=== design 1 ===
Design 1, signal wires by layer:
Two of the layers only.
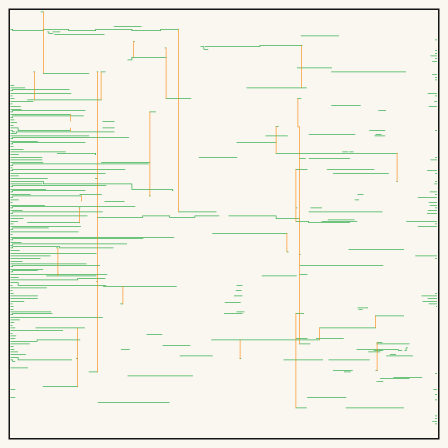

===== src/rtl/aes_gcm_sched.sv =====
// Command scheduler for one AES-GCM operation: sequences the AES core and GHASH multiplier via valid/ready.
// Optional H-key caching (skip E(K,0) when the key is unchanged) is enabled by defining AES_GCM_HKEY_CACHE_EN.
module aes_gcm_sched #(
    parameter int CNT_W = 16
) (
    input  logic             clk,
    input  logic             i_reset,
    input  logic             i_start,
    input  logic [95:0]      i_iv,
    input  logic [CNT_W-1:0] i_aad_blocks,
    input  logic [CNT_W-1:0] i_txt_blocks,
    input  logic             i_key_new,
    output logic             o_busy,
    output logic             o_done,
    output logic             o_aes_valid,
    output logic [127:0]     o_aes_block,
    output logic [1:0]       o_aes_kind,
    input  logic             i_aes_ready,
    output logic             o_gh_valid,
    output logic [1:0]       o_gh_sel,
    output logic [127:0]     o_gh_len,
    input  logic             i_gh_ready
);

    localparam logic [2:0] S_IDLE = 3'd0;
    localparam logic [2:0] S_HKEY = 3'd1;
    localparam logic [2:0] S_J0   = 3'd2;
    localparam logic [2:0] S_AAD  = 3'd3;
    localparam logic [2:0] S_TXT  = 3'd4;
    localparam logic [2:0] S_LEN  = 3'd5;
    localparam logic [2:0] S_DONE = 3'd6;

    localparam logic [1:0] KIND_H  = 2'd0;
    localparam logic [1:0] KIND_J0 = 2'd1;
    localparam logic [1:0] KIND_KS = 2'd2;
    localparam logic [1:0] SEL_AAD = 2'd0;
    localparam logic [1:0] SEL_TXT = 2'd1;
    localparam logic [1:0] SEL_LEN = 2'd2;

    logic [2:0]       state_reg, state_next;
    logic [95:0]      iv_reg, iv_next;
    logic [CNT_W-1:0] a_reg, a_next;
    logic [CNT_W-1:0] t_reg, t_next;
    logic [CNT_W-1:0] aad_cnt_reg, aad_cnt_next;
    logic [CNT_W-1:0] aes_cnt_reg, aes_cnt_next;
    logic [CNT_W-1:0] gh_cnt_reg, gh_cnt_next;
    logic [31:0]      ctr_reg, ctr_next;
    logic             hkey_ok_reg, hkey_ok_next;
    logic             busy_reg, busy_next;
    logic             done_reg, done_next;
    logic             aes_valid_reg, aes_valid_next;
    logic [127:0]     aes_block_reg, aes_block_next;
    logic [1:0]       aes_kind_reg, aes_kind_next;
    logic             gh_valid_reg, gh_valid_next;
    logic [1:0]       gh_sel_reg, gh_sel_next;
    logic [127:0]     gh_len_reg, gh_len_next;

    logic             aes_fire, gh_fire, skip_hkey;
    logic [CNT_W-1:0] aad_inc, aes_cnt_inc, gh_cnt_inc;
    logic [31:0]      ctr_inc;

    assign aes_fire    = aes_valid_reg & i_aes_ready;
    assign gh_fire     = gh_valid_reg & i_gh_ready;
    assign aad_inc     = aad_cnt_reg + 1'b1;
    assign aes_cnt_inc = aes_cnt_reg + CNT_W'(aes_fire);
    assign gh_cnt_inc  = gh_cnt_reg + CNT_W'(gh_fire);
    assign ctr_inc     = ctr_reg + 32'(aes_fire);

`ifdef AES_GCM_HKEY_CACHE_EN
    // H is still held downstream if a previous run completed and the key did not change
    assign skip_hkey = hkey_ok_reg & ~i_key_new;
`else
    logic unused_cfg;
    assign skip_hkey  = 1'b0;
    assign unused_cfg = i_key_new | hkey_ok_reg;
`endif

    always_comb begin
        state_next     = state_reg;
        iv_next        = iv_reg;
        a_next         = a_reg;
        t_next         = t_reg;
        aad_cnt_next   = aad_cnt_reg;
        aes_cnt_next   = aes_cnt_reg;
        gh_cnt_next    = gh_cnt_reg;
        ctr_next       = ctr_reg;
        hkey_ok_next   = hkey_ok_reg;
        busy_next      = busy_reg;
        done_next      = 1'b0;
        aes_valid_next = aes_valid_reg;
        aes_block_next = aes_block_reg;
        aes_kind_next  = aes_kind_reg;
        gh_valid_next  = gh_valid_reg;
        gh_sel_next    = gh_sel_reg;
        gh_len_next    = gh_len_reg;

        case (state_reg)
            S_IDLE: begin
                if (i_start) begin
                    iv_next        = i_iv;
                    a_next         = i_aad_blocks;
                    t_next         = i_txt_blocks;
                    aad_cnt_next   = '0;
                    aes_cnt_next   = '0;
                    gh_cnt_next    = '0;
                    ctr_next       = 32'd2;
                    busy_next      = 1'b1;
                    aes_valid_next = 1'b1;
                    gh_len_next    = {64'(i_aad_blocks) << 7, 64'(i_txt_blocks) << 7};
                    if (skip_hkey) begin
                        state_next     = S_J0;
                        aes_block_next = {i_iv, 32'h1};
                        aes_kind_next  = KIND_J0;
                    end else begin
                        state_next     = S_HKEY;
                        aes_block_next = '0;
                        aes_kind_next  = KIND_H;
                    end
                end
            end

            S_HKEY: begin
                if (aes_fire) begin
                    state_next     = S_J0;
                    aes_block_next = {iv_reg, 32'h1};
                    aes_kind_next  = KIND_J0;
                end
            end

            S_J0: begin
                if (aes_fire) begin
                    if (a_reg != '0) begin
                        state_next     = S_AAD;
                        aes_valid_next = 1'b0;
                        gh_valid_next  = 1'b1;
                        gh_sel_next    = SEL_AAD;
                    end else if (t_reg != '0) begin
                        state_next     = S_TXT;
                        aes_block_next = {iv_reg, ctr_reg};
                        aes_kind_next  = KIND_KS;
                    end else begin
                        state_next     = S_LEN;
                        aes_valid_next = 1'b0;
                        gh_valid_next  = 1'b1;
                        gh_sel_next    = SEL_LEN;
                    end
                end
            end

            S_AAD: begin
                if (gh_fire) begin
                    aad_cnt_next = aad_inc;
                    if (aad_inc == a_reg) begin
                        if (t_reg != '0) begin
                            state_next     = S_TXT;
                            gh_valid_next  = 1'b0;
                            aes_valid_next = 1'b1;
                            aes_block_next = {iv_reg, ctr_reg};
                            aes_kind_next  = KIND_KS;
                        end else begin
                            state_next  = S_LEN;
                            gh_sel_next = SEL_LEN;
                        end
                    end
                end
            end

            S_TXT: begin
                // AES and GHASH sides advance independently; GHASH only ever trails AES
                aes_cnt_next = aes_cnt_inc;
                gh_cnt_next  = gh_cnt_inc;
                ctr_next     = ctr_inc;
                if (gh_cnt_inc == t_reg) begin
                    state_next     = S_LEN;
                    aes_valid_next = 1'b0;
                    gh_valid_next  = 1'b1;
                    gh_sel_next    = SEL_LEN;
                end else begin
                    aes_valid_next = aes_cnt_inc < t_reg;
                    aes_block_next = {iv_reg, ctr_inc};
                    gh_valid_next  = gh_cnt_inc < aes_cnt_inc;
                    gh_sel_next    = SEL_TXT;
                end
            end

            S_LEN: begin
                if (gh_fire) begin
                    state_next    = S_DONE;
                    gh_valid_next = 1'b0;
                    done_next     = 1'b1;
                end
            end

            S_DONE: begin
                state_next     = S_IDLE;
                busy_next      = 1'b0;
                hkey_ok_next   = 1'b1;
                aes_block_next = '0;
                aes_kind_next  = '0;
                gh_sel_next    = '0;
            end

            default: begin
                state_next     = S_IDLE;
                busy_next      = 1'b0;
                aes_valid_next = 1'b0;
                gh_valid_next  = 1'b0;
            end
        endcase
    end

    always_ff @(posedge clk or posedge i_reset) begin
        if (i_reset) begin
            state_reg     <= S_IDLE;
            iv_reg        <= '0;
            a_reg         <= '0;
            t_reg         <= '0;
            aad_cnt_reg   <= '0;
            aes_cnt_reg   <= '0;
            gh_cnt_reg    <= '0;
            ctr_reg       <= '0;
            hkey_ok_reg   <= 1'b0;
            busy_reg      <= 1'b0;
            done_reg      <= 1'b0;
            aes_valid_reg <= 1'b0;
            aes_block_reg <= '0;
            aes_kind_reg  <= '0;
            gh_valid_reg  <= 1'b0;
            gh_sel_reg    <= '0;
            gh_len_reg    <= '0;
        end else begin
            state_reg     <= state_next;
            iv_reg        <= iv_next;
            a_reg         <= a_next;
            t_reg         <= t_next;
            aad_cnt_reg   <= aad_cnt_next;
            aes_cnt_reg   <= aes_cnt_next;
            gh_cnt_reg    <= gh_cnt_next;
            ctr_reg       <= ctr_next;
            hkey_ok_reg   <= hkey_ok_next;
            busy_reg      <= busy_next;
            done_reg      <= done_next;
            aes_valid_reg <= aes_valid_next;
            aes_block_reg <= aes_block_next;
            aes_kind_reg  <= aes_kind_next;
            gh_valid_reg  <= gh_valid_next;
            gh_sel_reg    <= gh_sel_next;
            gh_len_reg    <= gh_len_next;
        end
    end

    assign o_busy      = busy_reg;
    assign o_done      = done_reg;
    assign o_aes_valid = aes_valid_reg;
    assign o_aes_block = aes_block_reg;
    assign o_aes_kind  = aes_kind_reg;
    assign o_gh_valid  = gh_valid_reg;
    assign o_gh_sel    = gh_sel_reg;
    assign o_gh_len    = gh_len_reg;

endmodule

===== config.mk =====
export PLATFORM = sky130hd
export DESIGN_NAME = aes_gcm_sched
export DESIGN_NICKNAME = d
export VERILOG_FILES = /design/src/rtl/aes_gcm_sched.sv
export SDC_FILE = /design/constraint.sdc
export NUM_CORES = 1
export LEC_CHECK = 0
export CORE_UTILIZATION = 39
export CTS_BUF_LIST = sky130_fd_sc_hd__clkbuf_8
export DETAILED_ROUTE_END_ITERATION = 10
export PLACE_DENSITY_LB_ADDON = 0.1
export SYNTH_ARGS = -nofsm -noshare
export SYNTH_HDL_FRONTEND = slang
export SYNTH_SLANG_ARGS = --single-unit

===== constraint.sdc =====
create_clock -name clk -period 21.2 [get_ports clk]
set_clock_uncertainty 0.15 [all_clocks]
set_input_delay 2.12 -clock clk [delete_from_list [all_inputs] [get_ports clk]]
set_output_delay 2.12 -clock clk [all_outputs]
set_load 0.02 [all_outputs]

=== design 2 ===
$ cat src/rtl/poly_bram_streamer.sv
// rtl/poly_bram_streamer.sv - drains an N-coefficient polynomial from banks 0/1 as a 4-coefficient-per-beat stream
// Credit-limited BRAM reads feed a small FIFO so backpressure never drops read data.
module poly_bram_streamer #(
   parameter int N            = 16,
   parameter int K            = 32,
   parameter int READ_LATENCY = 1,
   parameter int FIFO_DEPTH   = 4,
   localparam int AW          = $clog2(N / 2)
) (
   input  logic              clk,
   input  logic              reset,
   input  logic              i_start,
   output logic [3:0]        o_bram_en,
   output logic [3:0]        o_bram_we,
   output logic [4*AW-1:0]   o_bram_addr_a,
   output logic [4*AW-1:0]   o_bram_addr_b,
   output logic [4*K-1:0]    o_bram_di_a,
   output logic [4*K-1:0]    o_bram_di_b,
   input  logic [2*K-1:0]    i_bram_do_a,
   input  logic [2*K-1:0]    i_bram_do_b,
   output logic [4*K-1:0]    o_out_data,
   output logic              o_out_valid,
   input  logic              i_out_ready,
   output logic              o_out_last,
   output logic              o_busy,
   output logic              o_done
);

   localparam int NB = N / 4;
   localparam int CW = $clog2(NB + 1);
   localparam int OW = $clog2(FIFO_DEPTH + 1);
   localparam int PW = (FIFO_DEPTH > 1) ? $clog2(FIFO_DEPTH) : 1;

   typedef enum logic [1:0] {S_IDLE, S_READ, S_DRAIN, S_DONE} state_t;

   state_t                  r_state;
   state_t                  w_next;
   logic [CW-1:0]           r_rd_cnt;
   logic [CW-1:0]           r_out_cnt;
   logic [READ_LATENCY-1:0] r_vsr;
   logic [OW-1:0]           r_inflight;
   logic [OW-1:0]           r_count;
   logic [4*K-1:0]          r_mem [FIFO_DEPTH];
   logic [PW-1:0]           r_wptr;
   logic [PW-1:0]           r_rptr;

   logic                    w_credit;
   logic                    w_issue;
   logic                    w_push;
   logic                    w_pop;
   logic                    w_last_issue;
   logic                    w_last_pop;
   logic [AW-1:0]           w_addr_a;
   logic [AW-1:0]           w_addr_b;

   // Credit uses occupancy before this cycle's pop, so a push can never find the FIFO full.
   assign w_credit     = ({1'b0, r_count} + {1'b0, r_inflight}) < (OW + 1)'(FIFO_DEPTH);
   assign w_push       = r_vsr[READ_LATENCY-1];
   assign w_pop        = o_out_valid & i_out_ready;
   assign w_last_issue = w_issue && (r_rd_cnt == CW'(NB - 1));
   assign w_last_pop   = w_pop && o_out_last;

   always_ff @(posedge clk) begin
      if (reset) begin
         r_state <= S_IDLE;
      end else begin
         r_state <= w_next;
      end
   end

   always_comb begin
      w_next = r_state;
      case (r_state)
         S_IDLE:  if (i_start) w_next = S_READ;
         S_READ:  if (w_last_issue) w_next = S_DRAIN;
         S_DRAIN: if (w_last_pop) w_next = S_DONE;
         S_DONE:  w_next = S_IDLE;
         default: w_next = S_IDLE;
      endcase
   end

   always_comb begin
      o_busy  = 1'b0;
      o_done  = 1'b0;
      w_issue = 1'b0;
      case (r_state)
         S_READ: begin
            o_busy  = 1'b1;
            w_issue = !reset && w_credit && (r_rd_cnt < CW'(NB));
         end
         S_DRAIN: o_busy = 1'b1;
         S_DONE:  o_done = 1'b1;
         default: ;
      endcase
   end

   always_ff @(posedge clk) begin
      if (reset) begin
         r_rd_cnt   <= '0;
         r_out_cnt  <= '0;
         r_vsr      <= '0;
         r_inflight <= '0;
      end else begin
         if (r_state == S_IDLE && i_start) begin
            r_rd_cnt  <= '0;
            r_out_cnt <= '0;
         end else begin
            if (w_issue) r_rd_cnt <= r_rd_cnt + CW'(1);
            if (w_pop && r_out_cnt != CW'(NB - 1)) r_out_cnt <= r_out_cnt + CW'(1);
         end
         r_vsr[0] <= w_issue;
         for (int i = 1; i < READ_LATENCY; i++) r_vsr[i] <= r_vsr[i-1];
         r_inflight <= r_inflight + OW'(w_issue) - OW'(w_push);
      end
   end

   always_ff @(posedge clk) begin
      if (reset) begin
         r_wptr  <= '0;
         r_rptr  <= '0;
         r_count <= '0;
      end else begin
         if (w_push) r_wptr <= (r_wptr == PW'(FIFO_DEPTH - 1)) ? '0 : r_wptr + PW'(1);
         if (w_pop)  r_rptr <= (r_rptr == PW'(FIFO_DEPTH - 1)) ? '0 : r_rptr + PW'(1);
         case ({w_push, w_pop})
            2'b10:   r_count <= r_count + OW'(1);
            2'b01:   r_count <= r_count - OW'(1);
            default: ;
         endcase
      end
   end

   // Beat layout {c3,c2,c1,c0} = {bank1.do_b, bank0.do_b, bank1.do_a, bank0.do_a}.
   always_ff @(posedge clk) begin
      if (w_push) r_mem[r_wptr] <= {i_bram_do_b, i_bram_do_a};
   end

   assign o_out_valid = (r_count != '0);
   assign o_out_data  = r_mem[r_rptr];
   assign o_out_last  = o_out_valid && (r_out_cnt == CW'(NB - 1));

   assign w_addr_a      = AW'({r_rd_cnt, 1'b0});
   assign w_addr_b      = AW'({r_rd_cnt, 1'b1});
   assign o_bram_en     = {2'b00, w_issue, w_issue};
   assign o_bram_we     = 4'b0000;
   assign o_bram_addr_a = {{(2*AW){1'b0}}, w_addr_a, w_addr_a};
   assign o_bram_addr_b = {{(2*AW){1'b0}}, w_addr_b, w_addr_b};
   assign o_bram_di_a   = '0;
   assign o_bram_di_b   = '0;

endmodule

$ cat config.mk
export PLATFORM = sky130hd
export DESIGN_NAME = poly_bram_streamer
export DESIGN_NICKNAME = d
export VERILOG_FILES = /design/src/rtl/poly_bram_streamer.sv
export SDC_FILE = /design/constraint.sdc
export NUM_CORES = 1
export LEC_CHECK = 0
export ABC_AREA = 1
export CAP_MARGIN = 20
export CORE_MARGIN = 3
export CORE_UTILIZATION = 45
export DETAILED_ROUTE_END_ITERATION = 8
export GPL_TIMING_DRIVEN = 0
export PLACE_DENSITY = 0.76
export SYNTH_ARGS = -nofsm -noshare
export SYNTH_HDL_FRONTEND = slang
export SYNTH_SLANG_ARGS = --single-unit
$ cat constraint.sdc
create_clock -name clk -period 3.7 [get_ports clk]
set_input_delay 0.74 -clock clk [delete_from_list [all_inputs] [get_ports clk]]
set_output_delay 0.74 -clock clk [all_outputs]
set_load 0.1 [all_outputs]
=== design 3 ===
## src/rtl/mem_port_arbiter.sv

```systemverilog
// Arbitrates an instruction-fetch port and a data port onto one shared single-port memory.
// Latency: grant on the edge after a request is seen in IDLE; ack two cycles later at best (one access per 3 cycles).
// Backpressure: mem_ready=0 holds the BUSY state indefinitely; stall_if/stall_mem freeze the requesting pipeline stages.
module mem_port_arbiter #(
   parameter int ADDR_W   = 32,
   parameter int DATA_W   = 32,
   parameter int MAX_WAIT = 4
) (
   input  logic              clk,
   input  logic              rst,
   input  logic              if_req,
   input  logic [ADDR_W-1:0] if_addr,
   output logic [DATA_W-1:0] if_rdata,
   output logic              if_ack,
   input  logic              dm_req,
   input  logic              dm_we,
   input  logic [ADDR_W-1:0] dm_addr,
   input  logic [DATA_W-1:0] dm_wdata,
   output logic [DATA_W-1:0] dm_rdata,
   output logic              dm_ack,
   output logic              mem_req,
   output logic              mem_we,
   output logic [ADDR_W-1:0] mem_addr,
   output logic [DATA_W-1:0] mem_wdata,
   input  logic [DATA_W-1:0] mem_rdata,
   input  logic              mem_ready,
   output logic              stall_if,
   output logic              stall_mem
);

   localparam int WC_W = (MAX_WAIT < 1) ? 1 : $clog2(MAX_WAIT + 1);
   localparam logic [WC_W-1:0] WC_MAX = WC_W'(MAX_WAIT);

   typedef enum logic [1:0] {IDLE, IF_BUSY, DM_BUSY, RESP} state_t;
   typedef enum logic {OWN_IF, OWN_DM} owner_t;

   state_t          state;
   owner_t          owner;
   logic [WC_W-1:0] wait_cnt;
   logic            dm_wins;

   // Data port has priority, except once fetch has been passed over MAX_WAIT times in a row
   assign dm_wins = dm_req && (!if_req || (wait_cnt < WC_MAX));

   // Arbitration FSM; all memory-side and ack outputs are registered here
   always_ff @(posedge clk) begin
      if (rst) begin
         state     <= IDLE;
         owner     <= OWN_IF;
         wait_cnt  <= '0;
         mem_req   <= 1'b0;
         mem_we    <= 1'b0;
         mem_addr  <= '0;
         mem_wdata <= '0;
         if_ack    <= 1'b0;
         dm_ack    <= 1'b0;
         if_rdata  <= '0;
         dm_rdata  <= '0;
      end else begin
         if_ack <= 1'b0;
         dm_ack <= 1'b0;
         case (state)
            IDLE: begin
               if (dm_wins) begin
                  state     <= DM_BUSY;
                  owner     <= OWN_DM;
                  mem_req   <= 1'b1;
                  mem_we    <= dm_we;
                  mem_addr  <= dm_addr;
                  mem_wdata <= dm_wdata;
                  // dm_wins with if_req pending implies wait_cnt < WC_MAX, so this saturates naturally
                  if (if_req) wait_cnt <= wait_cnt + 1'b1;
               end else if (if_req) begin
                  state     <= IF_BUSY;
                  owner     <= OWN_IF;
                  mem_req   <= 1'b1;
                  mem_we    <= 1'b0;
                  mem_addr  <= if_addr;
                  mem_wdata <= '0;
                  wait_cnt  <= '0;
               end
            end
            IF_BUSY, DM_BUSY: begin
               // Address/data stay frozen until memory answers; there is no timeout
               if (mem_ready) begin
                  state   <= RESP;
                  mem_req <= 1'b0;
                  if (owner == OWN_IF) begin
                     if_ack   <= 1'b1;
                     if_rdata <= mem_rdata;
                  end else begin
                     dm_ack   <= 1'b1;
                     dm_rdata <= mem_rdata;
                  end
               end
            end
            RESP: begin
               state <= IDLE;
            end
            default: begin
               state <= IDLE;
            end
         endcase
      end
   end

   // Freeze a requester until the cycle its ack is visible
   assign stall_if  = if_req & ~if_ack;
   assign stall_mem = dm_req & ~dm_ack;

endmodule

```

## config.mk

```make
export PLATFORM = sky130hd
export DESIGN_NAME = mem_port_arbiter
export DESIGN_NICKNAME = d
export VERILOG_FILES = /design/src/rtl/mem_port_arbiter.sv
export SDC_FILE = /design/constraint.sdc
export NUM_CORES = 1
export LEC_CHECK = 0
export CAP_MARGIN = 40
export CORE_UTILIZATION = 40
export DETAILED_ROUTE_END_ITERATION = 10
export GPL_ROUTABILITY_DRIVEN = 1
export HOLD_SLACK_MARGIN = 0.03
export PLACE_DENSITY_LB_ADDON = 0.08
export SYNTH_ARGS = -nofsm -noshare
export SYNTH_HDL_FRONTEND = slang
export SYNTH_SLANG_ARGS = --single-unit
```

## constraint.sdc

```tcl
create_clock -name clk -period 3.3 [get_ports clk]
set_clock_uncertainty 0.05 [all_clocks]
set_input_delay 0.33 -clock clk [delete_from_list [all_inputs] [get_ports clk]]
set_output_delay 0.33 -clock clk [all_outputs]
set_load 0.02 [all_outputs]
```

Design 2, signal wires by layer:
Two of the layers only.
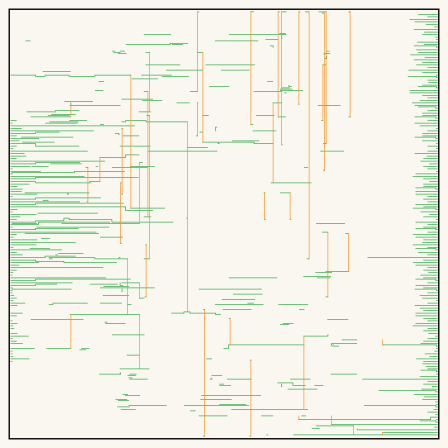
M4: drawn in orange, wire length 1630 um. M3: drawn in green, wire length 5720 um.
overall via count from detail_route: 14438
GRT Total Usage: 20.78%
Routed Wire Length: 57720 um
detailed-route wire length per cell: 19.32 um

Design 2, port wiring:
Bar = 50 um.
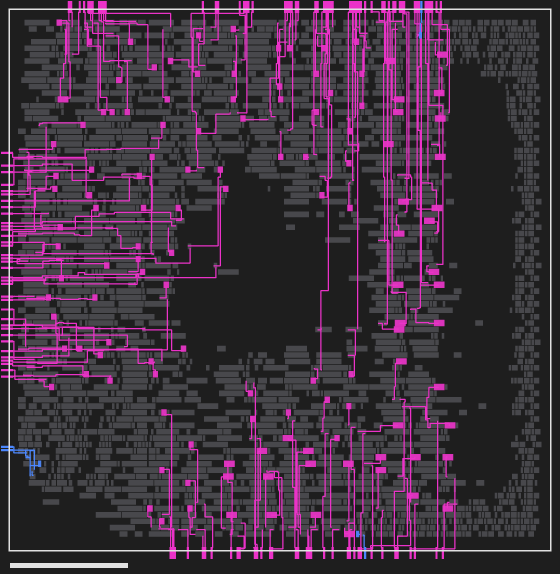
`o_bram_en`: drawn in blue, bits 4, direction output, edge 2 west, 1 north, 1 south, end cells 3, buffers 6, wire 69.3 um. `o_out_data`: drawn in magenta, bits 128, direction output, edge 57 north, 36 west, 35 south, end cells 128, buffers 130, wire 7570 um.
I/O pin count: 552
port bufs: 273

==> run notes, design 2 <==
- 2431 — net total in the final layout
- 0 — Post-CTS Setup Repair Bufs
- 4950 um2 — area occupied by multi-input gates
- 10 — critical path peak fanout
- 22530 um2 — Chip Area, Yosys
- 664 — Tapcells
- output pin — type of element capturing the critical path
- 0 — count of final max-slew check failures
- 3 — count of inserted antenna diode cells
- 81 — standard-cell row count
- o_out_data[93] — capture point of the critical path
- 512 x edfxtp_1, 296 x buf_4, 278 x nor2_1, 150 x o21ai_0, 116 x o21ai_1 — Post-synth top cells
- 15800 um2 — Register Area
- 229.8 um — die boundary height
- edfxtp_1 68%, buf_4 9.9%, nor2_1 4.6% — leading cell types by total area after synthesis
- 0% — mux contribution to synthesized area
- 26.03% — share of final-layout standard cells stronger than drive strength 1
- 0% — post-synthesis async set-or-reset flop share
- 12.8 mW — power in combinational cells
- r_inflight[2] — RR Endpoint
- 33.67% — Max transition margin
- 0.57 ns — Latency at later pin
- 0.01396 ns — Clock Skews
- r_mem — register with the highest flop count
- 4.95 mW — clock group total power
- 11.14 nW — cell leakage power
- 3.592 ns — minimum clock period
- complete, no violations — outcome
- 1 — WHS Path Cells
- 13.48 um2 — synthesized area divided by synthesized cell count
design 2: placed cells by master, fill, tap and decap left out, drive strengths merged, types with 4 or more instances in the layout:
master,synthesis,routed
conb,2,278
clkdlybuf4s50,0,145
nand2,14,14
clkdlybuf4s15,0,110
nand3,5,5
nor2,279,279
clkinvlp,0,4
clkdlybuf4s18,0,9
clkinv,0,20
inv,32,34
ha,19,19
edfxtp,512,512
o22ai,128,128
dfxtp,21,21
buf,341,354
a21oi,14,14
o21ai,266,266
clkbuf,31,98
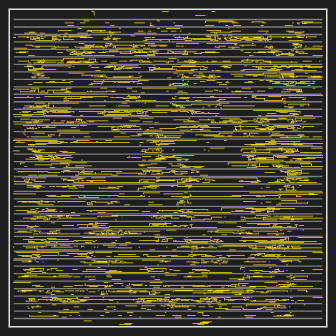
Design 3: met1 routing
Supply wires on this layer in gray.
The layer holds 40% of the routed length. 873 nets have wire on it. The wires run mostly horizontal. The layer carries 6600 um of wire.
overall via count from detail_route: 5357
Routed Wire Length: 16400 um
grt met1 use: 28.66%

Design 3, signal wires by layer:
Two of the layers only.
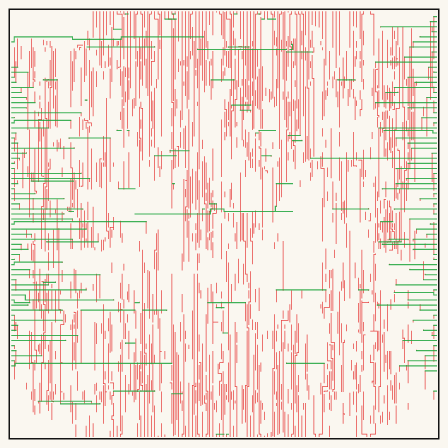
M2: drawn in red, wire length 7920 um. M3: drawn in green, wire length 1390 um.
GRT Total Usage: 24.58%
detailed-route wire length per cell: 15.69 um

==> run notes, design 3 <==
- dfxtp_1 54%, a21oi_1 13%, nand2_1 12% — leading cell types by total area after synthesis
- 33.11% — portion of the layout cell area used by non-clock buffers
- 8.183 um2 — synthesized area divided by synthesized cell count
- 0 — number of synthesized flops with an enable pin
- 54.10% — Seq share, synth
- 0.4901% — Adder Share, Synth
- complete, no violations — outcome
- 3 — CP Depth
- 138 — clock sink count
- 36.7% — relative contribution of combinational cells to total power
- 0 — final hold violation count
- 23.65% — area fraction in compound gates
- clkbuf_16 — clock root buffer
- 0.4010 ns — worst hold slack across all endpoints
- 41.81% — fp_density
- 2.135 mW — net switching power
- 10 — critical path peak fanout
- dm_rdata[13] — Worst Min Path Start
- 0 — # setup viols final
- 28.8% — Clock Power Share
- 54.10% — fraction of post-synthesis cell area in the top cell type by area
- clkdlybuf4s50_1 — most frequently placed logic cell in the final layout
- 0.8610 ns — worst slew pin tran
- stall_if — capture point of the critical path
- 0 — overall overflow remaining after global route
- if_req — Setup crit start
-- design 3: per-layer routing --
layer  track usage, %  vias to the layer above  share of wire (%)
met5                0                        -                  0
met4            11.95                        0                3.0
met3            8.276                       37                8.5
met2            40.56                      225                 48
met1            28.66                     2485                 40
li1                 -                     2610                  -
-- design 3: power by group through the flow --
stage / clock network, mW / registers, mW / logic (mW)
2_1_floorplan: 0 / 2.51 / 0.901
3_3_place_gp: 0 / 2.15 / 2.21
3_5_place_dp: 0 / 2.16 / 2.28
4_1_cts: 1.82 / 2.13 / 2.29
5_1_grt: 1.89 / 2.17 / 2.46
6_report: 1.78 / 2.14 / 2.28
Design 1, met1 routing:
Supply wires on this layer in gray.
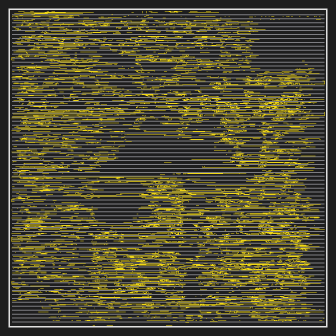
The layer carries 21.6 mm of wire. The wires run mostly horizontal. 2059 nets have wire on it. The layer holds 44% of the routed length.
overall via count from detail_route: 13885
Routed Wire Length: 48460 um
grt met1 use: 27.01%

About 'signal wires by layer' of design 1:
M3: drawn in green, wire length 4040 um. M4: drawn in orange, wire length 747 um.
detailed-route wire length per cell: 17.49 um
GRT Total Usage: 20.58%

==> run notes, design 1 <==
- multiplexers — Main logic family
- dfrtp_1 — most used standard cell by instance count after synthesis
- 45770 um2 — core area
- 77470 um — global-route wire length before repair
- 0.63 ns — Latency at later pin
- 159 — maximum number of pins on one net before global-route repair
- false — unrepaired setup endpoints after global routing
- 13.70% — portion of the layout cell area used by non-clock buffers
- 47630 um2 — area of the die
- 38.30% — sequential share of cell area
- 32570 um — DP Wirelength
- 128 — Largest register FFs
- 600 — Tapcells
- 0 — final hold violation count
- 1248 — combinational gates
- 7.23 ns — data arrival at the endpoint of the critical path
- 347 x dfrtp_1, 300 x clkdlybuf4s50_1, 265 x nand2_1 — most numerous logic cells after layout
- 0.06 ns — post-CTS clock slew at the launch and capture registers of the worst setup and hold paths
- o_gh_valid — Reg2Reg Launch Point
- 1 — WHS Path Cells
- 347 — flip-flop and latch count
- 6.875 ns — minimum clock period
- 15.88 ns — setup slack on the worst flop-to-flop path
- 0 — # setup viols final
- 5 — number of antenna violations at the first check in global routing
- 78 — standard-cell row count
- 1841 — total cells reported by yosys after synthesis
- complete, no violations — outcome
- 218.2 um — die width
- 21.56 ns — worst endpoint required time
- 39.84% — fp_density
- 13.48% — yosys simple share
- 8683 um2 — Register Area
- iv_reg[24] — Hold Path End
- 21350 um2 — placed cell areas
- 2771 — final std cells w/o fill
- registers — top cell class by occupied area
- 0 — Max Cap Viol
- iv_reg[24] — Worst Min Path Start
- 70 — number of library cell types mapped by synthesis
- 1.106 ns — worst slew pin tran
- 2655 — cell count after placement
- done — CTS tree
- 0 — count of final max-slew check failures
==> design 1: critical path, stage by stage <==
cell and delay [ns]:
clkdlybuf4s50_1 0.53, nand2_1 0.18, inv_1 0.20, ha_1 0.22, ha_1 0.24, nand4_1 0.36, or3_1 0.54, xnor2_1 0.30
o22a_1 0.19, and4b_1 0.21, nand4_1 0.30, nand3_4 0.45, buf_4 0.90, mux2_2 0.42
==> design 1: report_power, final <==
group / leakage, nW / switching (mW) / internal, mW / total (mW)
combinational: 6.76 / 0.0317 / 0.0217 / 0.0534
clock: 0.751 / 0.301 / 0.368 / 0.670
sequential: 4.21 / 0 / 0.663 / 0.663

==> layout pictures side by side <==
Clock routing.
(a)
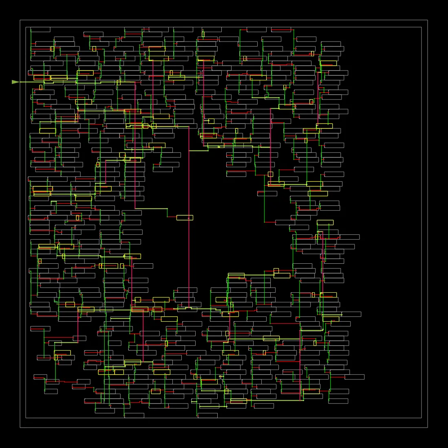
(b)
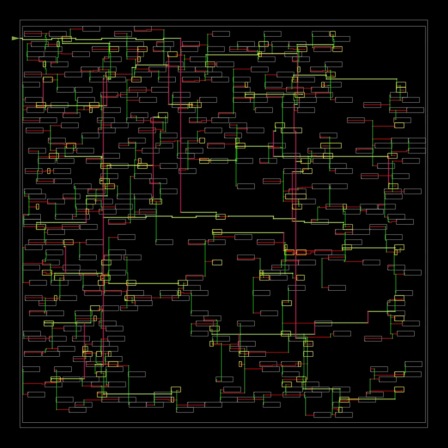
(c)
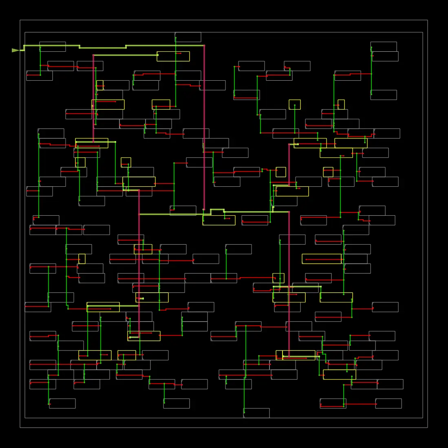
design 3: (c)
design 2: (a)
design 1: (b)
Of these, fewest sequential cells: (c)
Of these, most clock buffers: (b)


=== design 4 ===
Design 4, clock routing:
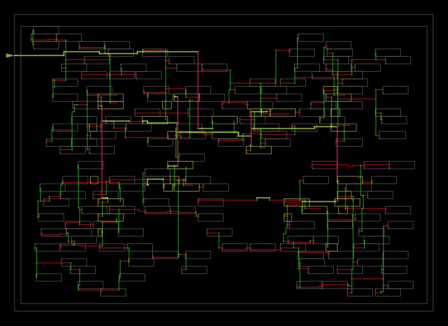

===== src/rtl/id_alu_issue_pkg.sv =====
// Shared definitions for the RV32I ALU issue stage: opcodes, funct7 values,
// ALU op encodings (shared with the ALU), skid-buffer states and entry layout.
package id_alu_issue_pkg;

  localparam logic [6:0] OPC_OP     = 7'b0110011;
  localparam logic [6:0] OPC_OP_IMM = 7'b0010011;
  localparam logic [6:0] OPC_LUI    = 7'b0110111;
  localparam logic [6:0] OPC_AUIPC  = 7'b0010111;

  localparam logic [6:0] F7_BASE = 7'b0000000;
  localparam logic [6:0] F7_ALT  = 7'b0100000;

  localparam logic [3:0] ALU_ADD  = 4'b0000;
  localparam logic [3:0] ALU_SUB  = 4'b0001;
  localparam logic [3:0] ALU_SLL  = 4'b0010;
  localparam logic [3:0] ALU_SLT  = 4'b0011;
  localparam logic [3:0] ALU_SLTU = 4'b0100;
  localparam logic [3:0] ALU_XOR  = 4'b0101;
  localparam logic [3:0] ALU_SRL  = 4'b0110;
  localparam logic [3:0] ALU_SRA  = 4'b0111;
  localparam logic [3:0] ALU_OR   = 4'b1000;
  localparam logic [3:0] ALU_AND  = 4'b1001;
  localparam logic [3:0] ALU_LUI  = 4'b1010;

  typedef enum logic [1:0] {
    ST_EMPTY = 2'd0,
    ST_ONE   = 2'd1,
    ST_TWO   = 2'd2
  } issue_state_e;

  typedef struct packed {
    logic [3:0]  alu_op;
    logic [31:0] alu1;
    logic [31:0] alu2;
    logic [4:0]  rd;
    logic        rd_we;
    logic        illegal;
  } issue_entry_t;

  // ALU op selected by funct3 when funct7 is the base (all-zero) encoding.
  function automatic logic [3:0] f3_base_op(input logic [2:0] f3);
    case (f3)
      3'b000:  f3_base_op = ALU_ADD;
      3'b001:  f3_base_op = ALU_SLL;
      3'b010:  f3_base_op = ALU_SLT;
      3'b011:  f3_base_op = ALU_SLTU;
      3'b100:  f3_base_op = ALU_XOR;
      3'b101:  f3_base_op = ALU_SRL;
      3'b110:  f3_base_op = ALU_OR;
      default: f3_base_op = ALU_AND;
    endcase
  endfunction

endpackage


===== src/rtl/id_alu_issue_alu_decode.sv =====
// Combinational RV32I ALU-class decoder: instruction, pc and register data in,
// ALU op, operands, destination and legality out.
module alu_decode
  import id_alu_issue_pkg::*;
#(
  parameter int XLEN = 32
) (
  input  logic [31:0]     instr_i,
  input  logic [XLEN-1:0] pc_i,
  input  logic [XLEN-1:0] rs1_data_i,
  input  logic [XLEN-1:0] rs2_data_i,
  output logic [3:0]      alu_op_o,
  output logic [XLEN-1:0] alu1_o,
  output logic [XLEN-1:0] alu2_o,
  output logic [4:0]      rd_o,
  output logic            rd_we_o,
  output logic            illegal_o
);

  logic [6:0] opc;
  logic [2:0] f3;
  logic [6:0] f7;
  logic [3:0] op;
  logic [XLEN-1:0] a1;
  logic [XLEN-1:0] a2;
  logic ill;

  assign opc = instr_i[6:0];
  assign f3  = instr_i[14:12];
  assign f7  = instr_i[31:25];

  always_comb begin
    op  = ALU_ADD;
    a1  = '0;
    a2  = '0;
    ill = 1'b0;
    case (opc)
      OPC_OP: begin
        a1 = rs1_data_i;
        a2 = rs2_data_i;
        if (f7 == F7_BASE) op = f3_base_op(f3);
        else if (f7 == F7_ALT && f3 == 3'b000) op = ALU_SUB;
        else if (f7 == F7_ALT && f3 == 3'b101) op = ALU_SRA;
        else ill = 1'b1;
      end
      OPC_OP_IMM: begin
        a1 = rs1_data_i;
        a2 = {{20{instr_i[31]}}, instr_i[31:20]};
        op = f3_base_op(f3);
        // Shift-immediates carry shamt in [24:20] and a funct7 in [31:25].
        if (f3 == 3'b001 || f3 == 3'b101) begin
          a2 = {27'b0, instr_i[24:20]};
          if (f3 == 3'b101 && f7 == F7_ALT) op = ALU_SRA;
          else if (f7 != F7_BASE) ill = 1'b1;
        end
      end
      OPC_LUI: begin
        op = ALU_LUI;
        a2 = {instr_i[31:12], 12'b0};
      end
      OPC_AUIPC: begin
        a1 = pc_i;
        a2 = {instr_i[31:12], 12'b0};
      end
      default: ill = 1'b1;
    endcase
    if (ill) begin
      op = ALU_ADD;
      a1 = '0;
      a2 = '0;
    end
  end

  assign alu_op_o  = op;
  assign alu1_o    = a1;
  assign alu2_o    = a2;
  assign rd_o      = instr_i[11:7];
  assign rd_we_o   = !ill && (instr_i[11:7] != 5'd0);
  assign illegal_o = ill;

endmodule


===== src/rtl/id_alu_issue.sv =====
// Decode-to-execute issue stage: decodes into a 2-entry skid buffer so the
// upstream ready is registered while sustaining one instruction per clock.
module id_alu_issue
  import id_alu_issue_pkg::*;
#(
  parameter int XLEN = 32
) (
  input  logic            clk_i,
  input  logic            rst_ni,
  input  logic            valid_i,
  output logic            ready_o,
  input  logic [31:0]     instr_i,
  input  logic [XLEN-1:0] pc_i,
  input  logic [XLEN-1:0] rs1_data_i,
  input  logic [XLEN-1:0] rs2_data_i,
  input  logic            flush_i,
  output logic            valid_o,
  input  logic            ready_i,
  output logic [3:0]      alu_op_o,
  output logic [XLEN-1:0] alu1_o,
  output logic [XLEN-1:0] alu2_o,
  output logic [4:0]      rd_o,
  output logic            rd_we_o,
  output logic            illegal_o
);

  issue_entry_t dec_p0;
  issue_entry_t main_p1;
  issue_entry_t skid_p1;
  issue_state_e state, state_nx;
  logic accept, drain;

  alu_decode #(.XLEN(XLEN)) u_decode (
    .instr_i    (instr_i),
    .pc_i       (pc_i),
    .rs1_data_i (rs1_data_i),
    .rs2_data_i (rs2_data_i),
    .alu_op_o   (dec_p0.alu_op),
    .alu1_o     (dec_p0.alu1),
    .alu2_o     (dec_p0.alu2),
    .rd_o       (dec_p0.rd),
    .rd_we_o    (dec_p0.rd_we),
    .illegal_o  (dec_p0.illegal)
  );

  assign valid_o = (state != ST_EMPTY);
  assign accept  = valid_i && ready_o;
  assign drain   = valid_o && ready_i;

  always_comb begin
    state_nx = state;
    if (flush_i) begin
      state_nx = ST_EMPTY;
    end else begin
      case (state)
        ST_EMPTY: if (accept) state_nx = ST_ONE;
        ST_ONE:   if (accept && !drain) state_nx = ST_TWO;
                  else if (!accept && drain) state_nx = ST_EMPTY;
        ST_TWO:   if (drain) state_nx = ST_ONE;
        default:  state_nx = ST_EMPTY;
      endcase
    end
  end

  // Stage boundary: decoded entry registered into main / skid.
  always_ff @(posedge clk_i or negedge rst_ni) begin
    if (!rst_ni) begin
      state   <= ST_EMPTY;
      ready_o <= 1'b1;
      main_p1 <= '0;
      skid_p1 <= '0;
    end else begin
      state   <= state_nx;
      ready_o <= (state_nx != ST_TWO);
      if (!flush_i) begin
        case (state)
          ST_EMPTY: if (accept) main_p1 <= dec_p0;
          ST_ONE: begin
            if (accept && drain) main_p1 <= dec_p0;
            else if (accept) skid_p1 <= dec_p0;
          end
          ST_TWO: if (drain) main_p1 <= skid_p1;
          default: ;
        endcase
      end
    end
  end

  assign alu_op_o  = main_p1.alu_op;
  assign alu1_o    = main_p1.alu1;
  assign alu2_o    = main_p1.alu2;
  assign rd_o      = main_p1.rd;
  assign rd_we_o   = main_p1.rd_we;
  assign illegal_o = main_p1.illegal;

endmodule


===== config.mk =====
export PLATFORM = sky130hd
export DESIGN_NAME = id_alu_issue
export DESIGN_NICKNAME = d
export VERILOG_FILES = /design/src/rtl/id_alu_issue_pkg.sv /design/src/rtl/id_alu_issue_alu_decode.sv /design/src/rtl/id_alu_issue.sv
export SDC_FILE = /design/constraint.sdc
export NUM_CORES = 1
export LEC_CHECK = 0
export ABC_CLOCK_PERIOD_IN_PS = 2250
export CAP_MARGIN = 20
export CORE_ASPECT_RATIO = 0.7
export CORE_MARGIN = 2
export CORE_UTILIZATION = 48
export CTS_CLUSTER_DIAMETER = 80
export CTS_CLUSTER_SIZE = 10
export DETAILED_ROUTE_END_ITERATION = 12
export PLACE_DENSITY = 0.8
export SLEW_MARGIN = 20
export SYNTH_ARGS = -nofsm -noshare
export SYNTH_HDL_FRONTEND = slang
export SYNTH_SLANG_ARGS = --single-unit

===== constraint.sdc =====
create_clock -name clk_i -period 2.25 [get_ports clk_i]
set_clock_uncertainty 0.15 [all_clocks]
set_input_delay 0.45 -clock clk_i [delete_from_list [all_inputs] [get_ports clk_i]]
set_output_delay 0.45 -clock clk_i [all_outputs]
set_load 0.01 [all_outputs]

=== design 5 ===
## src/rtl/alu_issue_ctrl.sv

```systemverilog
// rtl/alu_issue_ctrl.sv - instruction issue, ALU handshake and writeback controller for the 20-bit datapath
module alu_issue_ctrl (
    input  logic        clk,
    input  logic        reset,
    input  logic        instr_valid,
    input  logic [19:0] instr_data,
    output logic        instr_ready,
    output logic [3:0]  rf_ra_addr,
    output logic [3:0]  rf_rb_addr,
    input  logic [19:0] rf_ra_data,
    input  logic [19:0] rf_rb_data,
    output logic        rf_we,
    output logic [3:0]  rf_wa,
    output logic [19:0] rf_wd,
    output logic [5:0]  alu_op,
    output logic        alu_mode,
    output logic [19:0] alu_a,
    output logic [19:0] alu_b,
    output logic        alu_start,
    input  logic        alu_done,
    input  logic [19:0] alu_result,
    input  logic [19:0] alu_result_b,
    input  logic        alu_zero,
    input  logic        alu_sign,
    input  logic        alu_carry,
    output logic [19:0] pc,
    output logic [12:0] status,
    output logic        trap
);

    typedef enum logic [2:0] {
        S_FETCH,
        S_DECODE,
        S_FETCH_ADDR,
        S_EXEC,
        S_WB_A,
        S_WB_B
    } state_t;

    state_t      state_q, state_d;
    // Instruction word minus the ignored low five bits: {opcode, mode, ra, rb}
    logic [14:0] ir_q, ir_d;
    logic [19:0] pc_q, pc_d;
    // Live status bits {mode, trap, carry, sign, zero}; bits 12:5 of status are constant zero
    logic [4:0]  stat_q, stat_d;
    // High only during the first EXEC cycle so alu_start is a single pulse
    logic        first_q, first_d;
    logic [19:0] res_a_q, res_a_d;
    logic [19:0] res_b_q, res_b_d;

    logic [5:0]  op;
    logic        op_mode;
    logic [3:0]  ra;
    logic [3:0]  rb;
    logic        is_jump;
    logic        is_alu;
    logic        op_writes;
    logic        op_swap;
    logic        jump_taken;
    logic [19:0] status_word;

    assign op          = ir_q[14:9];
    assign op_mode     = ir_q[8];
    assign ra          = ir_q[7:4];
    assign rb          = ir_q[3:0];
    assign is_jump     = (op >= 6'h02) && (op <= 6'h05);
    assign is_alu      = (op >= 6'h08) && (op <= 6'h1B);
    assign op_writes   = (op >= 6'h08) && (op <= 6'h16);
    assign op_swap     = (op == 6'h10);
    assign status_word = {15'd0, stat_q};

    assign rf_ra_addr = ra;
    assign rf_rb_addr = rb;
    assign pc         = pc_q;
    assign status     = {8'd0, stat_q};
    assign trap       = stat_q[3];

    // Jump condition evaluated against the status held when the target word arrives
    always_comb begin
        jump_taken = 1'b0;
        case (op)
            6'h02:   jump_taken = 1'b1;
            6'h03:   jump_taken = stat_q[0];
            6'h04:   jump_taken = stat_q[1];
            6'h05:   jump_taken = stat_q[0] & stat_q[1];
            default: jump_taken = 1'b0;
        endcase
    end

    // Next-state, datapath updates and all handshake/writeback outputs
    always_comb begin
        state_d     = state_q;
        ir_d        = ir_q;
        pc_d        = pc_q;
        stat_d      = stat_q;
        first_d     = 1'b0;
        res_a_d     = res_a_q;
        res_b_d     = res_b_q;
        instr_ready = 1'b0;
        rf_we       = 1'b0;
        rf_wa       = 4'd0;
        rf_wd       = 20'd0;
        alu_op      = 6'd0;
        alu_mode    = 1'b0;
        alu_a       = 20'd0;
        alu_b       = 20'd0;
        alu_start   = 1'b0;

        case (state_q)
            S_FETCH: begin
                instr_ready = 1'b1;
                if (instr_valid) begin
                    ir_d    = instr_data[19:5];
                    pc_d    = pc_q + 20'd1;
                    state_d = S_DECODE;
                end
            end

            S_DECODE: begin
                if (is_jump) begin
                    state_d = S_FETCH_ADDR;
                end else if (is_alu) begin
                    first_d = 1'b1;
                    state_d = S_EXEC;
                end else begin
                    state_d = S_FETCH;
                    if (op == 6'h06) begin
                        rf_we = 1'b1;
                        rf_wa = ra;
                        rf_wd = status_word;
                    end else if (op == 6'h07) begin
                        // XSTAT only acts while trapped; otherwise it is a NOP
                        if (stat_q[3]) begin
                            rf_we     = 1'b1;
                            rf_wa     = ra;
                            rf_wd     = rf_ra_data ^ status_word;
                            stat_d[3] = 1'b0;
                        end
                    end else if (op != 6'h01) begin
                        // TRAP and every illegal opcode raise the sticky trap flag
                        stat_d[3] = 1'b1;
                    end
                end
            end

            S_FETCH_ADDR: begin
                instr_ready = 1'b1;
                if (instr_valid) begin
                    pc_d    = jump_taken ? instr_data : pc_q + 20'd1;
                    state_d = S_FETCH;
                end
            end

            S_EXEC: begin
                alu_op    = op;
                alu_mode  = op_mode;
                alu_a     = rf_ra_data;
                alu_b     = rf_rb_data;
                alu_start = first_q;
                if (alu_done) begin
                    res_a_d     = alu_result;
                    res_b_d     = alu_result_b;
                    stat_d[2:0] = {alu_carry, alu_sign, alu_zero};
                    stat_d[4]   = op_mode;
                    state_d     = S_WB_A;
                end
            end

            S_WB_A: begin
                if (op_writes) begin
                    rf_we = 1'b1;
                    rf_wa = ra;
                    rf_wd = res_a_q;
                end
                state_d = op_swap ? S_WB_B : S_FETCH;
            end

            S_WB_B: begin
                rf_we   = 1'b1;
                rf_wa   = rb;
                rf_wd   = res_b_q;
                state_d = S_FETCH;
            end

            default: state_d = S_FETCH;
        endcase
    end

    // State and datapath registers; reset abandons any operation in flight
    always_ff @(posedge clk or posedge reset) begin
        if (reset) begin
            state_q <= S_FETCH;
            ir_q    <= 15'd0;
            pc_q    <= 20'd0;
            stat_q  <= 5'd0;
            first_q <= 1'b0;
            res_a_q <= 20'd0;
            res_b_q <= 20'd0;
        end else begin
            state_q <= state_d;
            ir_q    <= ir_d;
            pc_q    <= pc_d;
            stat_q  <= stat_d;
            first_q <= first_d;
            res_a_q <= res_a_d;
            res_b_q <= res_b_d;
        end
    end

endmodule
```

## config.mk

```make
export PLATFORM = sky130hd
export DESIGN_NAME = alu_issue_ctrl
export DESIGN_NICKNAME = d
export VERILOG_FILES = /design/src/rtl/alu_issue_ctrl.sv
export SDC_FILE = /design/constraint.sdc
export NUM_CORES = 1
export LEC_CHECK = 0
export CAP_MARGIN = 10
export CELL_PAD_IN_SITES_DETAIL_PLACEMENT = 0
export CELL_PAD_IN_SITES_GLOBAL_PLACEMENT = 2
export CORE_UTILIZATION = 39
export CTS_BUF_LIST = sky130_fd_sc_hd__clkbuf_2 sky130_fd_sc_hd__clkbuf_4 sky130_fd_sc_hd__clkbuf_8
export DETAILED_ROUTE_END_ITERATION = 6
export DONT_BUFFER_PORTS = 1
export GPL_TIMING_DRIVEN = 0
export PLACE_DENSITY = 0.8
export SLEW_MARGIN = 30
export SYNTH_ARGS = -nofsm -noshare
export SYNTH_HDL_FRONTEND = slang
export SYNTH_SLANG_ARGS = --single-unit
```

## constraint.sdc

```tcl
create_clock -name clk -period 3.2 [get_ports clk]
set_clock_uncertainty 0.05 [all_clocks]
set_input_delay 0.48 -clock clk [delete_from_list [all_inputs] [get_ports clk]]
set_output_delay 0.48 -clock clk [all_outputs]
set_load 0.1 [all_outputs]
```

=== design 6 ===
**config.mk**
```make
export PLATFORM = sky130hd
export DESIGN_NAME = alu_result_receiver
export DESIGN_NICKNAME = d
export VERILOG_FILES = /design/src/rtl/alu_result_receiver.sv
export SDC_FILE = /design/constraint.sdc
export NUM_CORES = 1
export LEC_CHECK = 0
export ABC_AREA = 1
export CORE_ASPECT_RATIO = 1.5
export CORE_UTILIZATION = 50
export DETAILED_ROUTE_END_ITERATION = 7
export DONT_BUFFER_PORTS = 1
export GPL_ROUTABILITY_DRIVEN = 0
export SLEW_MARGIN = 20
export SYNTH_ARGS = -nofsm -noshare
export SYNTH_HDL_FRONTEND = slang
export SYNTH_SLANG_ARGS = --single-unit
```
**constraint.sdc**
```tcl
create_clock -name clk -period 3.9 [get_ports clk]
set_input_delay 0.78 -clock clk [delete_from_list [all_inputs] [get_ports clk]]
set_output_delay 0.78 -clock clk [all_outputs]
set_load 0.005 [all_outputs]
```
**src/rtl/alu_result_receiver.sv**
```systemverilog
// alu_result_receiver: 2-entry valid/ready FIFO for ALU results with flag decode and SLT checks
module alu_result_receiver #(
    parameter int         DEPTH  = 2,
    parameter logic [2:0] SLT_OP = 3'b100
) (
    input  logic        clk,
    input  logic        reset_n,
    input  logic        in_valid,
    output logic        in_ready,
    input  logic [31:0] in_result,
    input  logic [2:0]  in_ALUop,
    output logic        out_valid,
    input  logic        out_ready,
    output logic [31:0] out_result,
    output logic        out_is_slt,
    output logic        out_slt,
    output logic        out_zero,
    output logic        out_negative,
    output logic        err_malformed,
    output logic [15:0] slt_count
);
    logic [31:0] res_q [2];
    logic [1:0]  slt_q;
    logic        wr_q, wr_d, rd_q, rd_d;
    logic [1:0]  cnt_q, cnt_d;
    logic        err_q, err_d;
    logic [15:0] sltc_q, sltc_d;
    logic        push, pop, in_slt;

    assign in_ready      = cnt_q != 2'(DEPTH);
    assign out_valid     = cnt_q != 2'd0;
    assign push          = in_valid && in_ready;
    assign pop           = out_valid && out_ready;
    assign in_slt        = in_ALUop == SLT_OP;
    assign out_result    = res_q[rd_q];
    assign out_is_slt    = slt_q[rd_q];
    assign out_slt       = out_is_slt & out_result[0];
    assign out_zero      = out_result == 32'd0;
    assign out_negative  = out_result[31] & ~out_is_slt;
    assign err_malformed = err_q;
    assign slt_count     = sltc_q;

    // Next state for pointers, occupancy and SLT status
    always_comb begin
        wr_d   = wr_q ^ push;
        rd_d   = rd_q ^ pop;
        cnt_d  = cnt_q + {1'b0, push} - {1'b0, pop};
        err_d  = err_q | (push & in_slt & (|in_result[31:1]));
        sltc_d = (push && in_slt && sltc_q != 16'hFFFF) ? sltc_q + 16'd1 : sltc_q;
    end

    // Control state, cleared asynchronously so reset discards buffered entries at once
    always_ff @(posedge clk or negedge reset_n) begin
        if (!reset_n) begin
            wr_q   <= 1'b0;
            rd_q   <= 1'b0;
            cnt_q  <= 2'd0;
            err_q  <= 1'b0;
            sltc_q <= 16'd0;
        end else begin
            wr_q   <= wr_d;
            rd_q   <= rd_d;
            cnt_q  <= cnt_d;
            err_q  <= err_d;
            sltc_q <= sltc_d;
        end
    end

    // Entry storage; contents only matter once counted as occupied
    always_ff @(posedge clk) begin
        if (push) begin
            res_q[wr_q] <= in_result;
            slt_q[wr_q] <= in_slt;
        end
    end

    // A stalled producer must hold its request and data until accepted
    assert property (@(posedge clk) disable iff (!reset_n)
        in_valid && !in_ready |=> in_valid && $stable(in_result) && $stable(in_ALUop));
endmodule

```
=== design 7 ===
<file path="config.mk">
export PLATFORM = sky130hd
export DESIGN_NAME = m2ft_seq_scale_flat
export DESIGN_NICKNAME = d
export VERILOG_FILES = /design/src/rtl/m2ft_seq_scale_if.sv /design/src/rtl/m2ft_seq_scale.sv /design/src/flat_wrapper.sv
export SDC_FILE = /design/constraint.sdc
export NUM_CORES = 1
export LEC_CHECK = 0
export CORE_UTILIZATION = 35
export CTS_CLUSTER_SIZE = 28
export DETAILED_ROUTE_END_ITERATION = 10
export GPL_ROUTABILITY_DRIVEN = 0
export PLACE_DENSITY_LB_ADDON = 0.12
export REMOVE_ABC_BUFFERS = 1
export SLEW_MARGIN = 10
export SYNTH_ARGS = -nofsm -noshare
export SYNTH_HDL_FRONTEND = slang
export SYNTH_SLANG_ARGS = --single-unit
</file>
<file path="constraint.sdc">
create_clock -name clk -period 9.3 [get_ports clk]
set_clock_uncertainty 0.2 [all_clocks]
set_input_delay 1.86 -clock clk [delete_from_list [all_inputs] [get_ports clk]]
set_output_delay 1.86 -clock clk [all_outputs]
set_load 0.005 [all_outputs]
</file>
<file path="src/rtl/m2ft_seq_scale_if.sv">
// Operand/result handshake bundle for the sequential meters-to-feet scaler.
interface m2ft_seq_scale_if;
    // A transfer happens on a rising edge where valid & ready are both high;
    // the source keeps data stable while valid is high and ready is low.
    logic [31:0] in_data;
    logic        in_valid;
    logic        in_ready;
    logic [31:0] out_data;
    logic        out_valid;
    logic        out_ready;
    logic        out_ovf;

    modport master (
        output in_data, in_valid, out_ready,
        input  in_ready, out_data, out_valid, out_ovf
    );

    modport slave (
        input  in_data, in_valid, out_ready,
        output in_ready, out_data, out_valid, out_ovf
    );
endinterface

</file>
<file path="src/rtl/m2ft_seq_scale.sv">
// Sequential meters-to-feet scaler for sign-magnitude words, one coefficient bit per cycle.
// Define M2FT_SAT_EN to saturate the magnitude on overflow instead of wrapping.
module m2ft_seq_scale #(
    parameter int                COEF_W = 32,
    parameter logic [COEF_W-1:0] COEF   = 32'd3522775013,
    parameter int                FRAC   = 30
) (
    input  logic             clk,
    input  logic             rst,
    m2ft_seq_scale_if.slave  bus,
    output logic [1:0]       dbg_state
);

    localparam int CNT_W = $clog2(COEF_W);
    localparam int ACC_W = 31 + COEF_W;
    localparam int PRD_W = ACC_W - FRAC;

    typedef enum logic [1:0] {
        IDLE = 2'd0,
        BUSY = 2'd1,
        DONE = 2'd2
    } state_t;

    state_t             state;
    state_t             state_nxt;
    logic               sign_q;
    logic [30:0]        mag_q;
    logic [ACC_W-1:0]   acc_q;
    logic [CNT_W-1:0]   cnt_q;
    logic [31:0]        out_data_q;
    logic               out_ovf_q;

    logic [ACC_W-1:0]   addend;
    logic [ACC_W-1:0]   acc_sum;
    logic [PRD_W-1:0]   prod;
    logic               ovf;
    logic [30:0]        res_mag;
    logic [31:0]        res_data;
    logic               last_step;
    logic               unused_frac;

    assign last_step   = (cnt_q == CNT_W'(COEF_W - 1));
    assign addend      = COEF[cnt_q] ? ({{COEF_W{1'b0}}, mag_q} << cnt_q) : '0;
    assign acc_sum     = acc_q + addend;
    assign prod        = acc_sum[ACC_W-1:FRAC];
    assign unused_frac = ^acc_sum[FRAC-1:0];
    assign ovf         = |prod[PRD_W-1:31];

`ifdef M2FT_SAT_EN
    assign res_mag = ovf ? 31'h7FFF_FFFF : prod[30:0];
`else
    assign res_mag = prod[30:0];
`endif

    // A zero magnitude always leaves with a positive sign.
    assign res_data = {sign_q & (|res_mag), res_mag};

    always_ff @(posedge clk or posedge rst) begin
        if (rst) begin
            state <= IDLE;
        end else begin
            state <= state_nxt;
        end
    end

    always_comb begin
        state_nxt = state;
        case (state)
            IDLE:    if (bus.in_valid) state_nxt = BUSY;
            BUSY:    if (last_step) state_nxt = DONE;
            DONE:    if (bus.out_ready) state_nxt = IDLE;
            default: state_nxt = IDLE;
        endcase
    end

    always_ff @(posedge clk or posedge rst) begin
        if (rst) begin
            sign_q     <= 1'b0;
            mag_q      <= '0;
            acc_q      <= '0;
            cnt_q      <= '0;
            out_data_q <= '0;
            out_ovf_q  <= 1'b0;
        end else begin
            case (state)
                IDLE: begin
                    if (bus.in_valid) begin
                        sign_q <= bus.in_data[31];
                        mag_q  <= bus.in_data[30:0];
                        acc_q  <= '0;
                        cnt_q  <= '0;
                    end
                end
                BUSY: begin
                    acc_q <= acc_sum;
                    cnt_q <= cnt_q + 1'b1;
                    if (last_step) begin
                        out_data_q <= res_data;
                        out_ovf_q  <= ovf;
                    end
                end
                default: ;
            endcase
        end
    end

    assign bus.in_ready  = (state == IDLE);
    assign bus.out_valid = (state == DONE);
    assign bus.out_data  = out_data_q;
    assign bus.out_ovf   = out_ovf_q;
    assign dbg_state     = state;

endmodule

</file>
<file path="src/flat_wrapper.sv">
// flat-port wrapper written by rule: the top's interface ports become plain ports
module m2ft_seq_scale_flat 
#(
    parameter int                COEF_W = 32,
    parameter logic [COEF_W-1:0] COEF   = 32'd3522775013,
    parameter int                FRAC   = 30
)
  (clk, rst, dbg_state, bus_in_data, bus_in_valid, bus_out_ready, bus_in_ready, bus_out_data, bus_out_valid, bus_out_ovf);
  m2ft_seq_scale_if bus_i ();
  input  logic clk;
  input  logic rst;
  output logic [1:0] dbg_state;
  input wire logic [$bits(bus_i.in_data)-1:0] bus_in_data;
  input wire logic [$bits(bus_i.in_valid)-1:0] bus_in_valid;
  input wire logic [$bits(bus_i.out_ready)-1:0] bus_out_ready;
  output wire logic [$bits(bus_i.in_ready)-1:0] bus_in_ready;
  output wire logic [$bits(bus_i.out_data)-1:0] bus_out_data;
  output wire logic [$bits(bus_i.out_valid)-1:0] bus_out_valid;
  output wire logic [$bits(bus_i.out_ovf)-1:0] bus_out_ovf;
  assign bus_i.in_data = bus_in_data;
  assign bus_i.in_valid = bus_in_valid;
  assign bus_i.out_ready = bus_out_ready;
  assign bus_in_ready = bus_i.in_ready;
  assign bus_out_data = bus_i.out_data;
  assign bus_out_valid = bus_i.out_valid;
  assign bus_out_ovf = bus_i.out_ovf;
  m2ft_seq_scale #(.COEF_W(COEF_W), .COEF(COEF), .FRAC(FRAC)) u_core (.clk(clk), .rst(rst), .bus(bus_i), .dbg_state(dbg_state));
endmodule
</file>
Design 4, met1 routing:
Supply wires on this layer in gray.
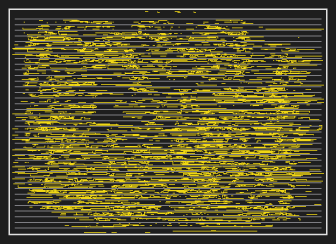
The wires run mostly horizontal. 1027 nets have wire on it. The layer holds 46% of the routed length. The longest straight run is 43.2 um.
grt met1 use: 41.41%
overall via count from detail_route: 7220
Routed Wire Length: 23390 um

Design 4, signal wires by layer:
Two of the layers only.
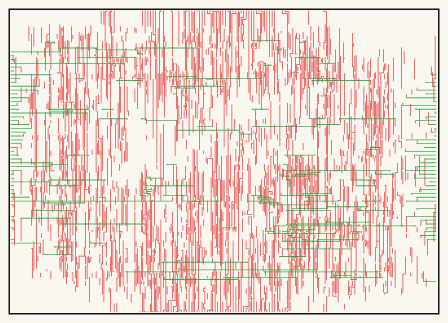
M3: drawn in green, wire length 1800 um. M2: drawn in red, wire length 10600 um.
GRT Total Usage: 28.54%
detailed-route wire length per cell: 19.01 um

About 'clock routing' of design 4:
flip-flop and latch count: 153
clock sink count: 153
number of buffers inserted during clock tree synthesis: 17
Latency at later pin: 0.42 ns
# clk buffers: 20

==> run notes, design 4 <==
- flip-flop — type of element capturing the critical path
- 0.3284 ns — worst hold slack across all endpoints
- met4 — top layer reached by signal wires
- ready_o — Reg2Reg Launch Point
- 209 — port bufs
- 0 — Post-CTS Setup Repair Bufs
- 1155 — net total in the final layout
- 787 — cell count after synthesis
- 0 — final antenna-violating net count
- complete, no violations — outcome
- 1.867% — mux contribution to synthesized area
- 104 — maximum number of pins on one net before global-route repair
- 6 — path depth of the worst reg2reg path
- 0 — number of synthesized flops with an enable pin
- 1113 — fill cell instance count of the final layout
- 45.74% — area growth from synthesis to layout
- 14860 um2 — core area
- 7049 — number of global-route vias before repair
- AND-OR/OR-AND gates — Main logic family
-- design 4: metrics by stage --
| stage | setup slack (ns) | utilization, % | std cells |
|---|---|---|---|
| 2_1_floorplan | 0.1540 | - | 787 |
| 3_3_place_gp | -0.3925 | 68.06 | 1197 |
| 3_5_place_dp | -0.4233 | 68.06 | 1197 |
| 4_1_cts | 0.01413 | 71.92 | 1230 |
| 5_1_grt | -0.01097 | 72.30 | 1230 |
| 6_report | 0.03056 | 72.30 | 1230 |
Design 5, clock routing:
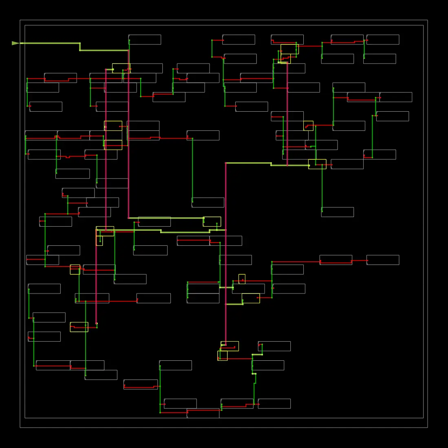
number of buffers inserted during clock tree synthesis: 9
Latency at later pin: 0.37 ns

==> run notes, design 5 <==
- 10.21 um2 — synthesized area divided by synthesized cell count
- 0.09 ns — post-CTS clock slew at the launch and capture registers of the worst setup and hold paths
- 66 — total of plain and repair buffers excluding clock buffers
- 1 — CTS hold repair buffers
- 10 — critical path peak fanout
- 0 — # setup viols final
- 0 — final hold violation count
- dfrtp_1 — most used standard cell by instance count after synthesis
- met4 — top layer reached by signal wires
- complete, no violations — outcome
- 34.55% — share of final-layout standard cells stronger than drive strength 1
- 676 — cell count after placement
- 84 — register bit count reported by yosys
- 0.56 ns — crit-path max cell delay
- 5045 um2 — Chip Area, Yosys
- 1214 — fill cell instance count of the final layout
- pc[14] — RR Endpoint
- 172 — Tapcells
- 0 — Post-CTS Setup Repair Bufs
- 99.75% — Tcrit/Tclk final
- 39.98% — fp_density
- 37.02% — sequential share of cell area
- 624 — net total in the final layout
- 223 — I/O pin count
## design 5: worst max path at each step
stage | slack [ns] | cells after the start | start | to
4_1_cts | -0.01 | 4 | state_q[2] | rf_we
3_3_place_gp | -0.53 | 1 | reset | pc[15]
6_report | 0.008 | 5 | state_q[2] | rf_wd[3]
3_5_place_dp | 0.05 | 6 | state_q[1] | rf_wd[17]
5_1_grt | -0.09 | 5 | state_q[2] | rf_wd[0]
2_1_floorplan | 0.31 | 7 | state_q[0] | pc[9]
Design 7, met1 routing:
Supply wires on this layer in gray.
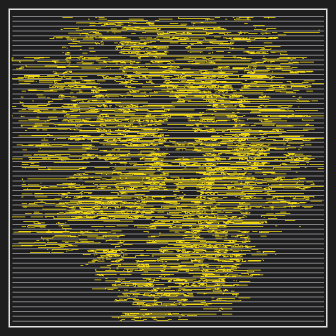
The longest straight run is 54.7 um. The layer holds 51% of the routed length. 1282 nets have wire on it. The wires run mostly horizontal. The layer carries 16400 um of wire.
grt met1 use: 30.81%
Routed Wire Length: 32230 um
overall via count from detail_route: 9522

Design 7, clock routing:
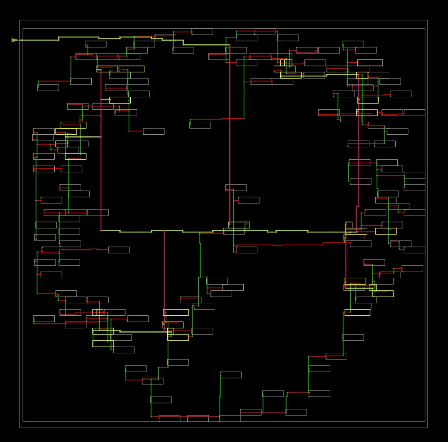
number of buffers inserted during clock tree synthesis: 17
# clk buffers: 19

==> run notes, design 7 <==
- 75.61% — Tcrit/Tclk final
- flip-flop to flip-flop — min-delay worst type
- 0 — # setup viols final
- 0 — overall overflow remaining after global route
- u_core.bus.out_data[31] — capture point of the critical path
- 1279 — total cells reported by yosys after synthesis
- 1.059 ns — worst slew pin tran
- 108 — maximum number of pins on one net before global-route repair
- u_core.cnt_q[1] — Setup crit start
- 2 — number of buffers on the longest clock path
- u_core.cnt_q[1] — Reg2Reg Launch Point
- false — unrepaired setup endpoints after global routing
- met2 — busiest metal layer after global routing
- 5.252% — Final clock-cell share
- 390 — Tapcells
- 1413 um — WL met3
- 0 — number of antenna violations at the first check in global routing
- inv_1 > ha_1 > nor3_1 > a311oi_1 > or2_2 > or3_1 > or2_2 > fa_1 > nand2b_1 > a21oi_1 > o211ai_1 > a211oi_1 > o31ai_4 > a31oi_2 > xnor2_2 > o2111a_1 > nand4_1 > or4_1 > nor4b_2 > a31oi_1 — list of cells traversed by the critical path
- 0 — post_cts resized
- 9.40 ns — worst endpoint required time
- flip-flop to flip-flop — Crit Path Class
- 1279 — cell count after synthesis
- 3381 um2 — Register Area
- 2.27 ns — setup slack on the worst flop-to-flop path
- 16410 um — Routed met1 length
- dfrtp_1 — most used flip-flop cell after synthesis
- 17.44% — yosys simple share
- complete, no violations — outcome
- 1.04 ns — crit-path max cell delay
- 29.38% — Max transition margin
- 21.15% — GRT Total Usage
- 1 — Crit path buffers/inverters
- 10810 um2 — synthesized cell area
- 31590 um2 — area of the die
- 3007 — fill cell instance count of the final layout
- 63 — Largest register FFs
- clkbuf_16 — clock root buffer
- dfrtp_1 — worst-path cell with the longest stage delay
- 0 ns — total negative slack for setup checks
[design 7: through the flow]
stage	area [um2]	instances	setup slack (ns)	utilization, %
2_1_floorplan	10480	1195	2.425	-
3_3_place_gp	11780	1666	2.440	39.23
3_5_place_dp	11780	1666	2.341	39.23
4_1_cts	12440	1697	2.305	41.41
5_1_grt	12440	1697	1.778	41.41
6_report	12440	1697	2.268	41.41
Design 6, layout detail:
Bar = 10 um. Window x 22 to 52, y 41 to 71 um. Cells in gray, sequential cells in the stronger gray; small squares are vias.
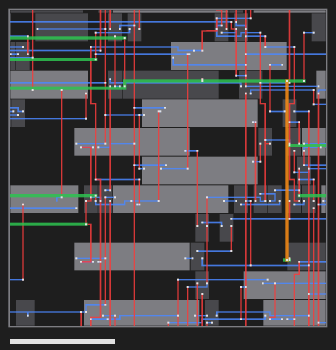
M2: drawn in red. M1: drawn in blue. M3: drawn in green. M4: drawn in orange.
Netlist names of flops here include `res_q` (9), `slt_count` (2). Most frequent: nand2_1 (18), edfxtp_1 (9), nor2_1 (5). 38 logic cells have their middle in the window. Sequential cells in the window: 11.

==> run notes, design 6 <==
- flip-flop — type of origin of the critical path
- 6.993% — share of final-layout standard cells stronger than drive strength 1
- 1.89 ns — data arrival at the endpoint of the critical path
- 26 — number of library cell types mapped by synthesis
- 68.51% — Tcrit/Tclk final
- dfrtp_1 — worst-path cell with the longest stage delay
- 0.005159 ns — Clock Skews
- 0 — final hold violation count
- 0 — count of inserted antenna diode cells
- 64 — Largest register FFs
- complete, no violations — outcome
- 34 — critical path peak fanout
- 9.501 um2 — synthesized area divided by synthesized cell count
- 531 — final std cells w/o fill
- 1 — Crit path buffers/inverters
- 374.2 MHz — max frequency
- 19.19% — grt met1 use
- 8 — path depth of the worst reg2reg path
- met2 — busiest metal layer after global routing
- 418 — total cells reported by yosys after synthesis
- 49.91% — fraction of post-synthesis cell area in the top cell type by area
- 12010 um — global-route wire length before repair
- nand2_1 — cell seen most often among critical-path stages
- 462 — Nets at Floorplan
- 39 — standard-cell row count
- 0 ns — total negative slack for setup checks
- 1.575% — Adder Share, Synth
- 122 — First DRT Iteration DRCs
- 0 — port bufs
- 0.06 ns — post-CTS clock slew at the launch and capture registers of the worst setup and hold paths
- clkbuf_16 — clock root buffer
- 0 — final antenna-violating net count
- 2.03 ns — setup slack on the worst flop-to-flop path
- 2663 — overall via count from detail_route
- 1.228 ns — smallest setup slack after layout
- 0.1387 ns — worst hold slack across all endpoints
- primary input to async pin — min-delay worst type
- false — unrepaired setup endpoints after global routing
- 7818 um — Routed Wire Length
- 66 — number of synthesized flops with an enable pin
- 3971 um2 — Chip Area, Yosys
- 2.079% — area fraction in compound gates
[design 6: cell type report]
class | instances | area, um2
Tap cell | 102 | 127.6
Sequential cell | 87 | 2507
Fill cell | 697 | 3334
Clock buffer | 15 | 267.8
Clock inverter | 1 | 5.005
Inverter | 30 | 115.1
Timing Repair Buffer | 3 | 22.52
Multi-Input combinational cell | 293 | 1281

==> layout pictures side by side <==
The metal 4 layer.
Supply wires on this layer in gray.
picture 1
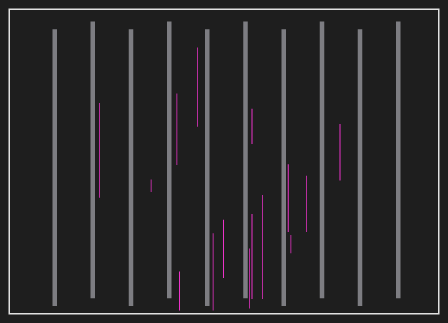
picture 2
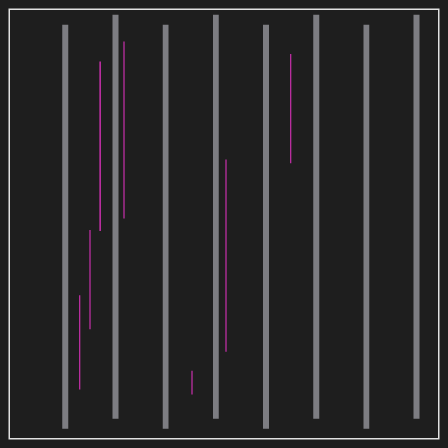
picture 3
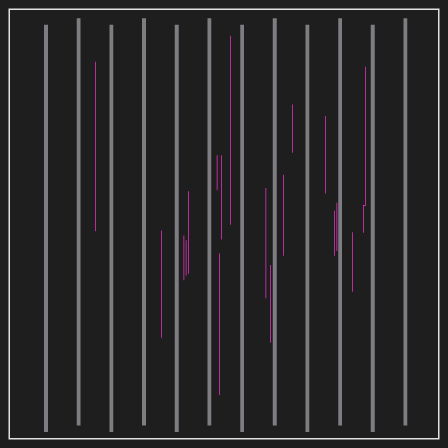
picture 4
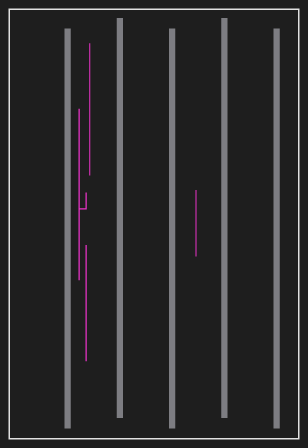
picture 2 -> design 5
picture 1 -> design 4
picture 3 -> design 7
picture 4 -> design 6

Key to picture 3:
The layer holds 2.1% of the routed length. The layer carries 661 um of wire. The wires run mostly vertical.



==> gallery <==
The metal 4 layer.
Supply wires on this layer in gray.
panel A
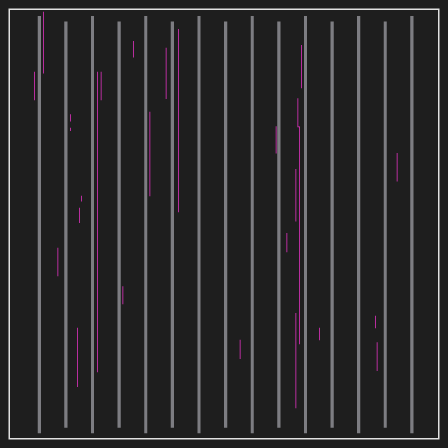
panel B
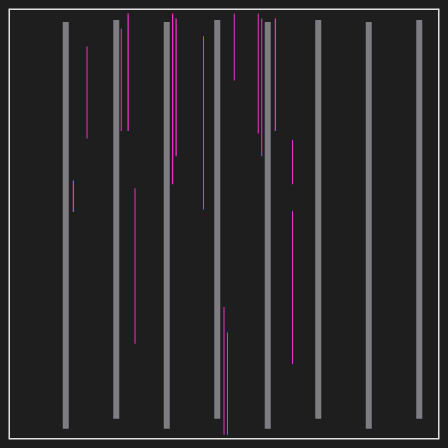
panel C
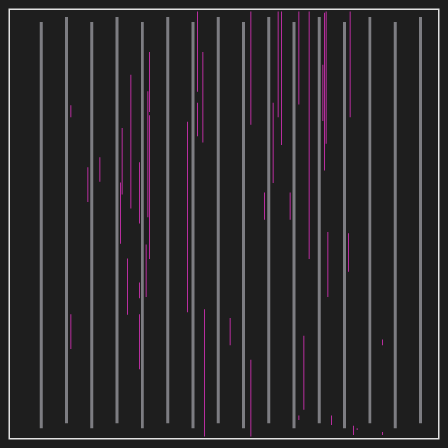
| from | picture |
|---|---|
| design 2 | panel C |
| design 1 | panel A |
| design 3 | panel B |


==> notes/layouts.md <==
Pictures saved along the way, in no particular order.

Signal wires by layer.
Two of the layers only.
shot_01.png
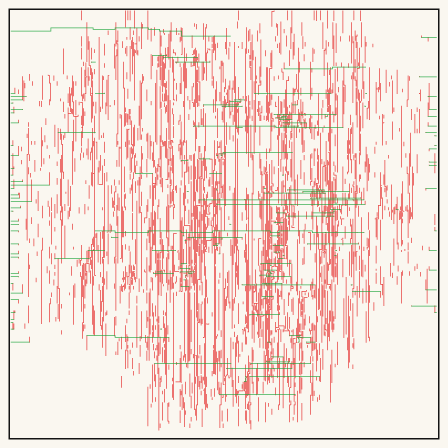
shot_02.png
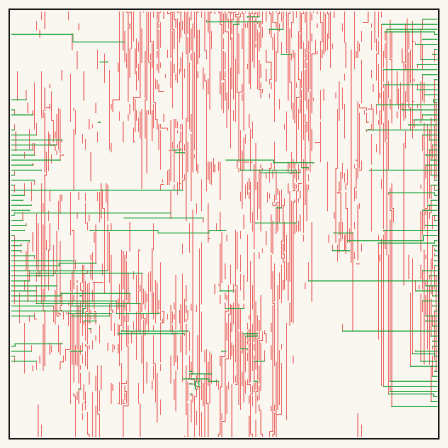
shot_03.png
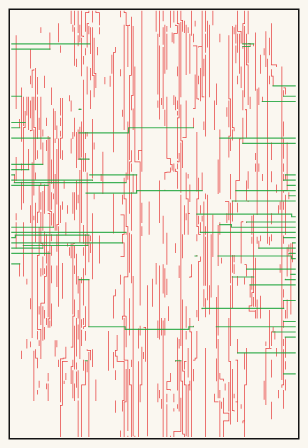
- most wire: shot_01.png
- design 6 = shot_03.png
- design 5 = shot_02.png
- design 7 = shot_01.png

Key to shot_03.png:
M3: drawn in green, wire length 679 um. M2: drawn in red, wire length 4240 um.

Power is estimated from default activity; no workload was simulated.
